# design 1

--- src/rtl/fpu_pkg.sv ---
`default_nettype none
// ============================================================================
//  Module      : fpu_pkg
//  Description : Shared FPU cluster definitions: default widths and the
//                request/response records of the normalize arbiter.
//  Revision    : 1.0 - initial release
// ============================================================================
package fpu_pkg;

    localparam int M_DEF     = 23;            // mantissa fraction width
    localparam int E_DEF     = 8;             // exponent width
    localparam int N_DEF     = 4;             // requesters sharing a normalizer
    localparam int TAG_W_DEF = 4;             // opaque tag width

    localparam int MANT_IN_W = 2 * M_DEF + 3; // unnormalized product mantissa
    localparam int EXP_W     = E_DEF + 1;     // exponent with guard bit
    localparam int ID_W      = $clog2(N_DEF);

    typedef struct packed {
        logic [MANT_IN_W-1:0] m;
        logic [EXP_W-1:0]     e;
        logic [TAG_W_DEF-1:0] tag;
    } fp_norm_req_t;

    typedef struct packed {
        logic [M_DEF:0]       m;
        logic [EXP_W-1:0]     e;
        logic                 zero;
        logic [ID_W-1:0]      id;
        logic [TAG_W_DEF-1:0] tag;
    } fp_norm_rsp_t;

endpackage
`default_nettype wire

--- src/rtl/fp_normalize.sv ---
`default_nettype none
// ============================================================================
//  Module      : fp_normalize
//  Description : Combinational mantissa normalizer. Left-justifies the input
//                mantissa by its leading-zero count, keeps the top M+1 bits
//                and lowers the exponent by the same amount (modulo 2^(E+1)).
//                An all-zero mantissa yields m=0, e=0, zero=1.
//  Revision    : 1.0 - initial release
// ============================================================================
module fp_normalize #(
    parameter int M = 23,
    parameter int E = 8
) (
    input  logic [2*M+2:0] m,
    input  logic [E:0]     e,
    output logic [M:0]     norm_m,
    output logic [E:0]     norm_e,
    output logic           zero
);

    localparam int MW = 2 * M + 3;
    localparam int EW = E + 1;
    localparam int SW = $clog2(MW + 1);

    logic [SW-1:0] shift;
    logic          found;

    // Leading-zero count: position of the most significant set bit
    always_comb begin
        shift = '0;
        found = 1'b0;
        for (int i = MW - 1; i >= 0; i--) begin
            if (!found && m[i]) begin
                shift = SW'(MW - 1 - i);
                found = 1'b1;
            end
        end
    end

    // Shift, truncate to the hidden-bit-first field and adjust the exponent
    always_comb begin
        zero   = !found;
        norm_m = '0;
        norm_e = '0;
        if (found) begin
            norm_m = (M + 1)'((m << shift) >> (MW - M - 1));
            norm_e = e - EW'(shift);
        end
    end

endmodule
`default_nettype wire

--- src/rtl/rr_arbiter.sv ---
`default_nettype none
// ============================================================================
//  Module      : rr_arbiter
//  Description : Combinational round-robin arbiter. Grants the first active
//                request at or above ptr, wrapping from N-1 to 0.
//  Revision    : 1.0 - initial release
// ============================================================================
module rr_arbiter #(
    parameter int N = 4
) (
    input  logic [N-1:0]         req,
    input  logic [$clog2(N)-1:0] ptr,
    output logic [N-1:0]         grant,
    output logic [$clog2(N)-1:0] grant_idx,
    output logic                 grant_any
);

    localparam int IW = $clog2(N);
    localparam logic [IW:0] N_EXT = (IW + 1)'(N);

    logic [IW:0] cand;

    // Priority scan starting at ptr; candidate index wraps modulo N
    always_comb begin
        grant     = '0;
        grant_idx = '0;
        grant_any = 1'b0;
        cand      = '0;
        for (int k = 0; k < N; k++) begin
            cand = {1'b0, ptr} + (IW + 1)'(k);
            if (cand >= N_EXT) begin
                cand = cand - N_EXT;
            end
            if (!grant_any && req[cand[IW-1:0]]) begin
                grant[cand[IW-1:0]] = 1'b1;
                grant_idx           = cand[IW-1:0];
                grant_any           = 1'b1;
            end
        end
    end

endmodule
`default_nettype wire

--- src/rtl/fp_norm_arbiter.sv ---
`default_nettype none
// ============================================================================
//  Module      : fp_norm_arbiter
//  Description : Round-robin shares one FP normalize datapath between N
//                valid/ready requesters. Stage 1 registers the granted
//                operand, stage 2 the normalized result, returned on a tagged
//                output channel with full backpressure.
//                Optional macro FP_NORM_ARB_PERF_EN adds grant/stall counters.
//  Revision    : 1.0 - initial release
// ============================================================================
module fp_norm_arbiter
    import fpu_pkg::*;
#(
    parameter int N     = N_DEF,
    parameter int M     = M_DEF,
    parameter int E     = E_DEF,
    parameter int TAG_W = TAG_W_DEF
) (
    input  logic                   clk,
    input  logic                   rst,
    input  logic [N-1:0]           req_valid,
    output logic [N-1:0]           req_ready,
    input  logic [N*(2*M+3)-1:0]   req_m,
    input  logic [N*(E+1)-1:0]     req_e,
    input  logic [N*TAG_W-1:0]     req_tag,
    output logic                   out_valid,
    input  logic                   out_ready,
    output logic [M:0]             out_m,
    output logic [E:0]             out_e,
    output logic                   out_zero,
    output logic [$clog2(N)-1:0]   out_id,
    output logic [TAG_W-1:0]       out_tag
`ifdef FP_NORM_ARB_PERF_EN
    ,
    input  logic                   perf_clr,
    output logic [N*32-1:0]        perf_grant_cnt,
    output logic [31:0]            perf_stall_cnt
`endif
);

    localparam int MW = 2 * M + 3;
    localparam int EW = E + 1;
    localparam int IW = $clog2(N);

    logic          adv1, adv2, accept;
    logic [N-1:0]  grant;
    logic [IW-1:0] grant_idx;
    logic          grant_any;
    logic [IW-1:0] rr_ptr;

    logic          s1_valid;
    logic [MW-1:0] s1_m;
    logic [EW-1:0] s1_e;
    logic [TAG_W-1:0] s1_tag;
    logic [IW-1:0] s1_id;

    logic [M:0]    norm_m;
    logic [EW-1:0] norm_e;
    logic          norm_zero;

    rr_arbiter #(.N(N)) u_arb (
        .req       (req_valid),
        .ptr       (rr_ptr),
        .grant     (grant),
        .grant_idx (grant_idx),
        .grant_any (grant_any)
    );

    // Pipeline advance and grant gating; ready is withheld while in reset
    always_comb begin
        adv2      = !out_valid || out_ready;
        adv1      = !s1_valid || adv2;
        accept    = adv1 && grant_any && !rst;
        req_ready = accept ? grant : '0;
    end

    // Round-robin pointer moves past the winner only on an accepted request
    always_ff @(posedge clk) begin
        if (rst) begin
            rr_ptr <= '0;
        end else if (accept) begin
            rr_ptr <= (grant_idx == IW'(N - 1)) ? '0 : grant_idx + IW'(1);
        end
    end

    // Stage 1 occupancy
    always_ff @(posedge clk) begin
        if (rst) begin
            s1_valid <= 1'b0;
        end else if (adv1) begin
            s1_valid <= accept;
        end
    end

    // Stage 1 operand capture from the granted requester
    always_ff @(posedge clk) begin
        if (accept) begin
            s1_m   <= req_m[grant_idx * MW +: MW];
            s1_e   <= req_e[grant_idx * EW +: EW];
            s1_tag <= req_tag[grant_idx * TAG_W +: TAG_W];
            s1_id  <= grant_idx;
        end
    end

    fp_normalize #(.M(M), .E(E)) u_norm (
        .m      (s1_m),
        .e      (s1_e),
        .norm_m (norm_m),
        .norm_e (norm_e),
        .zero   (norm_zero)
    );

    // Stage 2 occupancy
    always_ff @(posedge clk) begin
        if (rst) begin
            out_valid <= 1'b0;
        end else if (adv2) begin
            out_valid <= s1_valid;
        end
    end

    // Stage 2 result capture; held while the consumer stalls
    always_ff @(posedge clk) begin
        if (adv2 && s1_valid) begin
            out_m    <= norm_m;
            out_e    <= norm_e;
            out_zero <= norm_zero;
            out_id   <= s1_id;
            out_tag  <= s1_tag;
        end
    end

`ifdef FP_NORM_ARB_PERF_EN
    generate
        for (genvar gi = 0; gi < N; gi++) begin : g_perf_grant
            logic [31:0] cnt;
            // Per-requester accept counter
            always_ff @(posedge clk) begin
                if (rst || perf_clr) begin
                    cnt <= '0;
                end else if (req_ready[gi]) begin
                    cnt <= cnt + 32'd1;
                end
            end
            assign perf_grant_cnt[gi*32 +: 32] = cnt;
        end
    endgenerate

    // Output stall cycle counter
    always_ff @(posedge clk) begin
        if (rst || perf_clr) begin
            perf_stall_cnt <= '0;
        end else if (out_valid && !out_ready) begin
            perf_stall_cnt <= perf_stall_cnt + 32'd1;
        end
    end
`endif

endmodule
`default_nettype wire

--- config.mk ---
export PLATFORM = sky130hd
export DESIGN_NAME = fp_norm_arbiter
export DESIGN_NICKNAME = d
export VERILOG_FILES = /design/src/rtl/fpu_pkg.sv /design/src/rtl/fp_normalize.sv /design/src/rtl/rr_arbiter.sv /design/src/rtl/fp_norm_arbiter.sv
export SDC_FILE = /design/constraint.sdc
export NUM_CORES = 1
export LEC_CHECK = 0
export ABC_AREA = 1
export CAP_MARGIN = 0
export CORE_AREA = 2 2 134 136
export CTS_CLUSTER_SIZE = 10
export DETAILED_ROUTE_END_ITERATION = 6
export DIE_AREA = 0 0 136 138
export DONT_BUFFER_PORTS = 1
export PLACE_DENSITY = 0.77
export SLEW_MARGIN = 20
export SYNTH_ARGS = -nofsm -noshare
export SYNTH_HDL_FRONTEND = slang
export SYNTH_SLANG_ARGS = --single-unit
--- constraint.sdc ---
create_clock -name clk -period 5.26 [get_ports clk]
set_input_delay 0.526 -clock clk [delete_from_list [all_inputs] [get_ports clk]]
set_output_delay 0.526 -clock clk [all_outputs]
set_load 0.03 [all_outputs]
# design 2

### src/rtl/div_share_ctrl.sv
// div_share_ctrl: two-requester round-robin front end sharing one iterative
// restoring divider (one quotient bit per cycle, MSB first). Results leave on
// a valid/ready channel. A zero divisor gives quotient 0, remainder = dividend.
module div_share_ctrl #(
  parameter int WIDTH = 4
) (
  input  logic             clk,
  input  logic             rst,
  input  logic             req0_valid,
  output logic             req0_ready,
  input  logic [WIDTH-1:0] req0_dividend,
  input  logic [WIDTH-1:0] req0_divisor,
  input  logic             req1_valid,
  output logic             req1_ready,
  input  logic [WIDTH-1:0] req1_dividend,
  input  logic [WIDTH-1:0] req1_divisor,
  output logic             rsp_valid,
  input  logic             rsp_ready,
  output logic             rsp_id,
  output logic [WIDTH-1:0] rsp_quotient,
  output logic [WIDTH-1:0] rsp_remainder,
  output logic             rsp_dbz,
  output logic             busy
);

  typedef enum logic [1:0] {IDLE, CALC, RESP} state_t;

  localparam int CW = (WIDTH > 1) ? $clog2(WIDTH) : 1;
  localparam logic [CW-1:0] LAST_ITER = CW'(WIDTH - 1);

  state_t           state_q, state_d;
  logic             last_grant_q, last_grant_d;
  logic             id_q, id_d;
  logic             zero_q, zero_d;
  logic [WIDTH-1:0] dividend_q, dividend_d;
  logic [WIDTH-1:0] divisor_q, divisor_d;
  logic [WIDTH-1:0] rem_q, rem_d;
  logic [WIDTH-1:0] quo_q, quo_d;
  logic [CW-1:0]    cnt_q, cnt_d;
  logic             rsp_valid_q, rsp_valid_d;
  logic             rsp_id_q, rsp_id_d;
  logic             rsp_dbz_q, rsp_dbz_d;
  logic [WIDTH-1:0] rsp_quotient_q, rsp_quotient_d;
  logic [WIDTH-1:0] rsp_remainder_q, rsp_remainder_d;

  logic             grant0, grant1;
  logic [WIDTH:0]   trial;
  logic             trial_ge;
  logic [WIDTH-1:0] rem_next, quo_next;

  // Round-robin grant: a lone requester wins, a tie goes to the one not served last.
  always_comb begin
    // NOTE: every always_comb output gets a default first so no path can infer a latch.
    grant0 = req0_valid;
    grant1 = req1_valid;
    if (req0_valid && req1_valid) begin
      grant0 = last_grant_q;
      grant1 = !last_grant_q;
    end
  end

  assign req0_ready = (state_q == IDLE) && grant0 && !rst;
  assign req1_ready = (state_q == IDLE) && grant1 && !rst;

  // One restoring-division step: shift in the next dividend bit, subtract if it fits.
  always_comb begin
    trial    = {rem_q, dividend_q[WIDTH-1]};
    trial_ge = (trial >= {1'b0, divisor_q});
    rem_next = trial_ge ? (trial[WIDTH-1:0] - divisor_q) : trial[WIDTH-1:0];
    quo_next = (quo_q << 1) | WIDTH'(trial_ge);
  end

  // Next-state and next-output logic for the IDLE/CALC/RESP controller.
  always_comb begin
    state_d         = state_q;
    last_grant_d    = last_grant_q;
    id_d            = id_q;
    zero_d          = zero_q;
    dividend_d      = dividend_q;
    divisor_d       = divisor_q;
    rem_d           = rem_q;
    quo_d           = quo_q;
    cnt_d           = cnt_q;
    rsp_valid_d     = rsp_valid_q;
    rsp_id_d        = rsp_id_q;
    rsp_dbz_d       = rsp_dbz_q;
    rsp_quotient_d  = rsp_quotient_q;
    rsp_remainder_d = rsp_remainder_q;

    case (state_q)
      IDLE: begin
        if ((req0_valid && req0_ready) || (req1_valid && req1_ready)) begin
          id_d         = req1_ready;
          last_grant_d = req1_ready;
          dividend_d   = req1_ready ? req1_dividend : req0_dividend;
          divisor_d    = req1_ready ? req1_divisor : req0_divisor;
          zero_d       = ((req1_ready ? req1_divisor : req0_divisor) == '0);
          rem_d        = '0;
          quo_d        = '0;
          cnt_d        = '0;
          state_d      = CALC;
        end
      end

      CALC: begin
        if (zero_q) begin
          // Zero divisor spends a single cycle here and skips the iterations.
          state_d         = RESP;
          rsp_valid_d     = 1'b1;
          rsp_id_d        = id_q;
          rsp_dbz_d       = 1'b1;
          rsp_quotient_d  = '0;
          rsp_remainder_d = dividend_q;
        end else begin
          rem_d      = rem_next;
          quo_d      = quo_next;
          dividend_d = dividend_q << 1;
          cnt_d      = cnt_q + 1'b1;
          if (cnt_q == LAST_ITER) begin
            state_d         = RESP;
            rsp_valid_d     = 1'b1;
            rsp_id_d        = id_q;
            rsp_dbz_d       = 1'b0;
            rsp_quotient_d  = quo_next;
            rsp_remainder_d = rem_next;
          end
        end
      end

      RESP: begin
        if (rsp_ready) begin
          rsp_valid_d = 1'b0;
          state_d     = IDLE;
        end
      end

      default: state_d = IDLE;
    endcase
  end

  // State register with synchronous reset; discards any operation in flight.
  always_ff @(posedge clk) begin
    // NOTE: sequential state uses non-blocking assignments so all flops update together.
    if (rst) begin
      state_q         <= IDLE;
      last_grant_q    <= 1'b1;
      rsp_valid_q     <= 1'b0;
      rsp_id_q        <= 1'b0;
      rsp_dbz_q       <= 1'b0;
      rsp_quotient_q  <= '0;
      rsp_remainder_q <= '0;
    end else begin
      state_q         <= state_d;
      last_grant_q    <= last_grant_d;
      rsp_valid_q     <= rsp_valid_d;
      rsp_id_q        <= rsp_id_d;
      rsp_dbz_q       <= rsp_dbz_d;
      rsp_quotient_q  <= rsp_quotient_d;
      rsp_remainder_q <= rsp_remainder_d;
    end
  end

  // Datapath registers: always loaded at accept before they are used.
  always_ff @(posedge clk) begin
    // NOTE: datapath registers are not reset; the accept path initialises them.
    id_q       <= id_d;
    zero_q     <= zero_d;
    dividend_q <= dividend_d;
    divisor_q  <= divisor_d;
    rem_q      <= rem_d;
    quo_q      <= quo_d;
    cnt_q      <= cnt_d;
  end

  assign rsp_valid     = rsp_valid_q;
  assign rsp_id        = rsp_id_q;
  assign rsp_quotient  = rsp_quotient_q;
  assign rsp_remainder = rsp_remainder_q;
  assign rsp_dbz       = rsp_dbz_q;
  assign busy          = (state_q != IDLE);

endmodule

### config.mk
export PLATFORM = sky130hd
export DESIGN_NAME = div_share_ctrl
export DESIGN_NICKNAME = d
export VERILOG_FILES = /design/src/rtl/div_share_ctrl.sv
export SDC_FILE = /design/constraint.sdc
export NUM_CORES = 1
export LEC_CHECK = 0
export ABC_CLOCK_PERIOD_IN_PS = 2800
export CORE_MARGIN = 1.5
export CORE_UTILIZATION = 49
export CTS_CLUSTER_DIAMETER = 80
export DETAILED_ROUTE_END_ITERATION = 8
export GPL_TIMING_DRIVEN = 0
export PLACE_DENSITY = 0.78
export SYNTH_ARGS = -nofsm -noshare
export SYNTH_HDL_FRONTEND = slang
export SYNTH_SLANG_ARGS = --single-unit
### constraint.sdc
create_clock -name clk -period 2.8 [get_ports clk]
set_input_delay 0.28 -clock clk [delete_from_list [all_inputs] [get_ports clk]]
set_output_delay 0.28 -clock clk [all_outputs]
set_load 0.01 [all_outputs]
# design 3

File: config.mk
export PLATFORM = sky130hd
export DESIGN_NAME = ub_dequant_reader
export DESIGN_NICKNAME = d
export VERILOG_FILES = /design/src/rtl/tpu_quant_pkg.sv /design/src/rtl/sync_fifo.sv /design/src/rtl/ub_dequant_reader.sv
export SDC_FILE = /design/constraint.sdc
export NUM_CORES = 1
export LEC_CHECK = 0
export CAP_MARGIN = 20
export CORE_MARGIN = 2
export CORE_UTILIZATION = 40
export CTS_CLUSTER_DIAMETER = 150
export DETAILED_ROUTE_END_ITERATION = 6
export PLACE_DENSITY = 0.67
export SYNTH_ARGS = -nofsm -noshare
export SYNTH_HDL_FRONTEND = slang
export SYNTH_SLANG_ARGS = --single-unit
File: constraint.sdc
create_clock -name clk -period 9.9 [get_ports clk]
set_input_delay 1.485 -clock clk [delete_from_list [all_inputs] [get_ports clk]]
set_output_delay 1.485 -clock clk [all_outputs]
set_load 0.005 [all_outputs]
File: src/rtl/tpu_quant_pkg.sv
// Shared quantization constants and the dequant-reader FSM state type.
//   DEQ_FRAC_BITS : fractional bits of the Q8.8 scale
//   DEQ_ROUND     : half an LSB of the scaled product (round-half-up bias)
//   deq_state_e   : burst controller states
package tpu_quant_pkg;

  localparam int DEQ_FRAC_BITS = 8;
  localparam int DEQ_ROUND     = 128;  // 1 << (DEQ_FRAC_BITS - 1)

  typedef enum logic [1:0] {
    ST_IDLE,
    ST_RUN,
    ST_DRAIN,
    ST_DONE
  } deq_state_e;

endpackage

File: src/rtl/sync_fifo.sv
// Synchronous FIFO with occupancy count.
//   clk, reset     : clock, synchronous active-high reset
//   wr_en_i/wr_data_i : push (dropped only if full and not popping)
//   rd_en_i        : pop head entry when not empty
//   rd_data_o      : head entry, forced to zero while empty
//   empty_o        : no entries stored
//   count_o        : number of stored entries, 0..DEPTH
// A write and a read in the same cycle are both served even when full.
module sync_fifo #(
  parameter int WIDTH = 32,
  parameter int DEPTH = 8
) (
  input  logic                     clk,
  input  logic                     reset,
  input  logic                     wr_en_i,
  input  logic [WIDTH-1:0]         wr_data_i,
  input  logic                     rd_en_i,
  output logic [WIDTH-1:0]         rd_data_o,
  output logic                     empty_o,
  output logic [$clog2(DEPTH):0]   count_o
);

  localparam int PTR_W = $clog2(DEPTH);

  logic [WIDTH-1:0] mem_q [DEPTH];
  logic [PTR_W-1:0] wr_ptr_q, rd_ptr_q;
  logic [PTR_W:0]   count_q;
  logic             full, do_wr, do_rd;

  assign full    = (count_q == (PTR_W+1)'(DEPTH));
  assign empty_o = (count_q == '0);
  assign do_rd   = rd_en_i && !empty_o;
  assign do_wr   = wr_en_i && (!full || do_rd);

  // NOTE: sequential state uses non-blocking assignments so every register
  // samples the pre-edge values of its neighbours, independent of block order.
  always_ff @(posedge clk) begin
    if (reset) begin
      wr_ptr_q <= '0;
      rd_ptr_q <= '0;
      count_q  <= '0;
    end else begin
      // Pointers wrap naturally because DEPTH is a power of two.
      if (do_wr) wr_ptr_q <= wr_ptr_q + PTR_W'(1);
      if (do_rd) rd_ptr_q <= rd_ptr_q + PTR_W'(1);
      count_q <= count_q + (PTR_W+1)'(do_wr) - (PTR_W+1)'(do_rd);
    end
  end

  // NOTE: the storage array is deliberately not reset; the pointers and count
  // define which entries are meaningful, and an unreset array maps to RAM.
  always_ff @(posedge clk) begin
    if (do_wr) mem_q[wr_ptr_q] <= wr_data_i;
  end

  assign rd_data_o = empty_o ? '0 : mem_q[rd_ptr_q];
  assign count_o   = count_q;

endmodule

File: src/rtl/ub_dequant_reader.sv
// Burst reader: fetches int8 elements from the unified buffer, dequantizes
// them as ((q - Z) * S + 128) >>> 8 and streams the 32-bit results out.
//   clk, reset                 : clock, synchronous active-high reset
//   start, base_addr, length   : burst request (sampled in IDLE only)
//   deq_scale, deq_zero_point  : Q8.8 scale S and zero point Z
//   ub_rd_en/ub_rd_addr        : UB read port, data returns one cycle later
//   ub_rd_data                 : returned int8 element
//   out_valid/out_ready/out_data : result stream
//   busy, done                 : status; done pulses once per burst
module ub_dequant_reader
  import tpu_quant_pkg::*;
#(
  parameter int ADDR_W     = 8,
  parameter int FIFO_DEPTH = 8
) (
  input  logic              clk,
  input  logic              reset,
  input  logic              start,
  input  logic [ADDR_W-1:0] base_addr,
  input  logic [ADDR_W:0]   length,
  input  logic [15:0]       deq_scale,
  input  logic [7:0]        deq_zero_point,
  output logic              ub_rd_en,
  output logic [ADDR_W-1:0] ub_rd_addr,
  input  logic [7:0]        ub_rd_data,
  output logic              out_valid,
  input  logic              out_ready,
  output logic [31:0]       out_data,
  output logic              busy,
  output logic              done
);

  localparam int CNT_W = $clog2(FIFO_DEPTH) + 1;

  deq_state_e        state_q, state_d;
  logic [ADDR_W-1:0] addr_q, addr_d;
  logic [ADDR_W:0]   remain_q, remain_d;
  logic [15:0]       scale_q, scale_d;
  logic [7:0]        zp_q, zp_d;
  logic [CNT_W-1:0]  in_flight_q, fifo_count;
  logic              credit_ok, pop, fifo_empty;

  // Pipeline: rd_v (data on ub_rd_data) -> s1 (q) -> s2 (diff) -> s3 (prod).
  logic               rd_v_q, s1_v_q, s2_v_q, s3_v_q;
  logic signed [7:0]  s1_q;
  logic signed [8:0]  diff_q;
  logic signed [24:0] prod_q;
  logic signed [24:0] rounded, scaled;
  logic [31:0]        fifo_wr_data;

  // Every issued read owns a FIFO slot until it is popped, so the FIFO can
  // never overflow no matter how long out_ready stays low.
  assign credit_ok = ({1'b0, in_flight_q} + {1'b0, fifo_count}) < (CNT_W+1)'(FIFO_DEPTH);
  assign pop       = out_valid && out_ready;

  // NOTE: every always_comb output gets a default first, so no path through
  // the case statement can leave a signal unassigned and infer a latch.
  always_comb begin
    state_d  = state_q;
    addr_d   = addr_q;
    remain_d = remain_q;
    scale_d  = scale_q;
    zp_d     = zp_q;
    ub_rd_en = 1'b0;
    case (state_q)
      ST_IDLE: begin
        if (start) begin
          addr_d   = base_addr;
          remain_d = length;
          scale_d  = deq_scale;
          zp_d     = deq_zero_point;
          state_d  = (length == '0) ? ST_DONE : ST_RUN;
        end
      end
      ST_RUN: begin
        if (credit_ok) begin
          ub_rd_en = 1'b1;
          addr_d   = addr_q + ADDR_W'(1);
          remain_d = remain_q - (ADDR_W+1)'(1);
          if (remain_q == (ADDR_W+1)'(1)) state_d = ST_DRAIN;
        end
      end
      ST_DRAIN: begin
        // Leave on the cycle the final element is popped so done follows it.
        if (in_flight_q == '0 &&
            (fifo_count == '0 || (fifo_count == CNT_W'(1) && pop)))
          state_d = ST_DONE;
      end
      ST_DONE:  state_d = ST_IDLE;
      default:  state_d = ST_IDLE;
    endcase
  end

  always_ff @(posedge clk) begin
    if (reset) begin
      state_q     <= ST_IDLE;
      addr_q      <= '0;
      remain_q    <= '0;
      scale_q     <= '0;
      zp_q        <= '0;
      in_flight_q <= '0;
      rd_v_q      <= 1'b0;
      s1_v_q      <= 1'b0;
      s2_v_q      <= 1'b0;
      s3_v_q      <= 1'b0;
    end else begin
      state_q     <= state_d;
      addr_q      <= addr_d;
      remain_q    <= remain_d;
      scale_q     <= scale_d;
      zp_q        <= zp_d;
      // Issue and FIFO write may coincide; the net change covers both.
      in_flight_q <= in_flight_q + CNT_W'(ub_rd_en) - CNT_W'(s3_v_q);
      rd_v_q      <= ub_rd_en;
      s1_v_q      <= rd_v_q;
      s2_v_q      <= s1_v_q;
      s3_v_q      <= s2_v_q;
    end
  end

  // Datapath registers carry no reset; the valid bits above qualify them.
  always_ff @(posedge clk) begin
    s1_q   <= ub_rd_data;
    diff_q <= $signed({s1_q[7], s1_q}) - $signed({zp_q[7], zp_q});
    prod_q <= $signed({{16{diff_q[8]}}, diff_q}) * $signed({{9{scale_q[15]}}, scale_q});
  end

  // |prod| < 2^23, so the rounding bias cannot overflow 25 bits.
  assign rounded      = prod_q + 25'(DEQ_ROUND);
  assign scaled       = rounded >>> DEQ_FRAC_BITS;
  assign fifo_wr_data = {{7{scaled[24]}}, scaled};

  sync_fifo #(
    .WIDTH (32),
    .DEPTH (FIFO_DEPTH)
  ) u_out_fifo (
    .clk       (clk),
    .reset     (reset),
    .wr_en_i   (s3_v_q),
    .wr_data_i (fifo_wr_data),
    .rd_en_i   (out_ready),
    .rd_data_o (out_data),
    .empty_o   (fifo_empty),
    .count_o   (fifo_count)
  );

  assign out_valid  = !fifo_empty;
  assign ub_rd_addr = addr_q;
  assign busy       = (state_q != ST_IDLE);
  assign done       = (state_q == ST_DONE);

endmodule

# design 4

==> config.mk <==
export PLATFORM = sky130hd
export DESIGN_NAME = clkout_dly_ctrl
export DESIGN_NICKNAME = d
export VERILOG_FILES = /design/src/rtl/clkout_dly_ctrl.sv
export SDC_FILE = /design/constraint.sdc
export NUM_CORES = 1
export LEC_CHECK = 0
export CAP_MARGIN = 5
export CORE_ASPECT_RATIO = 1.25
export CORE_MARGIN = 1
export CORE_UTILIZATION = 50
export CTS_CLUSTER_DIAMETER = 150
export DETAILED_ROUTE_END_ITERATION = 7
export HOLD_SLACK_MARGIN = 0.02
export PLACE_DENSITY = 0.71
export SYNTH_ARGS = -nofsm -noshare
export SYNTH_HDL_FRONTEND = slang
export SYNTH_SLANG_ARGS = --single-unit
==> constraint.sdc <==
create_clock -name clk -period 5.4 [get_ports clk]
set_input_delay 1.08 -clock clk [delete_from_list [all_inputs] [get_ports clk]]
set_output_delay 1.08 -clock clk [all_outputs]
set_load 0.005 [all_outputs]
==> src/rtl/clkout_dly_ctrl.sv <==
// Forwarded-clock output delay sequencer: gates the ODDR clock, walks the
// IODELAY tap one step at a time with settle gaps, then re-enables the clock.
// Ports: clk, reset_n (async, active-low); req/target in; ack/clamped done;
// busy, cur_tap status; clk_en -> ODDR D1; dly_rst/dly_ce/dly_inc -> IODELAY.
module clkout_dly_ctrl #(
  parameter int TAP_W    = 6,
  parameter int MAX_TAP  = 63,
  parameter int GATE_CYC = 4,
  parameter int SETTLE   = 4
) (
  input  logic             clk,
  input  logic             reset_n,
  input  logic             req,
  input  logic [TAP_W-1:0] target,
  output logic             ack,
  output logic             clamped,
  output logic             busy,
  output logic [TAP_W-1:0] cur_tap,
  output logic             clk_en,
  output logic             dly_rst,
  output logic             dly_ce,
  output logic             dly_inc
);

  typedef enum logic [2:0] {
    S_INIT,
    S_IDLE,
    S_GATE_OFF,
    S_STEP,
    S_SETTLE,
    S_GATE_ON,
    S_DONE
  } state_e;

  localparam int CNT_W = 16;
  localparam logic [TAP_W-1:0] MAX_T =
    TAP_W'(MAX_TAP);
  localparam logic [CNT_W-1:0] GATE_LD =
    CNT_W'(GATE_CYC - 1);
  localparam logic [CNT_W-1:0] SETL_LD =
    CNT_W'(SETTLE - 1);

  state_e           state_q, state_d;
  logic [CNT_W-1:0] cnt_q, cnt_d;
  logic [TAP_W-1:0] tgt_q, tgt_d;
  logic [TAP_W-1:0] cur_tap_q, cur_tap_d;
  logic [TAP_W-1:0] req_tgt;
  logic ack_q, ack_d;
  logic clamped_q, clamped_d;
  logic busy_q, busy_d;
  logic clk_en_q, clk_en_d;
  logic dly_rst_q, dly_rst_d;
  logic dly_ce_q, dly_ce_d;
  logic dly_inc_q, dly_inc_d;

  always_comb begin
    state_d   = state_q;
    cnt_d     = cnt_q;
    tgt_d     = tgt_q;
    cur_tap_d = cur_tap_q;
    ack_d     = ack_q;
    clamped_d = clamped_q;
    busy_d    = busy_q;
    clk_en_d  = clk_en_q;
    dly_rst_d = dly_rst_q;
    dly_ce_d  = dly_ce_q;
    dly_inc_d = dly_inc_q;
    req_tgt   = (target > MAX_T) ? MAX_T : target;

    unique case (state_q)
      // dly_rst_q doubles as the "RST pulse already issued" marker.
      S_INIT: begin
        if (!dly_rst_q) begin
          dly_rst_d = 1'b1;
        end else begin
          dly_rst_d = 1'b0;
          clk_en_d  = 1'b1;
          busy_d    = 1'b0;
          cur_tap_d = '0;
          state_d   = S_IDLE;
        end
      end
      S_IDLE: begin
        if (req) begin
          tgt_d     = req_tgt;
          clamped_d = (target > MAX_T);
          busy_d    = 1'b1;
          if (req_tgt == cur_tap_q) begin
            ack_d   = 1'b1;
            state_d = S_DONE;
          end else begin
            clk_en_d  = 1'b0;
            dly_inc_d = (req_tgt > cur_tap_q);
            cnt_d     = GATE_LD;
            state_d   = S_GATE_OFF;
          end
        end
      end
      S_GATE_OFF: begin
        if (cnt_q == '0) begin
          dly_ce_d = 1'b1;
          state_d  = S_STEP;
        end else begin
          cnt_d = cnt_q - 1'b1;
        end
      end
      // Saturating step: the IODELAY wrap is never used.
      S_STEP: begin
        dly_ce_d = 1'b0;
        cnt_d    = SETL_LD;
        state_d  = S_SETTLE;
        if (dly_inc_q && cur_tap_q != MAX_T)
          cur_tap_d = cur_tap_q + 1'b1;
        else if (!dly_inc_q && cur_tap_q != '0)
          cur_tap_d = cur_tap_q - 1'b1;
      end
      S_SETTLE: begin
        if (cnt_q != '0) begin
          cnt_d = cnt_q - 1'b1;
        end else if (cur_tap_q != tgt_q) begin
          dly_ce_d = 1'b1;
          state_d  = S_STEP;
        end else begin
          clk_en_d = 1'b1;
          cnt_d    = GATE_LD;
          state_d  = S_GATE_ON;
        end
      end
      S_GATE_ON: begin
        if (cnt_q == '0) begin
          ack_d   = 1'b1;
          state_d = S_DONE;
        end else begin
          cnt_d = cnt_q - 1'b1;
        end
      end
      S_DONE: begin
        ack_d   = 1'b0;
        busy_d  = 1'b0;
        state_d = S_IDLE;
      end
      default: begin
        state_d = S_INIT;
      end
    endcase
  end

  always_ff @(posedge clk or negedge reset_n) begin
    if (!reset_n) begin
      state_q   <= S_INIT;
      cnt_q     <= '0;
      tgt_q     <= '0;
      cur_tap_q <= '0;
      ack_q     <= 1'b0;
      clamped_q <= 1'b0;
      busy_q    <= 1'b1;
      clk_en_q  <= 1'b0;
      dly_rst_q <= 1'b0;
      dly_ce_q  <= 1'b0;
      dly_inc_q <= 1'b0;
    end else begin
      state_q   <= state_d;
      cnt_q     <= cnt_d;
      tgt_q     <= tgt_d;
      cur_tap_q <= cur_tap_d;
      ack_q     <= ack_d;
      clamped_q <= clamped_d;
      busy_q    <= busy_d;
      clk_en_q  <= clk_en_d;
      dly_rst_q <= dly_rst_d;
      dly_ce_q  <= dly_ce_d;
      dly_inc_q <= dly_inc_d;
    end
  end

  assign ack     = ack_q;
  assign clamped = clamped_q;
  assign busy    = busy_q;
  assign cur_tap = cur_tap_q;
  assign clk_en  = clk_en_q;
  assign dly_rst = dly_rst_q;
  assign dly_ce  = dly_ce_q;
  assign dly_inc = dly_inc_q;

endmodule
### Signal wires on met3, design 4

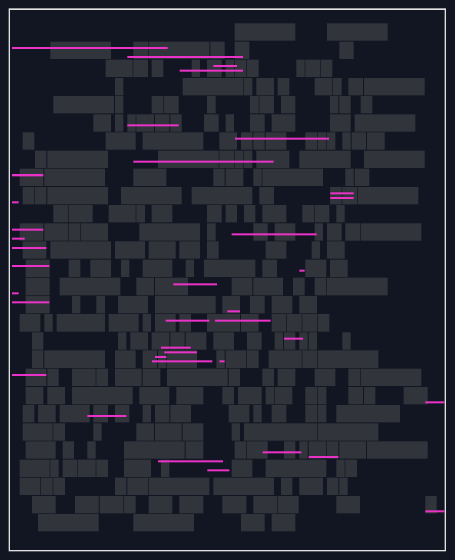
The wires run mostly horizontal. The longest straight run is 23.0 um. 31 nets have wire on it. The layer carries 222 um of wire.

==> flow_metrics.py, design 4 <==
# Physical implementation metrics
metrics = {
    "run_status": {
        "status": "finished clean",
    },
    "run": {
        "drv_cap": 0,
    },
    "synthesis": {
        "post_synth_ao_oa_area_fraction_pct": 23.0,
        "ys_async_sr_fraction_pct": 100,
        "logic_family": "AND-OR/OR-AND gates",
        "ys_chip_area_um2": 2480,
        "xor_area_share_pct": 3.52,
    },
    "routing": {
        "ant_nets": 0,
        "drt-pass1-iter-count": 4,
        "wl_mm": 5.70,
        "wire_per_inst_um": 16.3,
    },
    "cells_and_area": {
        "buf_share_pct": 7.28,
        "antennaDiodeCount": 0,
        "lay_top_count": "dfrtp_1",
        "buffers_excl_clock": 21,
    },
    "global_route": {
        "grt_use_total_pct": 23.2,
    },
    "sta": {
        "min_period_ns": 2.98,
    },
    "critical_path": {
        "cp_top_family": "simple AND/OR/NAND/NOR gates",
        "r2r_slack_ns": 2.81,
        "crit_slowest_cell": "nor3_2",
    },
    "cts": {
        "clock_path_buffers": 2,
    },
    "placement": {
        "place_area_um2": 2700,
    },
}
## design 4: routing by layer
metal | track usage [%] | vias up | part of all wire [%]
met4 | 8.70 | 0 | 2.0
met3 | 4.21 | 11 | 3.9
li1 | - | 1067 | -
met5 | 0 | - | 0
met1 | 29.2 | 1029 | 43
met2 | 39.6 | 55 | 51
## design 4: metrics by stage
stage / hold WS [ns] / util [%]
finish: 0.479 / 59.1
global route: 0.505 / 59.1
detailed placement: 0.477 / 56.7
CTS: 0.488 / 59.1
floorplan: 0.442 / -
global placement: 0.465 / 56.7
## design 4: synth_stat cells (5+ instances only)
cell	instances
nand4_1	5
nor2_1	13
xnor2_1	6
o21ai_0	8
o21ai_1	10
a21o_1	6
ha_1	11
nor3_1	9
dfrtp_1	37
inv_1	14
mux2_2	6
clkbuf_1	7
a21oi_1	14
a31oi_1	18
nand3_1	14
nand2_1	21
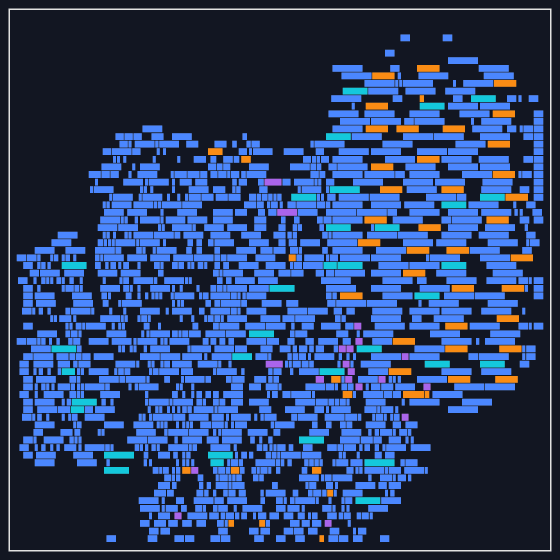
*Cells by drive strength, design 3*
Key: purple = _3 and _4 cells [cells 19]; cyan = _6 and larger [cells 33]; blue = _0 and _1 cells [cells 1238]; orange = _2 cells [cells 49]

==> flow_metrics.py, design 3 <==
# Physical implementation metrics
metrics = {
    "run_status": {
        "status": "finished clean",
    },
    "critical_path": {
        "cp_top_family": "adder cells",
    },
    "die": {
        "die_w_um": 194,
        "fp.coreArea_um2": 35500,
        "row_count": 69,
    },
    "placement": {
        "gp_congestion": 0.825,
        "io_buffers": 96,
        "dp_hpwl_mm": 19.8,
        "pre_cts_slack_ns": 4.61,
    },
    "routing": {
        "ant_nets": 0,
    },
    "global_route": {
        "grt_pass1_vias": 9398,
        "grt_pass1_wl_mm": 47.3,
        "grt_max_degree": 63,
    },
    "sta": {
        "hold_ws_ns": 0.436,
        "hold_viol": 0,
        "worst_slew_pin_slew_ns": 0.819,
    },
    "cts": {
        "cts_resized": 0,
        "root_buffer": "clkbuf_16",
    },
    "cells_and_area": {
        "largest_reg_flops": 136,
    },
    "synthesis": {
        "synth_area_um2": 14400,
        "syn-num-nets": 1511,
    },
}
## design 3: per-layer routing
metal	global-route usage (%)	wire [um]
met2	25.7	13300
met5	0	0
met3	2.49	1350
met1	20.5	12700
met4	4.33	672
## design 3: worst paths after layout
kind | start | endpoint | slack, ns | cells past startpoint
hold reg to reg | s2_v_q | s3_v_q | 0.44 | 1
hold / removal | s2_v_q | s3_v_q | 0.44 | 1
setup reg to reg | diff_q[5] | prod_q[15] | 4.58 | 14
setup / recovery | diff_q[5] | prod_q[15] | 4.58 | 14
## design 3: final cells by class
type | instances | area, um2
clock buffers | 34 | 699
clock inverters | 10 | 140
fillers | 3174 | 18900
inverters | 124 | 465
multi-input cells | 825 | 7530
flip-flops and latches | 235 | 6070
well taps | 461 | 577
repair buffers | 111 | 1070
## design 3: kinds of logic after synthesis
| family | count (synthesis) | synth area share, % |
|---|---|---|
| AND/OR/NAND/NOR | 391 | 12.8 |
| flip-flops | 235 | 42.2 |
| adder cells (fa/ha/maj) | 201 | 23.8 |
| buffers and inverters | 197 | 5.57 |
| AND-OR/OR-AND | 129 | 5.91 |
| multiplexers | 54 | 6.72 |
| XOR/XNOR | 50 | 3.05 |
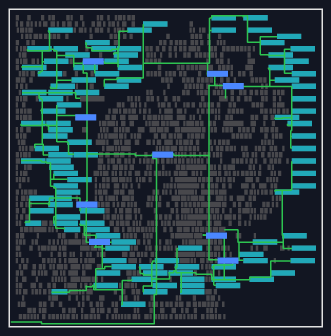
*Clock network drawn from the DEF, design 1*
Key: green = clock wires [length 1410 um]; cyan = flip-flops [count 108]; blue = clock drivers [count 9]
Position of the flops: spread over the die. There are 10 routed clock nets.

==> flow_metrics.py, design 1 <==
# Physical implementation metrics
metrics = {
    "run": {
        "warnings": 36,
        "drv_cap": 0,
    },
    "synthesis": {
        "synth_flop_count": 108,
        "synth_area_um2": 9310,
    },
    "global_route": {
        "use_met1_pct": 46.4,
        "met2_usage_pct": 48.5,
        "grt.busiest_layer": "met2",
    },
    "sta": {
        "setup_viol_count_final": 2,
        "finalWorstSetupSlack_ns": -0.0646,
        "worst_slew_pin_slew_ns": 0.839,
    },
    "die": {
        "row_count": 49,
    },
    "cells_and_area": {
        "layout.cells.non_filler": 1574,
        "clkbuf_count": 9,
        "nets": 1609,
        "sh_comb_area_pct": 53.4,
        "fill_cells": 1613,
    },
    "run_status": {
        "violations": "DRC, setup timing",
        "status": "complete, but fails checks",
    },
    "placement": {
        "place_area_um2": 9340,
    },
    "cts": {
        "holdBufCountCts": 0,
    },
    "routing": {
        "drc_errors": 1,
        "met3_length_mm": 3.05,
    },
}
design 1: cells by family (layout without fill, tap and decap cells):
group,count (synthesis),after routing,share of synthesized area [%]
compound gates,253,253,15.3
other cells,0,1,0
buf+inv,215,191,9.83
xor+xnor,3,3,0.282
simple gates,774,774,38.1
flops,108,108,34.4
fa+ha+maj,15,15,2.10
design 1: worst paths after layout:
path                     to  slack [ns]  cells past startpoint
hold / removal         flop        0.23                      1
setup / recovery   out_e[8]       -0.06                     38
setup reg to reg   out_e[8]       -0.06                     38
hold reg to reg   out_id[1]        0.42                      0
design 1: repair_timing:
item / CTS / global route
setup buffers: 0 / 21
setup endpoints to repair: 0 / 30
gates resized: 0 / 78
### Cells by drive strength, design 2

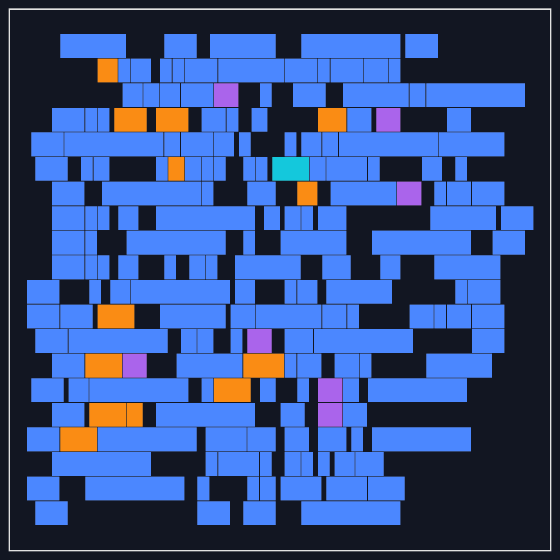
Key: cyan = _6 and larger [cells 1]; purple = _3 and _4 cells [cells 7]; orange = _2 cells [cells 13]; blue = _0 and _1 cells [cells 172]
Non-clock buffers: 39
Final Instance Area: 2030 um2
final worst slack: 0.531 ns
Layout Area Growth over Synthesis: 28.6%

==> flow_metrics.py, design 2 <==
# Physical implementation metrics
metrics = {
    "placement": {
        "dp_hpwl_mm": 2.49,
        "gp_congestion": 0.811,
    },
    "critical_path": {
        "reg2reg_to": "rsp_remainder[1]",
        "reg2reg_from": "divisor_q[1]",
    },
    "sta": {
        "worst_slew_pin_slew_ns": 0.683,
        "finalCritPeriodShare_pct": 81.1,
        "hold_viol": 0,
    },
    "worst_hold_path": {
        "holdPathStages": 2,
    },
    "cells_and_area": {
        "layout.cells.non_filler": 237,
        "nets": 219,
    },
    "cts": {
        "holdBufCountCts": 0,
        "clkTransAtPathRegs_ns": 0.11,
    },
    "global_route": {
        "use_met1_pct": 26.3,
        "grt_pass1_wl_mm": 5.52,
    },
    "routing": {
        "drc_errors": 0,
        "drt-pass1-iter-count": 4,
        "met3_length_um": 144,
        "top_layer": "met4",
    },
    "run_status": {
        "status": "finished clean",
    },
    "synthesis": {
        "syn-num-nets": 178,
        "synth_flop_count": 33,
    },
}
-- design 2: cells in the final DEF (no fill, tap or decap), types with 2 or more instances in the layout --
cell type | Yosys | routed
nor2_1 | 18 | 18
a32oi_1 | 2 | 2
a211oi_1 | 4 | 4
nand2_1 | 17 | 17
edfxtp_1 | 19 | 19
o21ai_1 | 1 | 2
and2_1 | 3 | 3
a22oi_1 | 4 | 4
clkbuf_4 | 0 | 5
clkinv_2 | 0 | 2
dfxtp_1 | 14 | 14
mux2_2 | 5 | 5
nand2b_1 | 2 | 2
clkdlybuf4s50_1 | 0 | 33
clkbuf_1 | 4 | 4
a211o_1 | 2 | 2
o21ai_0 | 5 | 4
inv_1 | 8 | 8
a21oi_1 | 10 | 10
ha_1 | 5 | 5
a31oi_1 | 4 | 4
nand3b_1 | 2 | 2
-- design 2: area by class of cell --
type                       instances  area, um2
fill                             265       1020
sequential                        33        851
multi-input combinational        105        674
timing repair buffer              34        342
tap                               44       55.1
clock buffer                       5       37.5
inverter                           8       30.0
buffer                             5       22.5
clock inverter                     3       17.5

# design 5

### Clock network drawn from the DEF, design 5

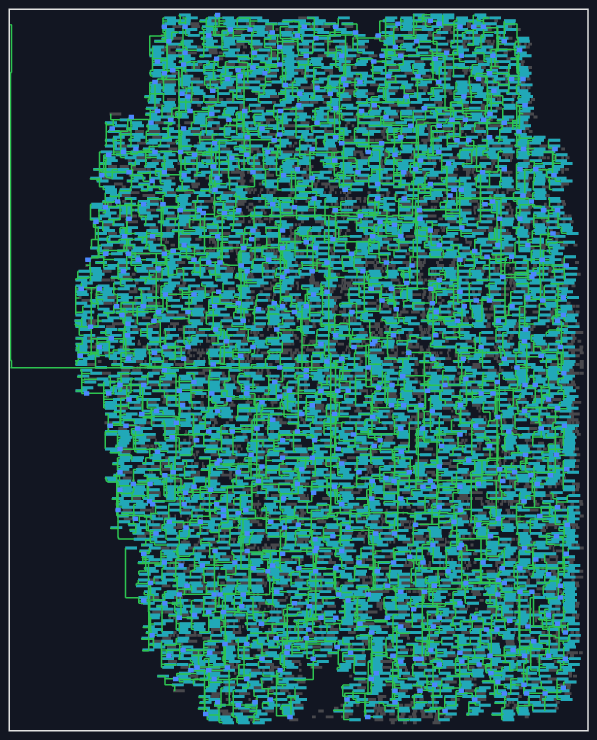

File: src/rtl/mem_resp_pkg.sv
// Shared types and constants for the stalling data-memory responder.
package mem_resp_pkg;

  localparam int CNT_W           = 4;
  localparam int DEFAULT_LATENCY = 4;

  typedef enum logic {
    IDLE = 1'b0,
    BUSY = 1'b1
  } state_e;

endpackage

File: src/rtl/mem_array.sv
// 2^ADDR_W x 16 word storage: synchronous write port, registered read port.
// The read register can be cleared so a faulted read reports zero.
module mem_array #(
  parameter int ADDR_W = 8
) (
  input  logic              clk,
  input  logic              rst,
  input  logic              we_i,
  input  logic              re_i,
  input  logic              clr_i,
  input  logic [ADDR_W-1:0] idx_i,
  input  logic [15:0]       wdata_i,
  output logic [15:0]       rdata_o
);

  logic [15:0] mem_q [2**ADDR_W];
  logic [15:0] rdata_q;

  // Storage is deliberately not reset; only the read register is.
  always_ff @(posedge clk) begin
    if (we_i) mem_q[idx_i] <= wdata_i;
  end

  always_ff @(posedge clk or posedge rst) begin
    if (rst)        rdata_q <= '0;
    else if (clr_i) rdata_q <= '0;
    else if (re_i)  rdata_q <= mem_q[idx_i];
  end

  assign rdata_o = rdata_q;

endmodule

File: src/rtl/mem_stall_responder.sv
// Multi-cycle data-memory responder: accepts one request, stalls for LATENCY
// cycles, then pulses done (with err for odd addresses) and completes the access.
module mem_stall_responder
  import mem_resp_pkg::*;
#(
  parameter int ADDR_W  = 8,
  parameter int LATENCY = DEFAULT_LATENCY
) (
  input  logic        clk,
  input  logic        rst,
  input  logic [15:0] addr,
  input  logic [15:0] data_in,
  input  logic        enable,
  input  logic        wr,
  output logic [15:0] data_out,
  output logic        stall,
  output logic        done,
  output logic        err,
  output state_e      state_dbg_o
);

  // Handshake: a request is accepted on a rising edge where enable=1 and
  // stall=0; enable while stall=1 is dropped, and done/err pulse for exactly
  // one cycle, in which the responder is already idle and can accept again.

  state_e              state_q, state_d;
  logic [CNT_W-1:0]    cnt_q, cnt_d;
  logic [ADDR_W-1:0]   idx_q, idx_d;
  logic                odd_q, odd_d;
  logic                wr_q, wr_d;
  logic [15:0]         wdata_q, wdata_d;
  logic                done_q, done_d;
  logic                err_q, err_d;
  logic                mem_we, mem_re, mem_clr;

  // Address bits above the word index alias by design.
  logic                addr_hi_unused;
  assign addr_hi_unused = ^addr[15:ADDR_W+1];

  always_ff @(posedge clk or posedge rst) begin
    if (rst) begin
      state_q <= IDLE;
      cnt_q   <= '0;
      idx_q   <= '0;
      odd_q   <= 1'b0;
      wr_q    <= 1'b0;
      wdata_q <= '0;
      done_q  <= 1'b0;
      err_q   <= 1'b0;
    end else begin
      state_q <= state_d;
      cnt_q   <= cnt_d;
      idx_q   <= idx_d;
      odd_q   <= odd_d;
      wr_q    <= wr_d;
      wdata_q <= wdata_d;
      done_q  <= done_d;
      err_q   <= err_d;
    end
  end

  always_comb begin
    state_d = state_q;
    cnt_d   = cnt_q;
    idx_d   = idx_q;
    odd_d   = odd_q;
    wr_d    = wr_q;
    wdata_d = wdata_q;
    done_d  = 1'b0;
    err_d   = 1'b0;
    mem_we  = 1'b0;
    mem_re  = 1'b0;
    mem_clr = 1'b0;
    case (state_q)
      IDLE: begin
        if (enable) begin
          state_d = BUSY;
          cnt_d   = CNT_W'(LATENCY - 1);
          idx_d   = addr[ADDR_W:1];
          odd_d   = addr[0];
          wr_d    = wr;
          wdata_d = data_in;
        end
      end
      BUSY: begin
        if (cnt_q != '0) begin
          cnt_d = cnt_q - CNT_W'(1);
        end else begin
          // Completion edge: the array port fires together with done.
          state_d = IDLE;
          done_d  = 1'b1;
          err_d   = odd_q;
          mem_we  = wr_q & ~odd_q;
          mem_re  = ~wr_q & ~odd_q;
          mem_clr = ~wr_q & odd_q;
        end
      end
      default: state_d = IDLE;
    endcase
  end

  mem_array #(
    .ADDR_W (ADDR_W)
  ) u_mem_array (
    .clk     (clk),
    .rst     (rst),
    .we_i    (mem_we),
    .re_i    (mem_re),
    .clr_i   (mem_clr),
    .idx_i   (idx_q),
    .wdata_i (wdata_q),
    .rdata_o (data_out)
  );

  assign stall       = (state_q == BUSY);
  assign done        = done_q;
  assign err         = err_q;
  assign state_dbg_o = state_q;

endmodule

File: config.mk
export PLATFORM = sky130hd
export DESIGN_NAME = mem_stall_responder
export DESIGN_NICKNAME = d
export VERILOG_FILES = /design/src/rtl/mem_resp_pkg.sv /design/src/rtl/mem_array.sv /design/src/rtl/mem_stall_responder.sv
export SDC_FILE = /design/constraint.sdc
export NUM_CORES = 2
export LEC_CHECK = 0
export CORE_ASPECT_RATIO = 1.25
export CORE_MARGIN = 3
export CORE_UTILIZATION = 45
export CTS_BUF_LIST = sky130_fd_sc_hd__clkbuf_4 sky130_fd_sc_hd__clkbuf_8
export DETAILED_ROUTE_END_ITERATION = 10
export SLEW_MARGIN = 0
export SYNTH_ARGS = -nofsm -noshare
export SYNTH_HDL_FRONTEND = slang
export SYNTH_SLANG_ARGS = --single-unit
File: constraint.sdc
create_clock -name clk -period 5.6 [get_ports clk]
set_input_delay 0.84 -clock clk [delete_from_list [all_inputs] [get_ports clk]]
set_output_delay 0.84 -clock clk [all_outputs]
set_load 0.02 [all_outputs]
# design 6

===== config.mk =====
export PLATFORM = sky130hd
export DESIGN_NAME = morse_key_decoder
export DESIGN_NICKNAME = d
export VERILOG_FILES = /design/src/rtl/morse_pkg.sv /design/src/rtl/morse_lut.sv /design/src/rtl/morse_key_decoder.sv
export SDC_FILE = /design/constraint.sdc
export NUM_CORES = 1
export LEC_CHECK = 0
export ABC_AREA = 1
export CAP_MARGIN = 10
export CORE_MARGIN = 1.5
export CORE_UTILIZATION = 61
export DETAILED_ROUTE_END_ITERATION = 10
export PLACE_DENSITY = 0.79
export SYNTH_ARGS = -nofsm -noshare
export SYNTH_HDL_FRONTEND = slang
export SYNTH_HIERARCHICAL = 1
export SYNTH_SLANG_ARGS = --single-unit
export TNS_END_PERCENT = 30

===== constraint.sdc =====
create_clock -name clk -period 2 [get_ports clk]
set_input_delay 0.5 -clock clk [delete_from_list [all_inputs] [get_ports clk]]
set_output_delay 0.5 -clock clk [all_outputs]
set_load 0.02 [all_outputs]

===== src/rtl/morse_pkg.sv =====
// Shared types and constants for the Morse key decoder and its lookup table.
package morse_pkg;

  typedef enum logic [1:0] {
    IDLE,
    MARK,
    SPACE
  } state_t;

  localparam int PATTERN_W = 6;
  localparam int COUNT_W   = 3;
  localparam int UNITS_W   = 3;

  localparam logic [UNITS_W-1:0] DIT_DAH_THRESH = 3'd2;
  localparam logic [UNITS_W-1:0] WORD_GAP       = 3'd5;
  localparam logic [UNITS_W-1:0] UNITS_MAX      = 3'd7;

  localparam logic [7:0] ASCII_SPACE   = 8'h20;
  localparam logic [7:0] ASCII_UNKNOWN = 8'h3F;

endpackage


===== src/rtl/morse_lut.sv =====
// Combinational {element count, element pattern} -> ASCII table.
// Pattern holds the first element in the MSB of the used bits; 1 = dah.
module morse_lut
  import morse_pkg::*;
(
  input  logic [COUNT_W-1:0]   count,
  input  logic [PATTERN_W-1:0] pattern,
  output logic [7:0]           ascii
);

  always_comb begin
    ascii = ASCII_UNKNOWN;
    case ({count, pattern})
      {3'd1, 6'b000000}: ascii = 8'h45;
      {3'd1, 6'b000001}: ascii = 8'h54;
      {3'd2, 6'b000000}: ascii = 8'h49;
      {3'd2, 6'b000001}: ascii = 8'h41;
      {3'd2, 6'b000010}: ascii = 8'h4E;
      {3'd2, 6'b000011}: ascii = 8'h4D;
      {3'd3, 6'b000000}: ascii = 8'h53;
      {3'd3, 6'b000001}: ascii = 8'h55;
      {3'd3, 6'b000010}: ascii = 8'h52;
      {3'd3, 6'b000011}: ascii = 8'h57;
      {3'd3, 6'b000100}: ascii = 8'h44;
      {3'd3, 6'b000101}: ascii = 8'h4B;
      {3'd3, 6'b000110}: ascii = 8'h47;
      {3'd3, 6'b000111}: ascii = 8'h4F;
      {3'd4, 6'b000000}: ascii = 8'h48;
      {3'd4, 6'b000001}: ascii = 8'h56;
      {3'd4, 6'b000010}: ascii = 8'h46;
      {3'd4, 6'b000100}: ascii = 8'h4C;
      {3'd4, 6'b000110}: ascii = 8'h50;
      {3'd4, 6'b000111}: ascii = 8'h4A;
      {3'd4, 6'b001000}: ascii = 8'h42;
      {3'd4, 6'b001001}: ascii = 8'h58;
      {3'd4, 6'b001010}: ascii = 8'h43;
      {3'd4, 6'b001011}: ascii = 8'h59;
      {3'd4, 6'b001100}: ascii = 8'h5A;
      {3'd4, 6'b001101}: ascii = 8'h51;
      {3'd5, 6'b000000}: ascii = 8'h35;
      {3'd5, 6'b000001}: ascii = 8'h34;
      {3'd5, 6'b000011}: ascii = 8'h33;
      {3'd5, 6'b000111}: ascii = 8'h32;
      {3'd5, 6'b001111}: ascii = 8'h31;
      {3'd5, 6'b010000}: ascii = 8'h36;
      {3'd5, 6'b011000}: ascii = 8'h37;
      {3'd5, 6'b011100}: ascii = 8'h38;
      {3'd5, 6'b011110}: ascii = 8'h39;
      {3'd5, 6'b011111}: ascii = 8'h30;
      default:           ascii = ASCII_UNKNOWN;
    endcase
  end

endmodule


===== src/rtl/morse_key_decoder.sv =====
// Hand-keyed Morse receiver: synchronises and debounces the key, times marks
// and spaces in dit units, and emits each decoded character as an ASCII strobe.
module morse_key_decoder
  import morse_pkg::*;
#(
  parameter int UNIT_CYCLES     = 600000,
  parameter int DEBOUNCE_CYCLES = 4,
  parameter int MAX_ELEMENTS    = 6
) (
  input  logic       clk,
  input  logic       rst_n,
  input  logic       key_in,
  output logic [7:0] char_data,
  output logic       char_valid,
  output logic       dit_pulse,
  output logic       dah_pulse,
  output logic       busy
);

  localparam int PRE_W = (UNIT_CYCLES > 1) ? $clog2(UNIT_CYCLES) : 1;
  localparam int DB_W  = (DEBOUNCE_CYCLES > 1) ? $clog2(DEBOUNCE_CYCLES) : 1;

  logic                 key_s1, key_s2, key_f, key_f_d;
  logic [DB_W-1:0]      db_cnt;
  logic [PRE_W-1:0]     prescaler;
  logic [UNITS_W-1:0]   units;
  logic                 key_rise, key_fall, mark_is_dah;
  state_t               state, state_next;
  logic [PATTERN_W-1:0] pattern, pattern_next;
  logic [COUNT_W-1:0]   count, count_next;
  logic                 overflow, overflow_next;
  logic                 char_done, char_done_next;
  logic                 char_valid_next, dit_next, dah_next;
  logic [7:0]           char_data_next, lut_ascii;

  always_ff @(posedge clk or negedge rst_n) begin
    if (!rst_n) begin
      key_s1  <= 1'b0;
      key_s2  <= 1'b0;
      key_f   <= 1'b0;
      key_f_d <= 1'b0;
      db_cnt  <= '0;
    end else begin
      key_s1  <= key_in;
      key_s2  <= key_s1;
      key_f_d <= key_f;
      if (key_s2 == key_f) begin
        db_cnt <= '0;
      end else if (db_cnt == DB_W'(DEBOUNCE_CYCLES - 1)) begin
        key_f  <= key_s2;
        db_cnt <= '0;
      end else begin
        db_cnt <= db_cnt + 1'b1;
      end
    end
  end

  assign key_rise    = key_f & ~key_f_d;
  assign key_fall    = ~key_f & key_f_d;
  assign mark_is_dah = (units >= DIT_DAH_THRESH);
  assign busy        = (state != IDLE);

  // Every filtered key edge restarts the unit timing for the next mark/space.
  always_ff @(posedge clk or negedge rst_n) begin
    if (!rst_n) begin
      prescaler <= '0;
      units     <= '0;
    end else if (key_rise || key_fall) begin
      prescaler <= '0;
      units     <= '0;
    end else if (prescaler == PRE_W'(UNIT_CYCLES - 1)) begin
      prescaler <= '0;
      if (units != UNITS_MAX) units <= units + 1'b1;
    end else begin
      prescaler <= prescaler + 1'b1;
    end
  end

  morse_lut u_lut (
    .count   (count),
    .pattern (pattern),
    .ascii   (lut_ascii)
  );

  always_ff @(posedge clk or negedge rst_n) begin
    if (!rst_n) begin
      state      <= IDLE;
      pattern    <= '0;
      count      <= '0;
      overflow   <= 1'b0;
      char_done  <= 1'b0;
      char_valid <= 1'b0;
      char_data  <= '0;
      dit_pulse  <= 1'b0;
      dah_pulse  <= 1'b0;
    end else begin
      state      <= state_next;
      pattern    <= pattern_next;
      count      <= count_next;
      overflow   <= overflow_next;
      char_done  <= char_done_next;
      char_valid <= char_valid_next;
      char_data  <= char_data_next;
      dit_pulse  <= dit_next;
      dah_pulse  <= dah_next;
    end
  end

  always_comb begin
    state_next      = state;
    pattern_next    = pattern;
    count_next      = count;
    overflow_next   = overflow;
    char_done_next  = char_done;
    char_valid_next = 1'b0;
    char_data_next  = char_data;
    dit_next        = 1'b0;
    dah_next        = 1'b0;
    case (state)
      IDLE: begin
        if (key_rise) begin
          state_next     = MARK;
          char_done_next = 1'b0;
        end
      end
      MARK: begin
        if (key_fall) begin
          dah_next   = mark_is_dah;
          dit_next   = ~mark_is_dah;
          state_next = SPACE;
          if (count == COUNT_W'(MAX_ELEMENTS)) begin
            overflow_next = 1'b1;
          end else begin
            pattern_next = {pattern[PATTERN_W-2:0], mark_is_dah};
            count_next   = count + 1'b1;
          end
        end
      end
      SPACE: begin
        // A mark starting on the very cycle the character ends still sees
        // the character emitted first and begins with an empty symbol.
        if (!char_done && units == DIT_DAH_THRESH) begin
          char_valid_next = 1'b1;
          char_data_next  = overflow ? ASCII_UNKNOWN : lut_ascii;
          pattern_next    = '0;
          count_next      = '0;
          overflow_next   = 1'b0;
          char_done_next  = 1'b1;
          if (key_rise) begin
            state_next     = MARK;
            char_done_next = 1'b0;
          end
        end else if (key_rise) begin
          state_next     = MARK;
          char_done_next = 1'b0;
        end else if (char_done && units == WORD_GAP) begin
          char_valid_next = 1'b1;
          char_data_next  = ASCII_SPACE;
          state_next      = IDLE;
        end
      end
      default: state_next = IDLE;
    endcase
  end

endmodule


### Clock network drawn from the DEF, design 6

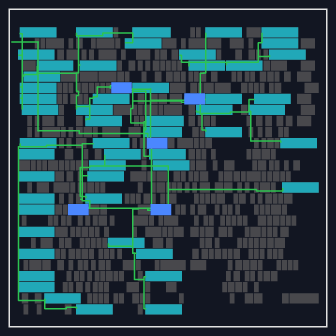
Key: green = clock wires [length 590 um]; blue = clock drivers [count 5]; cyan = flip-flops [count 53]
There are 6 routed clock nets. Position of the flops: spread over the die.

==> flow_metrics.py, design 6 <==
# Physical implementation metrics
metrics = {
    "routing": {
        "drc_errors": 0,
        "drt_iter0_drc": 264,
        "drt-pass1-iter-count": 5,
    },
    "cts": {
        "cts_htree_levels": 2,
        "root_buffer": "clkbuf_8",
        "holdBufCountCts": 0,
        "clock_path_buffers": 2,
    },
    "critical_path": {
        "startpoint": "pattern[3]",
        "critPathKind": "reg2reg",
        "cp-start-kind": "flop",
    },
    "synthesis": {
        "synth.yosys.warnings": 6,
        "ys_chip_area_um2": 3390,
        "postSynthSeqShare_pct": 39.1,
        "yosys_cells": 480,
        "flop_cell": "dfrtp_1",
        "yosysTopAreaCell": "dfrtp_1",
    },
    "placement": {
        "dp.cells": 567,
        "pre_cts_slack_ns": 0.0187,
    },
    "cells_and_area": {
        "logic_area_um2": 1800,
        "buffers_excl_clock": 24,
        "clkbuf_count": 6,
        "seq_share_pct": 35.3,
        "inverters_excl_clock": 58,
    },
    "die": {
        "fp_util_pct": 64.8,
        "io_pins": 15,
    },
    "power": {
        "vdd_ir_drop_max_mv": 0.870,
    },
    "run_status": {
        "status": "finished clean",
    },
    "sta": {
        "hold_ws_ns": 0.156,
    },
}
design 6: worst max-delay path: stages (launching register included):
cell and delay (ns):
dfrtp_1 0.45, nor2_2 0.28, inv_1 0.10, nor2_1 0.19, nand2_2 0.10, nand2_1 0.08, nor2_1 0.05, nand2_1 0.08
nor2_2 0.05, nand2_2 0.07, inv_1 0.04, nor3_1 0.18, a21oi_1 0.09
design 6: metal layers:
metal,wire (um),vias to the layer above
met3,427,29
met5,0,-
met2,3520,124
li1,-,1574
met4,250,0
met1,3230,1410
design 6: power by group through the flow:
stage / Combinational [uW] / Clock (uW) / Sequential [uW]
2_1_floorplan: 1760 / 0 / 1730
3_3_place_gp: 2500 / 0 / 1680
3_5_place_dp: 2510 / 0 / 1700
4_1_cts: 2540 / 618 / 1680
5_1_grt: 2890 / 657 / 1720
6_report: 2600 / 606 / 1680
design 6: flip-flops by register name (all words and copies together) (netlist names), 2 cells and up:
name	cells
char_data	8
count	3
db_cnt	2
pattern	6
prescaler	20
state	2
units	3
design 6: kinds of logic after synthesis:
group | synth area share [%]
buffers and inverters | 7.78
other | 0.111
adders and majority gates | 3.69
AOI/OAI and AO/OA | 4.69
and+or+nand+nor | 41.8
xor gates and xnor gates | 2.84
DFF | 39.1
### Congestion heat map, design 5

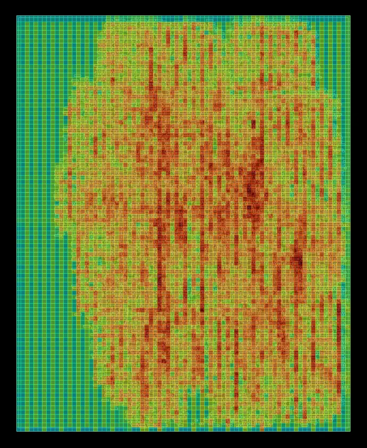
busiest grt layer: met2
met2 usage: 38.9%
Avg WL per Cell: 31.7 um
all-layer global routing usage: 23.1%
final core occ: 51.0%

Notes on 'Clock network drawn from the DEF' of design 5 above:
Key: blue = clock drivers [count 619]; cyan = flip-flops [count 4145]; green = clock wires [length 48.5 mm]
There are 620 routed clock nets. Position of the flops: spread over the die.

==> flow_metrics.py, design 5 <==
# Physical implementation metrics
metrics = {
    "cts": {
        "root_buffer": "clkbuf_8",
        "numCtsBuffers": 619,
    },
    "synthesis": {
        "syn-num-nets": 7678,
        "top_cell": "edfxtp_1",
        "synth_flop_count": 4145,
    },
    "die": {
        "io_pins": 56,
    },
    "run_status": {
        "status": "finished clean",
    },
    "power": {
        "power.internal_uw": 61100,
        "swShare_pct": 34.3,
    },
    "critical_path": {
        "endpoint_kind": "flop",
        "reg2regPathDepth": 9,
        "worstSetupPathDepth": 9,
    },
    "routing": {
        "met3_length_mm": 29.6,
        "wl_met2_mm": 215,
    },
    "cells_and_area": {
        "syn2layout_area_growth_pct": 12.8,
        "most-common-layout-cells": "4096 x edfxtp_1, 777 x mux4_2, 640 x clkbuf_8",
        "clkbuf_count": 820,
        "largest_class": "flip-flops and latches",
    },
    "sta": {
        "hold_viol": 0,
    },
}
==> design 5: worst register-to-register path, stage by stage, from the launching register on <==
cell      delay [ns]
dfrtp_4         1.12
buf_12          0.34
buf_4           0.42
mux4_2          0.35
and3_1          0.19
a31oi_1         0.32
nand4_1         0.30
nor3_1          0.83
a41o_1          0.43
a311oi_1        0.14
==> design 5: worst paths after layout <==
| kind | from | to | slack, ns |
|---|---|---|---|
| max in group asynchronous | rst | idx_q[0] | 4.40 |
| worst min register to register | odd_q | err | 0.51 |
| min in group clk | data_in[4] | wdata_q[4] | 0.38 |
| worst min-delay path | rst | wdata_q[2] | 0.36 |
| worst max-delay path | idx_q[1] | u_mem_array.rdata_o[5] | 0.96 |
| worst max register to register | idx_q[1] | u_mem_array.rdata_o[5] | 0.96 |
==> design 5: logic make-up (layout without fill, tap and decap cells) <==
kind of cell | Yosys count | in the layout | share of synthesized area (%)
muxes | 1425 | 1425 | 15.0
DFF | 4145 | 4145 | 77.7
and+or+nand+nor | 853 | 853 | 2.41
AOI/OAI and AO/OA | 738 | 738 | 3.25
adders and majority gates | 1 | 1 | 0.00782
other | 0 | 13 | 0
buffers and inverters | 479 | 1633 | 1.61

==> notes/layouts.md <==
Pictures saved along the way, in no particular order.

Signal wires on met3.
image #1
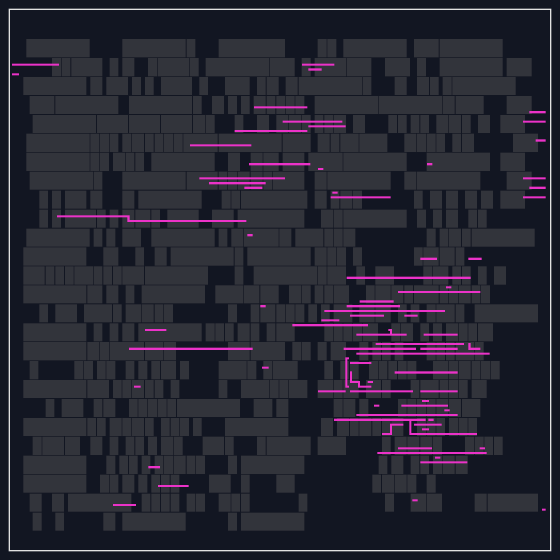
image #2
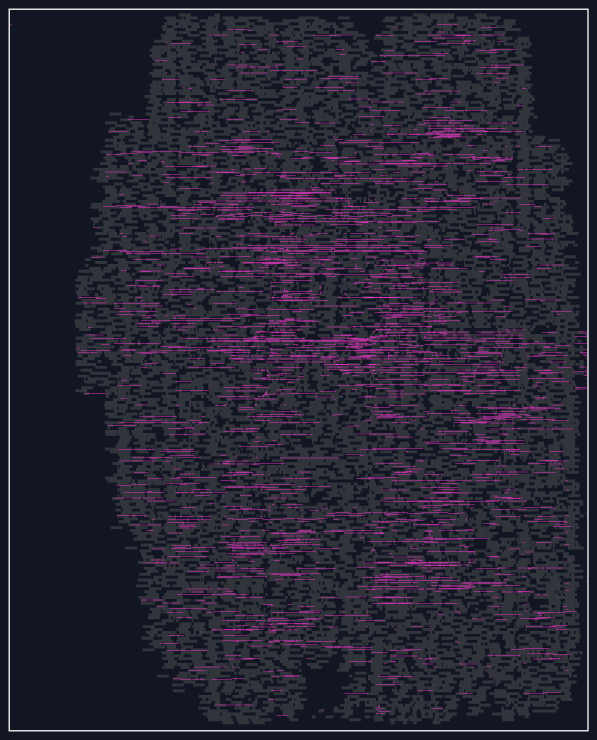
Image #1 comes from design 6.
Image #2 comes from design 5.


# design 7

### Clock network drawn from the DEF, design 7

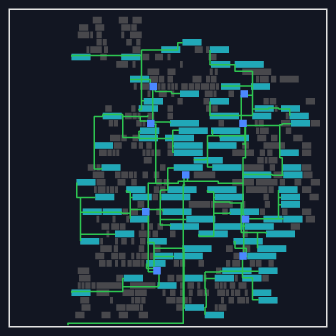

--- config.mk ---
export PLATFORM = sky130hd
export DESIGN_NAME = sig_counter_bank
export DESIGN_NICKNAME = d
export VERILOG_FILES = /design/src/rtl/sig_counter_bank.sv
export SDC_FILE = /design/constraint.sdc
export NUM_CORES = 1
export LEC_CHECK = 0
export CORE_MARGIN = 2
export CORE_UTILIZATION = 30
export CTS_BUF_LIST = sky130_fd_sc_hd__clkbuf_4
export DETAILED_ROUTE_END_ITERATION = 6
export PLACE_DENSITY = 0.55
export SLEW_MARGIN = 20
export SYNTH_ARGS = -nofsm -noshare
export SYNTH_HDL_FRONTEND = slang
export SYNTH_SLANG_ARGS = --single-unit
export TNS_END_PERCENT = 1
--- constraint.sdc ---
create_clock -name clk -period 2.4 [get_ports clk]
set_input_delay 0.24 -clock clk [delete_from_list [all_inputs] [get_ports clk]]
set_output_delay 0.24 -clock clk [all_outputs]
set_load 0.02 [all_outputs]
--- src/rtl/sig_counter_bank.sv ---
// Multi-channel edge counter bank with per-channel edge mode, wrap/saturate overflow,
// global clear, atomic snapshot into shadow registers and a registered indexed readout.
module sig_counter_bank #(
  parameter int unsigned CHANNELS  = 4,
  parameter int unsigned CNT_WIDTH = 8,
  parameter int unsigned SEL_WIDTH = 2,
  parameter bit          SATURATE  = 1'b0
) (
  input  logic                  clk,
  input  logic                  rst,
  input  logic [CHANNELS-1:0]   sig,
  input  logic [2*CHANNELS-1:0] mode,
  input  logic                  enable,
  input  logic                  clear,
  input  logic                  snap,
  input  logic [SEL_WIDTH-1:0]  rd_sel,
  output logic [CNT_WIDTH-1:0]  rd_data,
  output logic                  rd_ovf,
  output logic                  any_ovf
);

  logic [CHANNELS-1:0]  sig_last_q;
  logic [CHANNELS-1:0]  hit;
  logic [CHANNELS-1:0]  ovf_q, ovf_d;
  logic [CHANNELS-1:0]  shadow_ovf_q;
  logic [CNT_WIDTH-1:0] cnt_q        [CHANNELS];
  logic [CNT_WIDTH-1:0] cnt_d        [CHANNELS];
  logic [CNT_WIDTH-1:0] shadow_cnt_q [CHANNELS];
  logic [CNT_WIDTH-1:0] rd_data_d;
  logic                 rd_ovf_d;

  always_comb begin
    hit = '0;
    for (int i = 0; i < CHANNELS; i++) begin
      unique case (mode[2*i +: 2])
        2'b01:   hit[i] = sig[i] & ~sig_last_q[i];
        2'b10:   hit[i] = ~sig[i] & sig_last_q[i];
        2'b11:   hit[i] = sig[i] ^ sig_last_q[i];
        default: hit[i] = 1'b0;
      endcase
    end
  end

  // clear outranks a simultaneous hit, so that edge is dropped
  always_comb begin
    ovf_d = ovf_q;
    for (int i = 0; i < CHANNELS; i++) begin
      cnt_d[i] = cnt_q[i];
      if (clear) begin
        cnt_d[i] = '0;
        ovf_d[i] = 1'b0;
      end else if (enable && hit[i]) begin
        if (&cnt_q[i]) begin
          ovf_d[i] = 1'b1;
          cnt_d[i] = SATURATE ? cnt_q[i] : '0;
        end else begin
          cnt_d[i] = cnt_q[i] + 1'b1;
        end
      end
    end
  end

  // Out-of-range selects match no channel and read back as zero
  always_comb begin
    rd_data_d = '0;
    rd_ovf_d  = 1'b0;
    for (int i = 0; i < CHANNELS; i++) begin
      if (rd_sel == SEL_WIDTH'(i)) begin
        rd_data_d = shadow_cnt_q[i];
        rd_ovf_d  = shadow_ovf_q[i];
      end
    end
  end

  always_ff @(posedge clk) begin
    sig_last_q <= sig;
    if (rst) begin
      ovf_q        <= '0;
      shadow_ovf_q <= '0;
      rd_data      <= '0;
      rd_ovf       <= 1'b0;
      any_ovf      <= 1'b0;
      for (int i = 0; i < CHANNELS; i++) begin
        cnt_q[i]        <= '0;
        shadow_cnt_q[i] <= '0;
      end
    end else begin
      ovf_q   <= ovf_d;
      any_ovf <= |ovf_q;
      rd_data <= rd_data_d;
      rd_ovf  <= rd_ovf_d;
      for (int i = 0; i < CHANNELS; i++) begin
        cnt_q[i] <= cnt_d[i];
      end
      // Snapshot takes pre-update values: same-cycle hits and clear are not seen
      if (snap) begin
        shadow_ovf_q <= ovf_q;
        for (int i = 0; i < CHANNELS; i++) begin
          shadow_cnt_q[i] <= cnt_q[i];
        end
      end
    end
  end

endmodule

# design 8

[src/rtl/core_ctrl_pkg.sv]
// Shared definitions for the core pipeline control logic: controller state
// encoding, the NOP instruction word and the architectural register-index width.
package core_ctrl_pkg;

   localparam int REG_AW = 3;

   localparam logic [15:0] NOP_INSTR = 16'h0000;

   typedef enum logic {
      RUN      = 1'b0,
      MDU_WAIT = 1'b1
   } ctrl_state_e;

endpackage : core_ctrl_pkg

[src/rtl/hazard_detect_unit.sv]
// Combinational load-use comparator: flags an ID instruction that reads the
// destination of a load currently in EX. Register 0 never creates a hazard.
module hazard_detect_unit #(
   parameter int REG_AW = 3
) (
   input  logic              ex_memread_i,
   input  logic [REG_AW-1:0] ex_rd_i,
   input  logic [REG_AW-1:0] id_rs_i,
   input  logic [REG_AW-1:0] id_rt_i,
   input  logic              id_use_rs_i,
   input  logic              id_use_rt_i,
   output logic              load_use_o
);

   logic rs_match;
   logic rt_match;

   assign rs_match   = id_use_rs_i && (id_rs_i == ex_rd_i);
   assign rt_match   = id_use_rt_i && (id_rt_i == ex_rd_i);
   assign load_use_o = ex_memread_i && (ex_rd_i != '0) && (rs_match || rt_match);

endmodule : hazard_detect_unit

[src/rtl/pc_hazard_ctrl.sv]
// Hazard and stall controller for the 5-stage core: load-use bubbles, taken-branch
// flushes and multi-cycle MDU stalls with a timeout watchdog and stall counter.
module pc_hazard_ctrl #(
   parameter int REG_AW      = 3,
   parameter int MDU_TIMEOUT = 64,
   parameter int CNT_W       = 16
) (
   input  logic              clk_i,
   input  logic              rst_i,
   input  logic [REG_AW-1:0] id_rs_i,
   input  logic [REG_AW-1:0] id_rt_i,
   input  logic              id_use_rs_i,
   input  logic              id_use_rt_i,
   input  logic              ex_memread_i,
   input  logic [REG_AW-1:0] ex_rd_i,
   input  logic              ex_branch_taken_i,
   input  logic              ex_mdu_start_i,
   input  logic              mdu_done_i,
   output logic              pc_stall_o,
   output logic              ifid_stall_o,
   output logic              ifid_flush_o,
   output logic              idex_stall_o,
   output logic              idex_flush_o,
   output logic              exmem_bubble_o,
   output logic              err_timeout_o,
   output logic [CNT_W-1:0]  stall_cnt_o
);

   import core_ctrl_pkg::*;

   localparam int TO_W = (MDU_TIMEOUT > 1) ? $clog2(MDU_TIMEOUT) : 1;
   localparam logic [TO_W-1:0] TO_LAST = TO_W'(MDU_TIMEOUT - 1);

   function automatic logic [CNT_W-1:0] sat_inc(input logic [CNT_W-1:0] c);
      return (c == '1) ? c : c + CNT_W'(1);
   endfunction

   ctrl_state_e       state_q, state_d;
   logic [TO_W-1:0]   tmo_q, tmo_d;
   logic              err_q, err_d;
   logic [CNT_W-1:0]  cnt_q, cnt_d;

   logic load_use;
   logic timeout_hit;
   logic mdu_busy;

   hazard_detect_unit #(
      .REG_AW (REG_AW)
   ) u_hdu (
      .ex_memread_i (ex_memread_i),
      .ex_rd_i      (ex_rd_i),
      .id_rs_i      (id_rs_i),
      .id_rt_i      (id_rt_i),
      .id_use_rs_i  (id_use_rs_i),
      .id_use_rt_i  (id_use_rt_i),
      .load_use_o   (load_use)
   );

   assign timeout_hit = (state_q == MDU_WAIT) && (tmo_q == TO_LAST);

   always_comb begin
      state_d        = state_q;
      err_d          = err_q;
      tmo_d          = '0;
      mdu_busy       = 1'b0;
      pc_stall_o     = 1'b0;
      ifid_stall_o   = 1'b0;
      ifid_flush_o   = 1'b0;
      idex_stall_o   = 1'b0;
      idex_flush_o   = 1'b0;
      exmem_bubble_o = 1'b0;

      unique case (state_q)
         RUN: begin
            mdu_busy = ex_mdu_start_i && !mdu_done_i;
            if (mdu_busy) begin
               state_d = MDU_WAIT;
            end
         end
         MDU_WAIT: begin
            tmo_d    = tmo_q + TO_W'(1);
            mdu_busy = !mdu_done_i && !timeout_hit;
            if (mdu_done_i || timeout_hit) begin
               state_d = RUN;
            end
            if (timeout_hit && !mdu_done_i) begin
               err_d = 1'b1;
            end
         end
         default: state_d = RUN;
      endcase

      // Branch and load-use are only meaningful while running; MDU stall dominates.
      if (rst_i) begin
         pc_stall_o = 1'b0;
      end else if (mdu_busy) begin
         pc_stall_o     = 1'b1;
         ifid_stall_o   = 1'b1;
         idex_stall_o   = 1'b1;
         exmem_bubble_o = 1'b1;
      end else if (state_q == RUN && ex_branch_taken_i) begin
         ifid_flush_o = 1'b1;
         idex_flush_o = 1'b1;
      end else if (state_q == RUN && load_use) begin
         pc_stall_o   = 1'b1;
         ifid_stall_o = 1'b1;
         idex_flush_o = 1'b1;
      end

      cnt_d = pc_stall_o ? sat_inc(cnt_q) : cnt_q;
   end

   always_ff @(posedge clk_i) begin
      if (rst_i) begin
         state_q <= RUN;
         tmo_q   <= '0;
         err_q   <= 1'b0;
         cnt_q   <= '0;
      end else begin
         state_q <= state_d;
         tmo_q   <= tmo_d;
         err_q   <= err_d;
         cnt_q   <= cnt_d;
      end
   end

   assign err_timeout_o = err_q;
   assign stall_cnt_o   = cnt_q;

endmodule : pc_hazard_ctrl

[config.mk]
export PLATFORM = sky130hd
export DESIGN_NAME = pc_hazard_ctrl
export DESIGN_NICKNAME = d
export VERILOG_FILES = /design/src/rtl/core_ctrl_pkg.sv /design/src/rtl/hazard_detect_unit.sv /design/src/rtl/pc_hazard_ctrl.sv
export SDC_FILE = /design/constraint.sdc
export NUM_CORES = 1
export LEC_CHECK = 0
export ABC_AREA = 1
export CAP_MARGIN = 20
export CELL_PAD_IN_SITES_DETAIL_PLACEMENT = 0
export CELL_PAD_IN_SITES_GLOBAL_PLACEMENT = 1
export CORE_MARGIN = 4
export CORE_UTILIZATION = 36
export DETAILED_ROUTE_END_ITERATION = 10
export PLACE_DENSITY = 0.91
export SLEW_MARGIN = 20
export SYNTH_ARGS = -nofsm -noshare
export SYNTH_HDL_FRONTEND = slang
export SYNTH_SLANG_ARGS = --single-unit
[constraint.sdc]
create_clock -name clk_i -period 3.3 [get_ports clk_i]
set_input_delay 0.33 -clock clk_i [delete_from_list [all_inputs] [get_ports clk_i]]
set_output_delay 0.33 -clock clk_i [all_outputs]
set_load 0.01 [all_outputs]
### Clock network drawn from the DEF, design 8

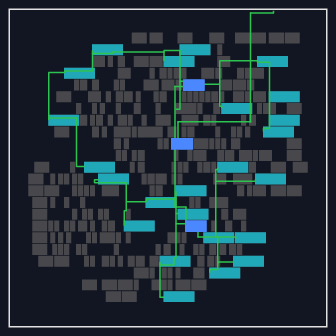
Key: cyan = flip-flops [count 24]; green = clock wires [length 350 um]; blue = clock drivers [count 3]
There are 4 routed clock nets.
Final Skew: 0.00313 ns
P_clk: 204 uW

==> flow_metrics.py, design 8 <==
# Physical implementation metrics
metrics = {
    "global_route": {
        "grt_max_degree": 21,
        "grt.busiest_layer": "met2",
    },
    "critical_path": {
        "cp-start-kind": "primary input",
    },
    "power": {
        "switchingPower_uw": 136,
        "cellPowerDensity_nw_per_um2": 288,
        "comb_power_share_pct": 12.9,
    },
    "cells_and_area": {
        "layout.cells.non_filler": 316,
        "lay_top_count": "nand2_1",
        "final_cell_area_um2": 1990,
        "syn2layout_area_growth_pct": 30.1,
    },
    "sta": {
        "hold_ws_ns": 0.458,
        "fmax_mhz": 421,
    },
    "placement": {
        "dp.cells": 312,
    },
    "cts": {
        "numClockSinks": 24,
        "clk_latency_ns": 0.27,
    },
    "routing": {
        "drc_errors": 0,
    },
    "synthesis": {
        "logic_family": "simple AND/OR/NAND/NOR gates",
        "ys_async_sr_fraction_pct": 0,
        "synth.yosys.warnings": 0,
        "mux_share_pct": 0,
        "synth_cell_types": 29,
        "flop_cell": "dfxtp_1",
        "syn-num-nets": 248,
    },
    "die": {
        "die_w_um": 73.1,
        "fp.dieH_um": 73.1,
    },
    "run_status": {
        "status": "finished clean",
    },
}
## design 8: sequential cells by signal, indices dropped and copies added, names as in the netlist
signal         count
stall_cnt_o       16
state_q            1
err_timeout_o      1
tmo_q              6
## design 8: area by class of cell
class | instances | area [um2] | share of cell area [%]
Tap cell | 50 | 62.6 | 3.15
Timing Repair Buffer | 41 | 405 | 20.4
Multi-Input combinational cell | 173 | 892 | 44.9
Clock buffer | 4 | 55.1 | 2.77
Inverter | 24 | 90.1 | 4.54
Sequential cell | 24 | 480 | 24.2
## design 8: per-layer routing
metal,vias up,part of all wire [%]
met5,-,0
met1,643,49
met2,38,44
met3,5,5.7
li1,802,-
met4,0,1.5
## design 8: power by group through the flow
stage          sequential, uW  clock (uW)  combinational (uW)
2_1_floorplan             301           0                39.6
3_3_place_gp              301           0                74.7
3_5_place_dp              301           0                74.5
4_1_cts                   294         211                74.7
5_1_grt                   295         222                81.2
6_report                  294         204                73.5
## design 8: critical path: stages
cell and delay, ns:
clkdlybuf4s50_1 0.54, inv_2 0.05, nand2_1 0.06, nand2_1 0.05, nor2_1 0.10, nand2_1 0.06, nand2_1 0.07, nand3_1 0.07
nand2_1 0.15, clkdlybuf4s50_1 0.57
### Cells by drive strength, design 7

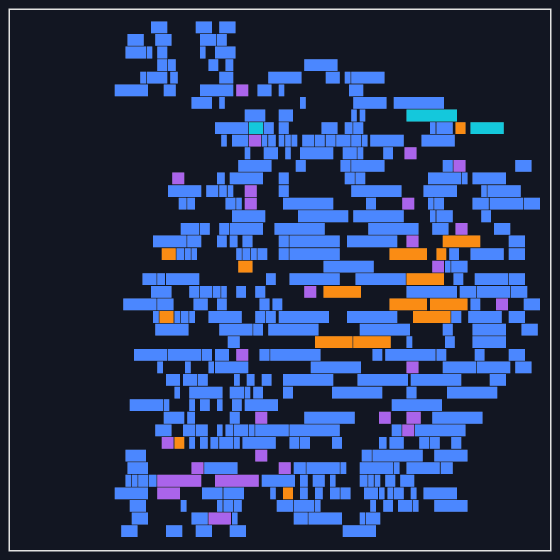
Key: purple = _3 and _4 cells [cells 27]; orange = _2 cells [cells 16]; cyan = _6 and larger [cells 3]; blue = _0 and _1 cells [cells 335]
final worst slack: 0.469 ns
Layout Area Growth over Synthesis: 17.6%

## Picture notes: 'Clock network drawn from the DEF' of design 7
Key: blue = clock drivers [count 9]; green = clock wires [length 1050 um]; cyan = flip-flops [count 86]
There are 10 routed clock nets.
Final Skew: 0.0129 ns
Clk pwr share: 31.8%

==> flow_metrics.py, design 7 <==
# Physical implementation metrics
metrics = {
    "power": {
        "comb_power_share_pct": 7.9,
        "power_leader": "sequential cells",
        "cellPowerDensity_nw_per_um2": 580,
        "seqPwrFrac_pct": 60.3,
        "vdd_ir_drop_max_mv": 0.162,
        "leakage_uw": 0.00166,
    },
    "placement": {
        "dp.cells": 537,
    },
    "critical_path": {
        "endpoint_kind": "flop",
        "startpoint": "sig[1]",
        "cp_slowest_stage_delay_ns": 0.51,
        "r2r_slack_ns": 0.52,
        "path_max_fanout": 3,
        "crit_chain": "clkdlybuf4s50_1 -> inv_1 -> ha_1 -> nand2b_1 -> a311oi_4 -> nand2_2 -> or4_1 -> a21oi_1",
    },
    "synthesis": {
        "yosysTopAreaCell": "dfxtp_1",
        "synth.yosys.warnings": 0,
        "simple_gate_share_pct": 20.7,
        "ys_top_cells_by_count": "54 x dfxtp_1, 39 x nor2_1, 33 x and2_1",
        "post_synth_ao_oa_area_fraction_pct": 7.17,
        "yosys_cells": 338,
    },
    "cts": {
        "cts_tree": "done",
        "numCtsBuffers": 9,
    },
    "routing": {
        "drt-pass1-iter-count": 4,
    },
    "sta": {
        "fmax_mhz": 518,
        "hold_ws_ns": 0.308,
        "finalCritPeriodShare_pct": 80.4,
    },
    "run_status": {
        "status": "finished clean",
    },
    "worst_hold_path": {
        "worstHoldPathType": "in2reg",
    },
}
-- design 7: layout make-up --
class	instances	area (um2)
antenna	1	2.50
clock buffer	9	67.6
clock inverter	7	73.8
fill	1280	8040
inverter	10	37.5
multi-input combinational	230	1660
sequential	86	2040
tap	172	215
timing repair buffer	39	375
-- design 7: placed cells by master (no fill, tap or decap), types with 3 or more instances in the layout --
master,Yosys,final
nand4_1,12,12
clkdlybuf4s50_1,0,28
nor3_1,3,3
nor2b_1,12,12
clkbuf_4,0,9
o21ai_0,4,4
nor2_1,39,39
and2_1,33,33
buf_4,0,10
clkinvlp_4,0,3
nand2_1,16,16
and3_1,7,7
a21oi_1,13,13
a31o_2,3,3
dfxtp_1,54,54
a31oi_1,4,4
mux4_2,9,9
edfxtp_1,32,32
xor2_1,15,15
ha_1,12,12
nand2b_1,4,4
inv_1,9,9
nand3_1,7,7
xnor2_1,4,4
mux2i_1,8,8
-- design 7: layer usage --
metal  track usage (%)  vias to the layer above
met2              18.9                       36
met4              6.35                        0
li1                  -                     1273
met5                 0                        -
met3              1.71                       10
met1              14.9                     1189

# design 9

$ cat src/rtl/oled_power_sequencer.sv
// ---------------------------------------------------------------------------
// oled_power_sequencer
//
// Brings an SSD1306 panel up and down in the order the panel needs:
// VDD on, RES# pulse, init command stream, VBAT on, display on.
// Power-down is the reverse: display off, VBAT off, then VDD off.
// The block owns the byte channel into the SPI byte sender. The display
// content client reaches that channel only once the panel is fully up (RUN).
//
// Optional build macro: OLED_SEQ_CONTRAST_EN
//   When defined, the block adds a contrast_in port. The init stream then
//   ends with 0x81 followed by the contrast byte. The contrast byte is
//   sampled when the 0x81 byte is accepted.
//
// Ports
//   clk_in            system clock (1 MHz reference)
//   resetn_in         synchronous active-low reset
//   power_on_in       level request: 1 = panel up, 0 = panel down
//   oled_rstn_out     panel RES#
//   oled_vcdn_out     VDD enable, active-low
//   oled_vbatn_out    VBAT enable, active-low
//   byte_out          byte to the SPI sender
//   dc_out            0 = command, 1 = data
//   byte_valid_out    byte_out/dc_out valid
//   byte_ready_in     SPI sender accepts the byte
//   client_byte_in    client byte
//   client_dc_in      client D/C
//   client_valid_in   client byte valid
//   client_ready_out  client byte accepted
//   contrast_in       contrast byte (only with OLED_SEQ_CONTRAST_EN)
//   panel_up_out      high only in RUN
//   busy_out          high in every state except OFF and RUN
// ---------------------------------------------------------------------------
module oled_power_sequencer #(
  parameter int T_VDD_CYCLES  = 1000,
  parameter int T_RST_CYCLES  = 10,
  parameter int T_VBAT_CYCLES = 100000,
  parameter int CNT_W         = 24
) (
  input  logic       clk_in,
  input  logic       resetn_in,
  input  logic       power_on_in,
  output logic       oled_rstn_out,
  output logic       oled_vcdn_out,
  output logic       oled_vbatn_out,
  output logic [7:0] byte_out,
  output logic       dc_out,
  output logic       byte_valid_out,
  input  logic       byte_ready_in,
  input  logic [7:0] client_byte_in,
  input  logic       client_dc_in,
  input  logic       client_valid_in,
  output logic       client_ready_out,
`ifdef OLED_SEQ_CONTRAST_EN
  input  logic [7:0] contrast_in,
`endif
  output logic       panel_up_out,
  output logic       busy_out
);

  typedef enum logic [3:0] {
    S_OFF,
    S_VDD_WAIT,
    S_RST_LOW,
    S_RST_WAIT,
    S_INIT,
    S_VBAT_WAIT,
    S_DISP_ON,
    S_RUN,
    S_DISP_OFF,
    S_VBAT_OFF,
    S_VDD_OFF
  } state_t;

  // Timed states load N-1 on entry and leave when the counter reaches zero,
  // which makes each one last exactly N cycles.
  localparam logic [CNT_W-1:0] C_VDD  = CNT_W'(T_VDD_CYCLES - 1);
  localparam logic [CNT_W-1:0] C_RST  = CNT_W'(T_RST_CYCLES - 1);
  localparam logic [CNT_W-1:0] C_VBAT = CNT_W'(T_VBAT_CYCLES - 1);

`ifdef OLED_SEQ_CONTRAST_EN
  localparam logic [3:0] INIT_LAST = 4'd9;
`else
  localparam logic [3:0] INIT_LAST = 4'd7;
`endif

  localparam logic [7:0] CMD_DISP_ON  = 8'hAF;
  localparam logic [7:0] CMD_DISP_OFF = 8'hAE;

  // Fixed part of the init command stream. Index 9 (the contrast value) is
  // not a constant, so it is loaded from contrast_in directly.
  function automatic logic [7:0] init_byte(input logic [3:0] idx);
    case (idx)
      4'd0:    init_byte = 8'h8D;
      4'd1:    init_byte = 8'h14;
      4'd2:    init_byte = 8'hD9;
      4'd3:    init_byte = 8'hF1;
      4'd4:    init_byte = 8'hA1;
      4'd5:    init_byte = 8'hC8;
      4'd6:    init_byte = 8'hDA;
      4'd7:    init_byte = 8'h20;
      4'd8:    init_byte = 8'h81;
      default: init_byte = 8'h00;
    endcase
  endfunction

  state_t           r_state;
  logic [CNT_W-1:0] r_cnt;
  logic [3:0]       r_idx;
  logic [7:0]       r_byte;
  logic             r_dc;
  logic             r_valid;
  logic             r_rstn;
  logic             r_vcdn;
  logic             r_vbatn;
  logic             r_panel_up;
  logic             r_busy;

  logic [3:0] w_idx_nxt;
  logic [7:0] w_init_nxt;
  logic       w_cnt_done;
  logic       w_run;

  assign w_idx_nxt  = r_idx + 4'd1;
  assign w_cnt_done = (r_cnt == '0);
  assign w_run      = (r_state == S_RUN);

`ifdef OLED_SEQ_CONTRAST_EN
  // The contrast byte is sampled at the moment the 0x81 byte is accepted.
  assign w_init_nxt = (r_idx == 4'd8) ? contrast_in : init_byte(w_idx_nxt);
`else
  assign w_init_nxt = init_byte(w_idx_nxt);
`endif

  always_ff @(posedge clk_in) begin
    if (!resetn_in) begin
      r_state    <= S_OFF;
      r_cnt      <= '0;
      r_idx      <= '0;
      r_byte     <= 8'h00;
      r_dc       <= 1'b0;
      r_valid    <= 1'b0;
      r_rstn     <= 1'b1;
      r_vcdn     <= 1'b1;
      r_vbatn    <= 1'b1;
      r_panel_up <= 1'b0;
      r_busy     <= 1'b0;
    end else begin
      case (r_state)
        S_OFF: begin
          if (power_on_in) begin
            r_state <= S_VDD_WAIT;
            r_vcdn  <= 1'b0;
            r_busy  <= 1'b1;
            r_cnt   <= C_VDD;
          end
        end

        S_VDD_WAIT, S_RST_LOW, S_RST_WAIT: begin
          if (!power_on_in) begin
            // Abort before any command went out: drop VDD, release RES#.
            r_state <= S_VDD_OFF;
            r_vcdn  <= 1'b1;
            r_rstn  <= 1'b1;
            r_cnt   <= C_VDD;
          end else if (!w_cnt_done) begin
            r_cnt <= r_cnt - CNT_W'(1);
          end else if (r_state == S_VDD_WAIT) begin
            r_state <= S_RST_LOW;
            r_rstn  <= 1'b0;
            r_cnt   <= C_RST;
          end else if (r_state == S_RST_LOW) begin
            r_state <= S_RST_WAIT;
            r_rstn  <= 1'b1;
            r_cnt   <= C_RST;
          end else begin
            r_state <= S_INIT;
            r_idx   <= '0;
            r_valid <= 1'b0;
          end
        end

        S_INIT: begin
          if (!r_valid) begin
            // First INIT cycle: load byte 0 into the output register.
            if (!power_on_in) begin
              r_state <= S_VDD_OFF;
              r_vcdn  <= 1'b1;
              r_idx   <= '0;
              r_cnt   <= C_VDD;
            end else begin
              r_byte  <= init_byte(r_idx);
              r_dc    <= 1'b0;
              r_valid <= 1'b1;
            end
          end else if (byte_ready_in) begin
            if (!power_on_in) begin
              // The in-flight byte has just been accepted; stop here.
              r_state <= S_VDD_OFF;
              r_vcdn  <= 1'b1;
              r_valid <= 1'b0;
              r_idx   <= '0;
              r_cnt   <= C_VDD;
            end else if (r_idx == INIT_LAST) begin
              r_state <= S_VBAT_WAIT;
              r_vbatn <= 1'b0;
              r_valid <= 1'b0;
              r_idx   <= '0;
              r_cnt   <= C_VBAT;
            end else begin
              // Next byte is presented the cycle after acceptance.
              r_idx  <= w_idx_nxt;
              r_byte <= w_init_nxt;
            end
          end
        end

        S_VBAT_WAIT: begin
          if (!power_on_in) begin
            r_state <= S_VBAT_OFF;
            r_vbatn <= 1'b1;
            r_cnt   <= C_VBAT;
          end else if (!w_cnt_done) begin
            r_cnt <= r_cnt - CNT_W'(1);
          end else begin
            r_state <= S_DISP_ON;
            r_byte  <= CMD_DISP_ON;
            r_dc    <= 1'b0;
            r_valid <= 1'b1;
          end
        end

        S_DISP_ON: begin
          // 0xAF always completes; power_on_in only picks the next state.
          if (byte_ready_in) begin
            r_valid <= 1'b0;
            if (!power_on_in) begin
              r_state <= S_VBAT_OFF;
              r_vbatn <= 1'b1;
              r_cnt   <= C_VBAT;
            end else begin
              r_state    <= S_RUN;
              r_panel_up <= 1'b1;
              r_busy     <= 1'b0;
            end
          end
        end

        S_RUN: begin
          // A client transfer in this cycle completes at this edge, because
          // the channel is a pass-through, so leaving now drops nothing.
          if (!power_on_in) begin
            r_state    <= S_DISP_OFF;
            r_panel_up <= 1'b0;
            r_busy     <= 1'b1;
            r_byte     <= CMD_DISP_OFF;
            r_dc       <= 1'b0;
            r_valid    <= 1'b1;
          end
        end

        S_DISP_OFF: begin
          if (byte_ready_in) begin
            r_state <= S_VBAT_OFF;
            r_valid <= 1'b0;
            r_vbatn <= 1'b1;
            r_cnt   <= C_VBAT;
          end
        end

        S_VBAT_OFF: begin
          if (!w_cnt_done) begin
            r_cnt <= r_cnt - CNT_W'(1);
          end else begin
            r_state <= S_VDD_OFF;
            r_vcdn  <= 1'b1;
            r_cnt   <= C_VDD;
          end
        end

        S_VDD_OFF: begin
          if (!w_cnt_done) begin
            r_cnt <= r_cnt - CNT_W'(1);
          end else begin
            r_state <= S_OFF;
            r_busy  <= 1'b0;
          end
        end

        default: begin
          r_state    <= S_OFF;
          r_valid    <= 1'b0;
          r_rstn     <= 1'b1;
          r_vcdn     <= 1'b1;
          r_vbatn    <= 1'b1;
          r_panel_up <= 1'b0;
          r_busy     <= 1'b0;
        end
      endcase
    end
  end

  // In RUN the client drives the channel combinationally.
  assign byte_out         = w_run ? client_byte_in  : r_byte;
  assign dc_out           = w_run ? client_dc_in    : r_dc;
  assign byte_valid_out   = w_run ? client_valid_in : r_valid;
  assign client_ready_out = w_run ? byte_ready_in   : 1'b0;

  assign oled_rstn_out  = r_rstn;
  assign oled_vcdn_out  = r_vcdn;
  assign oled_vbatn_out = r_vbatn;
  assign panel_up_out   = r_panel_up;
  assign busy_out       = r_busy;

endmodule

$ cat config.mk
export PLATFORM = sky130hd
export DESIGN_NAME = oled_power_sequencer
export DESIGN_NICKNAME = d
export VERILOG_FILES = /design/src/rtl/oled_power_sequencer.sv
export SDC_FILE = /design/constraint.sdc
export NUM_CORES = 1
export LEC_CHECK = 0
export ABC_CLOCK_PERIOD_IN_PS = 7350
export CORE_ASPECT_RATIO = 0.6
export CORE_MARGIN = 1.5
export CORE_UTILIZATION = 25
export CTS_CLUSTER_DIAMETER = 60
export CTS_CLUSTER_SIZE = 20
export DETAILED_ROUTE_END_ITERATION = 8
export PLACE_DENSITY_LB_ADDON = 0.25
export SKIP_LAST_GASP = 1
export SYNTH_ARGS = -nofsm -noshare
export SYNTH_HDL_FRONTEND = slang
export SYNTH_SLANG_ARGS = --single-unit
$ cat constraint.sdc
create_clock -name clk_in -period 7.35 [get_ports clk_in]
set_input_delay 1.8375 -clock clk_in [delete_from_list [all_inputs] [get_ports clk_in]]
set_output_delay 1.8375 -clock clk_in [all_outputs]
set_load 0.1 [all_outputs]
# design 10

<file path="src/rtl/io_bridge_pkg.sv">
// Shared decode constants and UART transmitter state encoding for the CPU I/O bridge.
package io_bridge_pkg;

    localparam logic [1:0] IO_BASE_HI  = 2'b11;
    localparam logic [2:0] IO_TX_OFF   = 3'd0;
    localparam logic [2:0] IO_HALT_OFF = 3'd4;

    typedef enum logic [1:0] {
        TX_IDLE,
        TX_START,
        TX_DATA,
        TX_STOP
    } uart_tx_state_t;

endpackage

</file>
<file path="src/rtl/cpu_io_bridge_uart_tx.sv">
// 8N1 UART serializer: one start bit, eight data bits LSB first, one stop bit,
// each held BAUD_DIV clocks. The line output is registered and idles high.
module uart_tx
    import io_bridge_pkg::*;
#(
    parameter int BAUD_DIV = 434
) (
    input  logic       clk_in,
    input  logic       rstn_in,
    input  logic       valid,
    input  logic [7:0] data,
    output logic       ready,
    output logic       txd
);

    localparam int CW = (BAUD_DIV > 2) ? $clog2(BAUD_DIV) : 1;
    localparam logic [CW-1:0] BAUD_LAST = CW'(BAUD_DIV - 1);

    // Handshake: a byte moves on any clock where valid and ready are both high;
    // valid must not depend on ready, and ready is high only while idle.
    uart_tx_state_t state, state_nx;
    logic [CW-1:0]  baud_cnt, baud_cnt_nx;
    logic [2:0]     bit_idx, bit_idx_nx;
    logic [7:0]     shreg, shreg_nx;
    logic           txd_nx;
    logic           baud_done;

    assign baud_done = (baud_cnt == BAUD_LAST);

    always_ff @(posedge clk_in or negedge rstn_in) begin
        if (!rstn_in) begin
            state    <= TX_IDLE;
            baud_cnt <= '0;
            bit_idx  <= '0;
            shreg    <= '0;
            txd      <= 1'b1;
        end else begin
            state    <= state_nx;
            baud_cnt <= baud_cnt_nx;
            bit_idx  <= bit_idx_nx;
            shreg    <= shreg_nx;
            txd      <= txd_nx;
        end
    end

    // The line level is a registered copy of what the current state drives.
    always_comb begin
        state_nx    = state;
        baud_cnt_nx = baud_cnt + 1'b1;
        bit_idx_nx  = bit_idx;
        shreg_nx    = shreg;
        ready       = 1'b0;
        txd_nx      = 1'b1;
        case (state)
            TX_IDLE: begin
                ready       = 1'b1;
                baud_cnt_nx = '0;
                if (valid) begin
                    shreg_nx = data;
                    state_nx = TX_START;
                end
            end
            TX_START: begin
                txd_nx = 1'b0;
                if (baud_done) begin
                    state_nx    = TX_DATA;
                    baud_cnt_nx = '0;
                    bit_idx_nx  = '0;
                end
            end
            TX_DATA: begin
                txd_nx = shreg[bit_idx];
                if (baud_done) begin
                    baud_cnt_nx = '0;
                    if (bit_idx == 3'd7) begin
                        state_nx = TX_STOP;
                    end else begin
                        bit_idx_nx = bit_idx + 3'd1;
                    end
                end
            end
            TX_STOP: begin
                txd_nx = 1'b1;
                if (baud_done) begin
                    state_nx    = TX_IDLE;
                    baud_cnt_nx = '0;
                end
            end
            default: begin
                state_nx    = TX_IDLE;
                baud_cnt_nx = '0;
            end
        endcase
    end

endmodule

</file>
<file path="src/rtl/cpu_io_bridge.sv">
// Byte-bus bridge between the CPU memory port, the 128 KiB RAM and a UART TX FIFO,
// with a sticky halt flag and a one-cycle read path matching the RAM latency.
module cpu_io_bridge
    import io_bridge_pkg::*;
#(
    parameter int FIFO_DEPTH = 8,
    parameter int BAUD_DIV   = 434
) (
    input  logic        clk_in,
    input  logic        rstn_in,
    input  logic [31:0] cpu_a,
    input  logic [7:0]  cpu_wdata,
    input  logic        cpu_wr,
    output logic [7:0]  cpu_rdata,
    output logic        io_buffer_full,
    output logic [16:0] ram_a,
    output logic [7:0]  ram_wdata,
    output logic        ram_we,
    input  logic [7:0]  ram_rdata,
    output logic        uart_txd,
    output logic        halt
);

    localparam int AW = $clog2(FIFO_DEPTH);
    localparam int PW = AW + 1;
    localparam logic [PW-1:0] FULL_COUNT   = PW'(FIFO_DEPTH);
    localparam logic [PW-1:0] ALMOST_COUNT = PW'(FIFO_DEPTH - 1);

    logic          io_sel;
    logic          tx_wr;
    logic          halt_wr;
    logic [PW-1:0] wp;
    logic [PW-1:0] rp;
    logic [PW-1:0] count;
    logic          fifo_full;
    logic          fifo_empty;
    logic          push;
    logic          pop;
    logic          overflow;
    logic [7:0]    fifo_mem [FIFO_DEPTH];
    logic [7:0]    tx_data;
    logic          tx_valid;
    logic          tx_ready;
    logic          io_sel_q;
    logic [7:0]    io_rdata_q;
    logic          unused_addr;

    assign io_sel    = (cpu_a[17:16] == IO_BASE_HI);
    assign ram_a     = cpu_a[16:0];
    assign ram_wdata = cpu_wdata;
    assign ram_we    = cpu_wr & ~io_sel;
    assign tx_wr     = cpu_wr & io_sel & (cpu_a[2:0] == IO_TX_OFF);
    assign halt_wr   = cpu_wr & io_sel & (cpu_a[2:0] == IO_HALT_OFF);

    assign unused_addr = ^cpu_a[31:18];

    // Pointers carry an extra wrap bit so a full FIFO is distinguishable from empty.
    assign count      = wp - rp;
    assign fifo_full  = (count == FULL_COUNT);
    assign fifo_empty = (count == '0);
    assign tx_valid   = ~fifo_empty;
    assign tx_data    = fifo_mem[rp[AW-1:0]];
    assign pop        = tx_valid & tx_ready;
    // A concurrent pop frees the slot, so a write to a full FIFO still lands.
    assign push       = tx_wr & (~fifo_full | pop);

    always_ff @(posedge clk_in) begin
        if (push) begin
            fifo_mem[wp[AW-1:0]] <= cpu_wdata;
        end
    end

    always_ff @(posedge clk_in or negedge rstn_in) begin
        if (!rstn_in) begin
            wp             <= '0;
            rp             <= '0;
            overflow       <= 1'b0;
            halt           <= 1'b0;
            io_buffer_full <= 1'b0;
            io_sel_q       <= 1'b0;
            io_rdata_q     <= 8'h00;
        end else begin
            if (push) begin
                wp <= wp + 1'b1;
            end
            if (pop) begin
                rp <= rp + 1'b1;
            end
            if (tx_wr && !push) begin
                overflow <= 1'b1;
            end
            if (halt_wr) begin
                halt <= 1'b1;
            end
            io_buffer_full <= (count >= ALMOST_COUNT);
            io_sel_q       <= io_sel;
            io_rdata_q     <= (io_sel && (cpu_a[2:0] == IO_HALT_OFF))
                              ? {6'b0, overflow, fifo_full} : 8'h00;
        end
    end

    assign cpu_rdata = io_sel_q ? io_rdata_q : ram_rdata;

    uart_tx #(
        .BAUD_DIV (BAUD_DIV)
    ) u_uart_tx (
        .clk_in  (clk_in),
        .rstn_in (rstn_in),
        .valid   (tx_valid),
        .data    (tx_data),
        .ready   (tx_ready),
        .txd     (uart_txd)
    );

endmodule

</file>
<file path="config.mk">
export PLATFORM = sky130hd
export DESIGN_NAME = cpu_io_bridge
export DESIGN_NICKNAME = d
export VERILOG_FILES = /design/src/rtl/io_bridge_pkg.sv /design/src/rtl/cpu_io_bridge_uart_tx.sv /design/src/rtl/cpu_io_bridge.sv
export SDC_FILE = /design/constraint.sdc
export NUM_CORES = 1
export LEC_CHECK = 0
export CAP_MARGIN = 20
export CORE_UTILIZATION = 47
export DETAILED_ROUTE_END_ITERATION = 8
export PLACE_DENSITY = 0.78
export SYNTH_ARGS = -nofsm -noshare
export SYNTH_HDL_FRONTEND = slang
export SYNTH_SLANG_ARGS = --single-unit
export TNS_END_PERCENT = 1
</file>
<file path="constraint.sdc">
create_clock -name clk_in -period 3.5 [get_ports clk_in]
set_input_delay 0.35 -clock clk_in [delete_from_list [all_inputs] [get_ports clk_in]]
set_output_delay 0.35 -clock clk_in [all_outputs]
set_load 0.01 [all_outputs]
</file>
# design 11

<file path="config.mk">
export PLATFORM = sky130hd
export DESIGN_NAME = traffic_phase_ctrl
export DESIGN_NICKNAME = d
export VERILOG_FILES = /design/src/rtl/traffic_phase_ctrl_pkg.sv /design/src/rtl/traffic_phase_ctrl_ped_req_latch.sv /design/src/rtl/traffic_phase_ctrl.sv
export SDC_FILE = /design/constraint.sdc
export NUM_CORES = 1
export LEC_CHECK = 0
export CORE_MARGIN = 1.5
export CORE_UTILIZATION = 25
export DETAILED_ROUTE_END_ITERATION = 8
export PLACE_DENSITY = 0.54
export SYNTH_ARGS = -nofsm -noshare
export SYNTH_HDL_FRONTEND = slang
export SYNTH_SLANG_ARGS = --single-unit
</file>
<file path="constraint.sdc">
create_clock -name clk -period 2.2 [get_ports clk]
set_input_delay 0.33 -clock clk [delete_from_list [all_inputs] [get_ports clk]]
set_output_delay 0.33 -clock clk [all_outputs]
set_load 0.03 [all_outputs]
</file>
<file path="src/rtl/traffic_phase_ctrl_pkg.sv">
// Shared types and constants for the intersection phase sequencer.
// Holds the state encodings, the phase-select and lamp codes, and the
// state-to-output decode used by the sequencer.
package traffic_phase_ctrl_pkg;

    localparam int unsigned STATE_W = 4;
    localparam int unsigned SEL_W   = 3;
    localparam int unsigned LAMP_W  = 3;

    typedef enum logic [STATE_W-1:0] {
        ALL_RED_B = 4'd0,
        MAIN_G    = 4'd1,
        MAIN_Y    = 4'd2,
        ALL_RED_A = 4'd3,
        SIDE_G    = 4'd4,
        SIDE_Y    = 4'd5,
        PED_WALK  = 4'd6,
        PED_CLEAR = 4'd7,
        FLASH     = 4'd8
    } state_t;

    // One-hot phase length request to the phase timer
    localparam logic [SEL_W-1:0] SEL_LONG  = 3'b001;
    localparam logic [SEL_W-1:0] SEL_SHORT = 3'b010;
    localparam logic [SEL_W-1:0] SEL_MED   = 3'b100;

    // Lamp triplets, {red,yellow,green}
    localparam logic [LAMP_W-1:0] RED = 3'b100;
    localparam logic [LAMP_W-1:0] YEL = 3'b010;
    localparam logic [LAMP_W-1:0] GRN = 3'b001;
    localparam logic [LAMP_W-1:0] OFF = 3'b000;

    typedef struct packed {
        logic [LAMP_W-1:0] main_lights;
        logic [LAMP_W-1:0] side_lights;
        logic              walk;
        logic [SEL_W-1:0]  phase_sel;
    } lamp_out_t;

    localparam lamp_out_t RESET_OUT = '{main_lights: RED, side_lights: RED,
                                        walk: 1'b0, phase_sel: SEL_MED};

    // Lamp/walk/phase-select pattern shown while in a given state
    function automatic lamp_out_t outputs_for(input state_t st, input logic flash_phase);
        lamp_out_t o;
        o = RESET_OUT;
        case (st)
            ALL_RED_B: o = '{main_lights: RED, side_lights: RED, walk: 1'b0, phase_sel: SEL_MED};
            MAIN_G:    o = '{main_lights: GRN, side_lights: RED, walk: 1'b0, phase_sel: SEL_LONG};
            MAIN_Y:    o = '{main_lights: YEL, side_lights: RED, walk: 1'b0, phase_sel: SEL_SHORT};
            ALL_RED_A: o = '{main_lights: RED, side_lights: RED, walk: 1'b0, phase_sel: SEL_MED};
            SIDE_G:    o = '{main_lights: RED, side_lights: GRN, walk: 1'b0, phase_sel: SEL_LONG};
            SIDE_Y:    o = '{main_lights: RED, side_lights: YEL, walk: 1'b0, phase_sel: SEL_SHORT};
            PED_WALK:  o = '{main_lights: RED, side_lights: RED, walk: 1'b1, phase_sel: SEL_LONG};
            PED_CLEAR: o = '{main_lights: RED, side_lights: RED, walk: 1'b0, phase_sel: SEL_SHORT};
            FLASH:     o = '{main_lights: {1'b0, flash_phase, 1'b0},
                             side_lights: {flash_phase, 2'b00},
                             walk: 1'b0, phase_sel: SEL_SHORT};
            default:   o = RESET_OUT;
        endcase
        return o;
    endfunction

endpackage

</file>
<file path="src/rtl/traffic_phase_ctrl_ped_req_latch.sv">
// Pedestrian request latch.
// Ports:
//   clk, rst  - clock, asynchronous active-low reset
//   req       - pedestrian request (already gated by the enable)
//   serve     - the sequencer is entering the walk phase on this edge
//   pending   - a request is waiting to be served
//   ack       - one-cycle pulse in the cycle after the serving edge
module traffic_phase_ctrl_ped_req_latch (
    input  logic clk,
    input  logic rst,
    input  logic req,
    input  logic serve,
    output logic pending,
    output logic ack
);

    // Serve wins over a coincident request so it is absorbed by this walk
    always_ff @(posedge clk or negedge rst) begin
        if (!rst) begin
            pending <= 1'b0;
            ack     <= 1'b0;
        end else begin
            if (serve) begin
                pending <= 1'b0;
            end else if (req) begin
                pending <= 1'b1;
            end
            ack <= serve;
        end
    end

endmodule

</file>
<file path="src/rtl/traffic_phase_ctrl.sv">
// Intersection phase sequencer. Advances on the phase timer's done pulse and
// drives the one-hot phase length back to the timer; lamps change on the same
// edge as the state so the timer sees no extra latency.
// Ports:
//   clk, rst     - clock, asynchronous active-low reset
//   phase_done   - one-cycle pulse: current phase has expired
//   side_car     - side-road vehicle present
//   ped_req      - pedestrian button
//   flash_en     - night flash mode request
//   phase_sel    - one-hot phase length to the timer
//   main_lights  - main road {red,yellow,green}
//   side_lights  - side road {red,yellow,green}
//   walk         - pedestrian walk lamp
//   ped_ack      - one-cycle pulse when a pedestrian request is served
//   state_dbg    - current state encoding
module traffic_phase_ctrl
    import traffic_phase_ctrl_pkg::*;
#(
    parameter bit PED_ENABLE = 1'b1,
    parameter bit SIDE_SENSE = 1'b1
) (
    input  logic              clk,
    input  logic              rst,
    input  logic              phase_done,
    input  logic              side_car,
    input  logic              ped_req,
    input  logic              flash_en,
    output logic [SEL_W-1:0]  phase_sel,
    output logic [LAMP_W-1:0] main_lights,
    output logic [LAMP_W-1:0] side_lights,
    output logic              walk,
    output logic              ped_ack,
    output logic [STATE_W-1:0] state_dbg
);

    state_t    state, state_nxt;
    logic      flash_phase, flash_phase_nxt;
    lamp_out_t out_q, out_nxt;

    logic side_demand;
    logic ped_req_gated;
    logic ped_pending;
    logic ped_serve;

    assign side_demand   = SIDE_SENSE ? side_car : 1'b1;
    assign ped_req_gated = PED_ENABLE ? ped_req : 1'b0;
    assign ped_serve     = phase_done && (state == SIDE_Y) && ped_pending;

    traffic_phase_ctrl_ped_req_latch u_ped_latch (
        .clk     (clk),
        .rst     (rst),
        .req     (ped_req_gated),
        .serve   (ped_serve),
        .pending (ped_pending),
        .ack     (ped_ack)
    );

    // State, flash toggle and registered lamp pattern
    always_ff @(posedge clk or negedge rst) begin
        if (!rst) begin
            state       <= ALL_RED_B;
            flash_phase <= 1'b0;
            out_q       <= RESET_OUT;
        end else begin
            state       <= state_nxt;
            flash_phase <= flash_phase_nxt;
            out_q       <= out_nxt;
        end
    end

    // Next state; flash mode is only honoured at the all-red phases
    always_comb begin
        state_nxt       = state;
        flash_phase_nxt = flash_phase;
        if (phase_done) begin
            case (state)
                ALL_RED_B, ALL_RED_A: begin
                    if (flash_en) begin
                        state_nxt       = FLASH;
                        flash_phase_nxt = 1'b1;
                    end else begin
                        state_nxt = (state == ALL_RED_B) ? MAIN_G : SIDE_G;
                    end
                end
                MAIN_G: begin
                    if (side_demand || ped_pending || flash_en) begin
                        state_nxt = MAIN_Y;
                    end
                end
                MAIN_Y:    state_nxt = ALL_RED_A;
                SIDE_G:    state_nxt = SIDE_Y;
                SIDE_Y:    state_nxt = ped_pending ? PED_WALK : ALL_RED_B;
                PED_WALK:  state_nxt = PED_CLEAR;
                PED_CLEAR: state_nxt = ALL_RED_B;
                FLASH: begin
                    if (flash_en) begin
                        flash_phase_nxt = ~flash_phase;
                    end else begin
                        state_nxt       = ALL_RED_B;
                        flash_phase_nxt = 1'b0;
                    end
                end
                default: begin
                    state_nxt       = ALL_RED_B;
                    flash_phase_nxt = 1'b0;
                end
            endcase
        end
        out_nxt = outputs_for(state_nxt, flash_phase_nxt);
    end

    assign phase_sel   = out_q.phase_sel;
    assign main_lights = out_q.main_lights;
    assign side_lights = out_q.side_lights;
    assign walk        = out_q.walk;
    assign state_dbg   = state;

    // Conflicting movements must never be released together
    a_no_conflict: assert property (@(posedge clk) disable iff (!rst)
        !((main_lights[1:0] != 2'b00) && (side_lights[1:0] != 2'b00)));
    a_walk_all_red: assert property (@(posedge clk) disable iff (!rst)
        walk |-> ((main_lights == RED) && (side_lights == RED)));
    a_sel_onehot: assert property (@(posedge clk) disable iff (!rst)
        $onehot(phase_sel));

endmodule

</file>
### Signal wires on met3, design 11

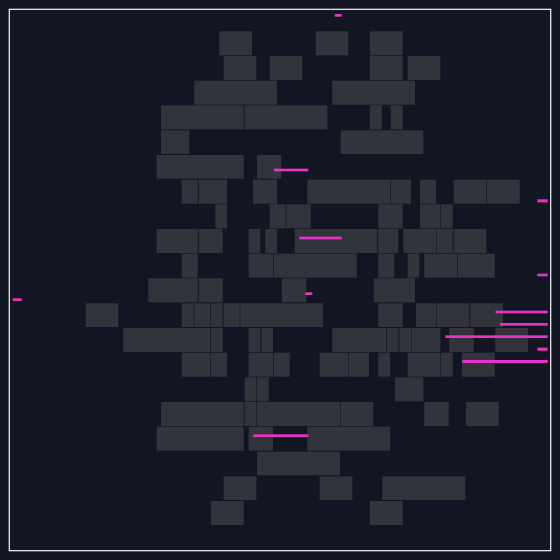
10 nets have wire on it. The layer carries 47.7 um of wire.
DR vias: 638
WL final: 1.66 mm
grt met3 use: 1.53%

==> flow_metrics.py, design 11 <==
# Physical implementation metrics
metrics = {
    "cts": {
        "clock_path_buffers": 2,
        "root_buffer": "clkbuf_4",
        "clk_latency_ns": 0.29,
        "cts_resized": 0,
    },
    "synthesis": {
        "synth_cell_types": 37,
        "ys_chip_area_um2": 796,
    },
    "critical_path": {
        "critPathKind": "reg2out",
        "worstSetupPathDepth": 1,
        "endpoint_kind": "output pin",
        "endpoint": "state_dbg[3]",
        "r2r_slack_ns": 0.35,
        "cp_num_buf_inv": 1,
    },
    "cells_and_area": {
        "most-common-layout-cells": "20 x clkdlybuf4s50_1, 14 x dfrtp_1, 9 x nor2_1",
        "buffers_excl_clock": 25,
        "drive_gt1_share_pct": 21.2,
        "buf_share_pct": 21.7,
        "logic_area_um2": 332,
    },
    "sta": {
        "finalWorstSetupSlack_ns": 0.325,
        "min_period_ns": 1.87,
    },
    "power": {
        "leakage_uw": 0.000466,
        "power.internal_uw": 907,
    },
    "die": {
        "die_w_um": 59.4,
        "taps": 44,
    },
    "placement": {
        "pre_cts_slack_ns": 0.0459,
        "dp_hpwl_mm": 1.28,
    },
    "run_status": {
        "status": "finished clean",
    },
}
-- design 11: Yosys cell counts, drive strengths merged --
cell type | n | area (um2)
a21o | 1 | 7.51
o21ba | 1 | 10.0
or4 | 1 | 11.3
dfrtp | 14 | 350
nor2b | 2 | 12.5
a21oi | 3 | 26.3
nand3 | 2 | 10.0
o22ai | 1 | 12.5
and3 | 1 | 6.26
o22a | 1 | 8.76
buf | 2 | 16.3
dfstp | 3 | 78.8
and2 | 1 | 6.26
xnor2 | 1 | 8.76
nor4bb | 1 | 10.0
a2bb2oi | 1 | 8.76
o211ai | 1 | 7.51
clkbuf | 1 | 3.75
nor2 | 9 | 33.8
nor4 | 2 | 18.8
nand2 | 5 | 18.8
inv | 4 | 15.0
o21ai | 3 | 15.0
nor3 | 4 | 25.0
a22o | 1 | 8.76
a21boi | 1 | 7.51
a211oi | 2 | 15.0
nand4b | 1 | 8.76
and3b | 1 | 8.76
a221oi | 1 | 15.0
o211a | 1 | 10.0
-- design 11: metal layers --
metal  part of all wire (%)  GRT usage [%]
met4                    3.2           7.79
met5                      0              0
met2                     49           17.0
met1                     45           13.1
met3                    2.8           1.53
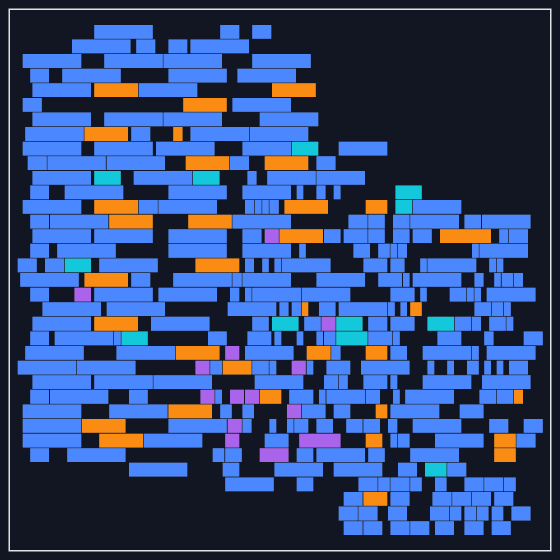
*Cells by drive strength, design 10*
Key: orange = _2 cells [cells 33]; purple = _3 and _4 cells [cells 14]; blue = _0 and _1 cells [cells 281]; cyan = _6 and larger [cells 12]
Layout Area Growth over Synthesis: 14.4%
Final Instance Area: 5230 um2

### Congestion heat map, design 10

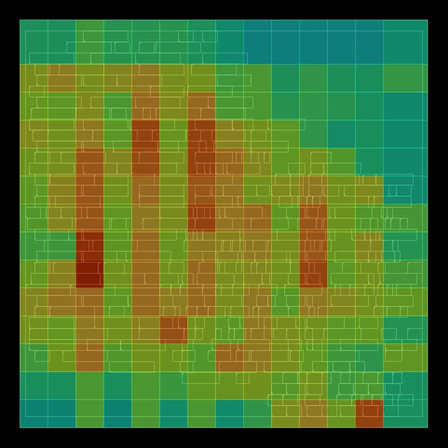
busiest grt layer: met2
met2 usage: 27.8%

==> flow_metrics.py, design 10 <==
# Physical implementation metrics
metrics = {
    "synthesis": {
        "synthAdderAreaFrac_pct": 4.27,
        "flop_cell": "edfxtp_1",
        "synth_flop_count": 101,
        "post_synth_ao_oa_area_fraction_pct": 4.05,
        "synth_area_um2": 4570,
    },
    "critical_path": {
        "reg2regPathDepth": 9,
    },
    "die": {
        "row_count": 35,
    },
    "cells_and_area": {
        "largest_class": "flip-flops and latches",
    },
    "run_status": {
        "status": "finished clean",
    },
    "power": {
        "comb_power_share_pct": 34.3,
        "power.internal_uw": 2240,
    },
    "run": {
        "warnings": 45,
    },
    "global_route": {
        "antenna_found_initial": 0,
    },
    "cts": {
        "root_buffer": "clkbuf_8",
    },
    "placement": {
        "dp.cells": 453,
    },
    "sta": {
        "hold_ws_ns": 0.0650,
    },
}
[design 10: worst max path at each step]
| stage | from | endpoint | slack, ns | cells after the start |
|---|---|---|---|---|
| 5_1_grt | wp[0] | rp[3] | 0.23 | 10 |
| 6_report | wp[0] | fifo_mem[1][5] | 0.42 | 9 |
| 3_3_place_gp | wp[0] | rp[3] | 0.52 | 10 |
| 2_1_floorplan | rp[1] | fifo_mem[4][0] | 0.008 | 9 |
| 3_5_place_dp | wp[0] | rp[3] | 0.44 | 10 |
| 4_1_cts | wp[0] | fifo_mem[1][5] | 0.44 | 9 |
[design 10: Yosys cell counts (all sizes together) (4+ instances only)]
master	instances	area [um2]
a22o	5	43.8
buf	31	225
dfrtp	36	901
edfxtp	64	1920
ha	14	175
inv	10	37.5
mux2	6	71.3
mux2i	11	110
mux4	18	405
nand2	16	60.1
nand3	4	20.0
nor2	15	56.3
nor2b	8	50.1
nor4	5	31.3
o21ai	10	50.1
xnor2	8	70.1
xor2	6	52.6
[design 10: critical path, cell delays in order (launching register included)]
cell and delay, ns:
dfrtp_1 0.47, inv_1 0.20, ha_1 0.19, inv_1 0.05, fa_1 0.37, xor2_1 0.18, or3b_1 0.53, o31ai_4 0.51
nor4_1 0.12, buf_4 0.21
### Cells by drive strength, design 9

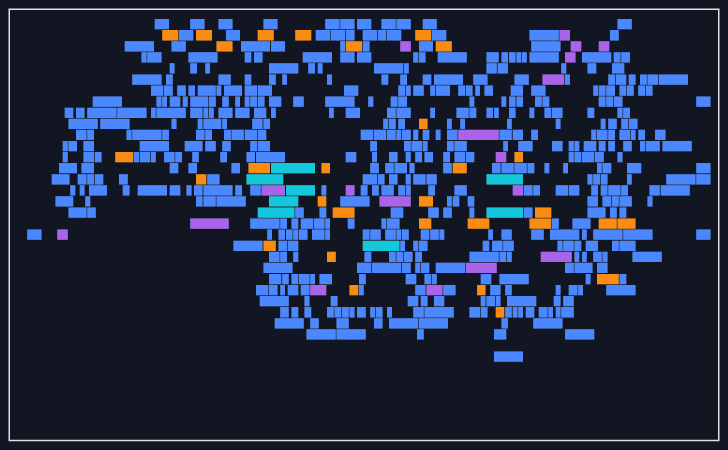
Key: cyan = _6 and larger [cells 8]; orange = _2 cells [cells 30]; blue = _0 and _1 cells [cells 516]; purple = _3 and _4 cells [cells 18]

==> flow_metrics.py, design 9 <==
# Physical implementation metrics
metrics = {
    "run_status": {
        "status": "finished clean",
    },
    "die": {
        "io_pins": 30,
    },
    "routing": {
        "wire_per_inst_um": 18.0,
        "wl_mm": 14.5,
    },
    "power": {
        "cellPowerDensity_nw_per_um2": 322,
    },
    "synthesis": {
        "synth_area_um2": 4380,
        "syn-num-nets": 597,
        "post_synth_ao_oa_area_fraction_pct": 34.9,
        "syn_inst": 570,
        "synthTopCellsByArea": "dfxtp_1 25%, a21oi_1 5.5%, o21ai_0 4.2%, nand2_1 4.2%, nor2_1 3.8%",
        "synth_cell_types": 83,
    },
    "sta": {
        "final-max-slew-violation-count": 0,
    },
    "cts": {
        "cts_tree": "done",
        "root_buffer": "clkbuf_16",
        "numCtsBuffers": 5,
    },
    "critical_path": {
        "path_common_cell": "clkdlybuf4s50_1",
        "crit_chain": "clkdlybuf4s50_1 -> and2_1 -> clkdlybuf4s50_1",
        "startpoint": "byte_ready_in",
        "r2r_slack_ns": 3.53,
        "endpoint": "client_ready_out",
        "critPathKind": "in2out",
    },
    "cells_and_area": {
        "drive_gt1_share_pct": 9.79,
        "lay_top_count": "dfxtp_1",
        "antennaDiodeCount": 0,
        "inverters_excl_clock": 21,
    },
    "global_route": {
        "grt.busiest_layer": "met1",
        "grt_max_degree": 40,
    },
    "run": {
        "drv_cap": 0,
    },
}
## design 9: per-stage QoR
stage	hold slack, ns	std cells	util (%)	instance area, um2
2_1_floorplan	0.429	570	-	4380
4_1_cts	0.460	806	29.1	4990
3_5_place_dp	0.449	798	28.2	4820
5_1_grt	0.479	806	29.1	4990
6_report	0.456	806	29.1	4990
3_3_place_gp	0.448	798	28.2	4820
## design 9: kinds of logic after synthesis
| group | count (synthesis) |
|---|---|
| compound gates | 213 |
| simple gates | 202 |
| buf+inv | 63 |
| flops | 54 |
| mux | 18 |
| fa+ha+maj | 13 |
| xor+xnor | 7 |
## design 9: power groups by stage
| stage | Combinational (uW) | Sequential (uW) | Clock (uW) |
|---|---|---|---|
| 2_1_floorplan | 687 | 413 | 0 |
| 3_3_place_gp | 913 | 393 | 0 |
| 3_5_place_dp | 915 | 393 | 0 |
| 4_1_cts | 920 | 387 | 286 |
| 5_1_grt | 1010 | 394 | 297 |
| 6_report | 940 | 388 | 281 |
## design 9: per-layer routing
| layer | vias up | share of wire [%] |
|---|---|---|
| li1 | 2157 | - |
| met1 | 2187 | 54 |
| met2 | 180 | 38 |
| met3 | 8 | 7.1 |
| met4 | 0 | 0.41 |
| met5 | - | 0 |

==> notes/layouts.md <==
Pictures saved along the way, in no particular order.

Clock network drawn from the DEF.
picture 1
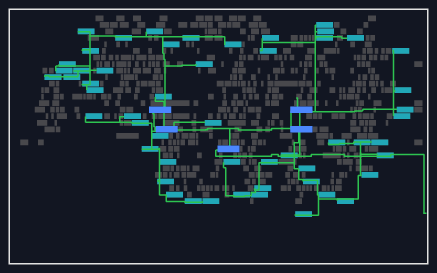
picture 2
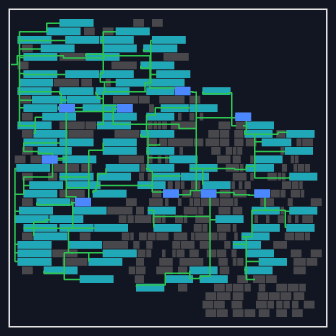
picture 3
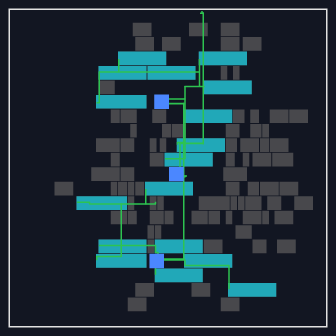
| picture | from |
|---|---|
| picture 3 | design 11 |
| picture 1 | design 9 |
| picture 2 | design 10 |
The one with the fewest sequential cells is picture 3.
The one with the most sequential cells is picture 2.



## Gallery

Clock network drawn from the DEF.
Plate I
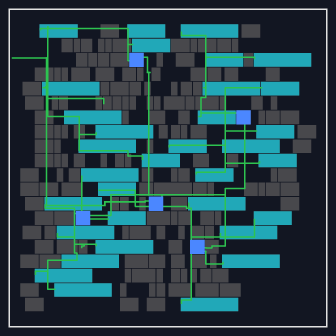
Plate II
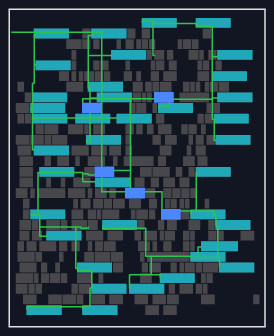
Plate III
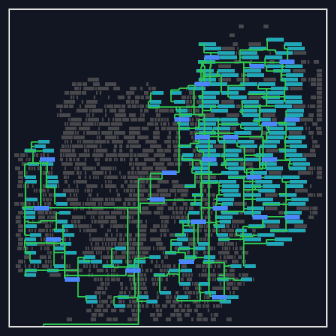
design 2 -> Plate I
design 4 -> Plate II
design 3 -> Plate III
The one with the most sequential cells is Plate III.


## Gallery

Signal wires on met3.
panel A
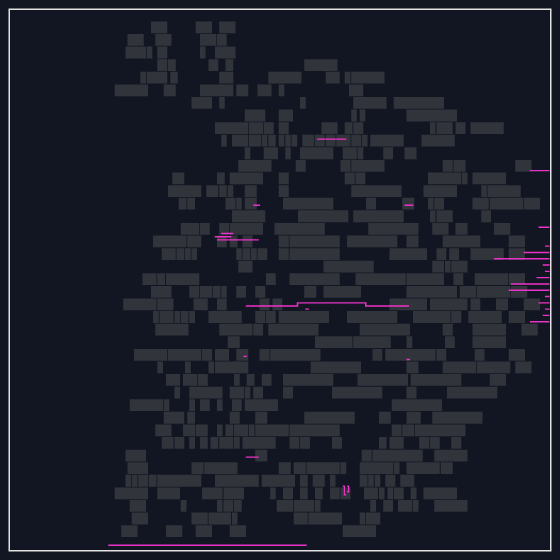
panel B
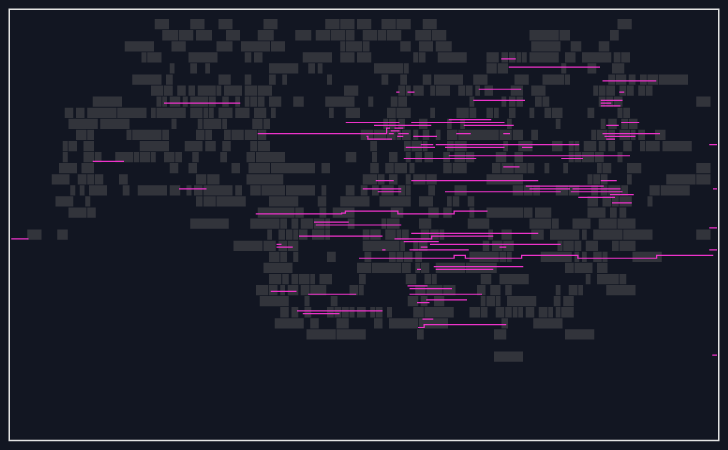
panel C
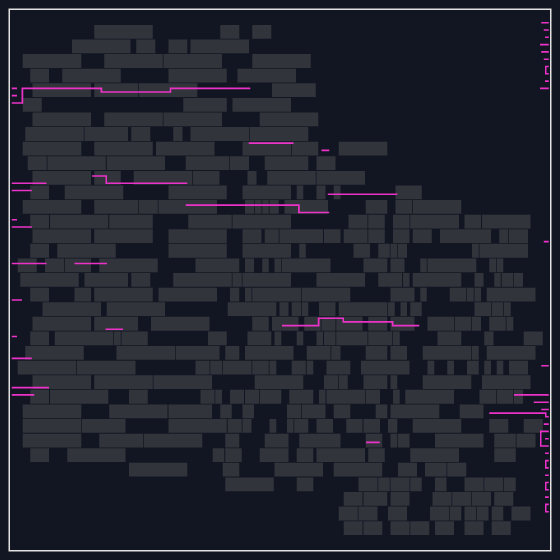
panel D
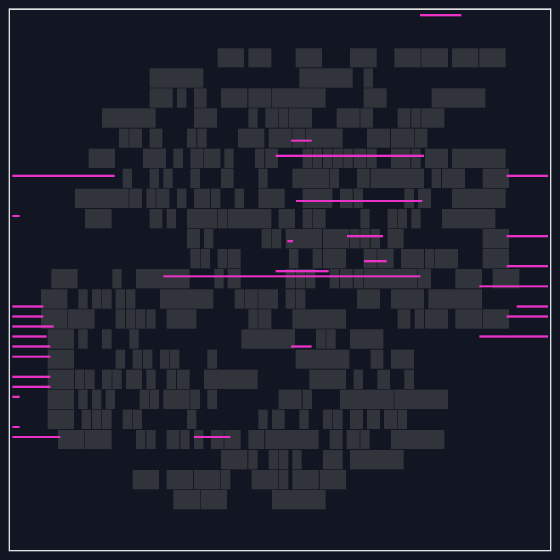
panel E
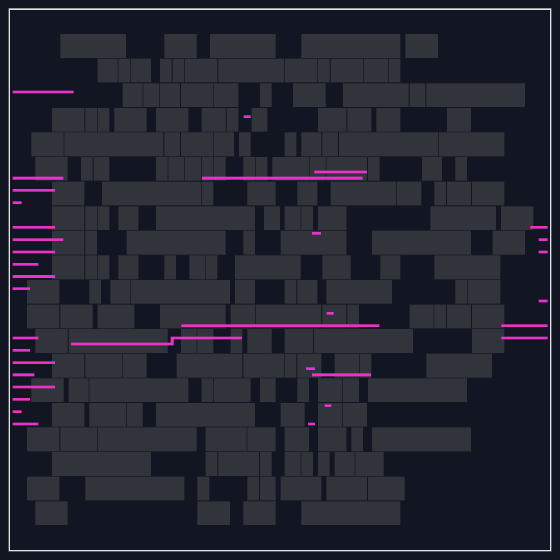
panel F
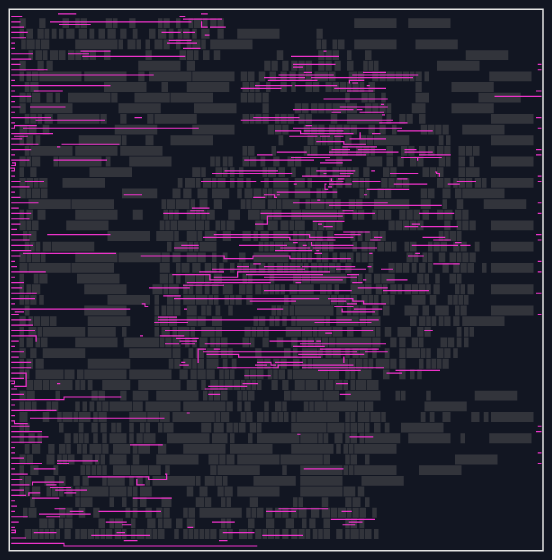
design 2: panel E
design 7: panel A
design 9: panel B
design 8: panel D
design 1: panel F
design 10: panel C

Key to panel E:
30 nets have wire on it. The layer holds 4.3% of the routed length. The layer carries 145 um of wire. The longest straight run is 21.6 um. The wires run mostly horizontal.

Power and IR drop assume default switching activity.
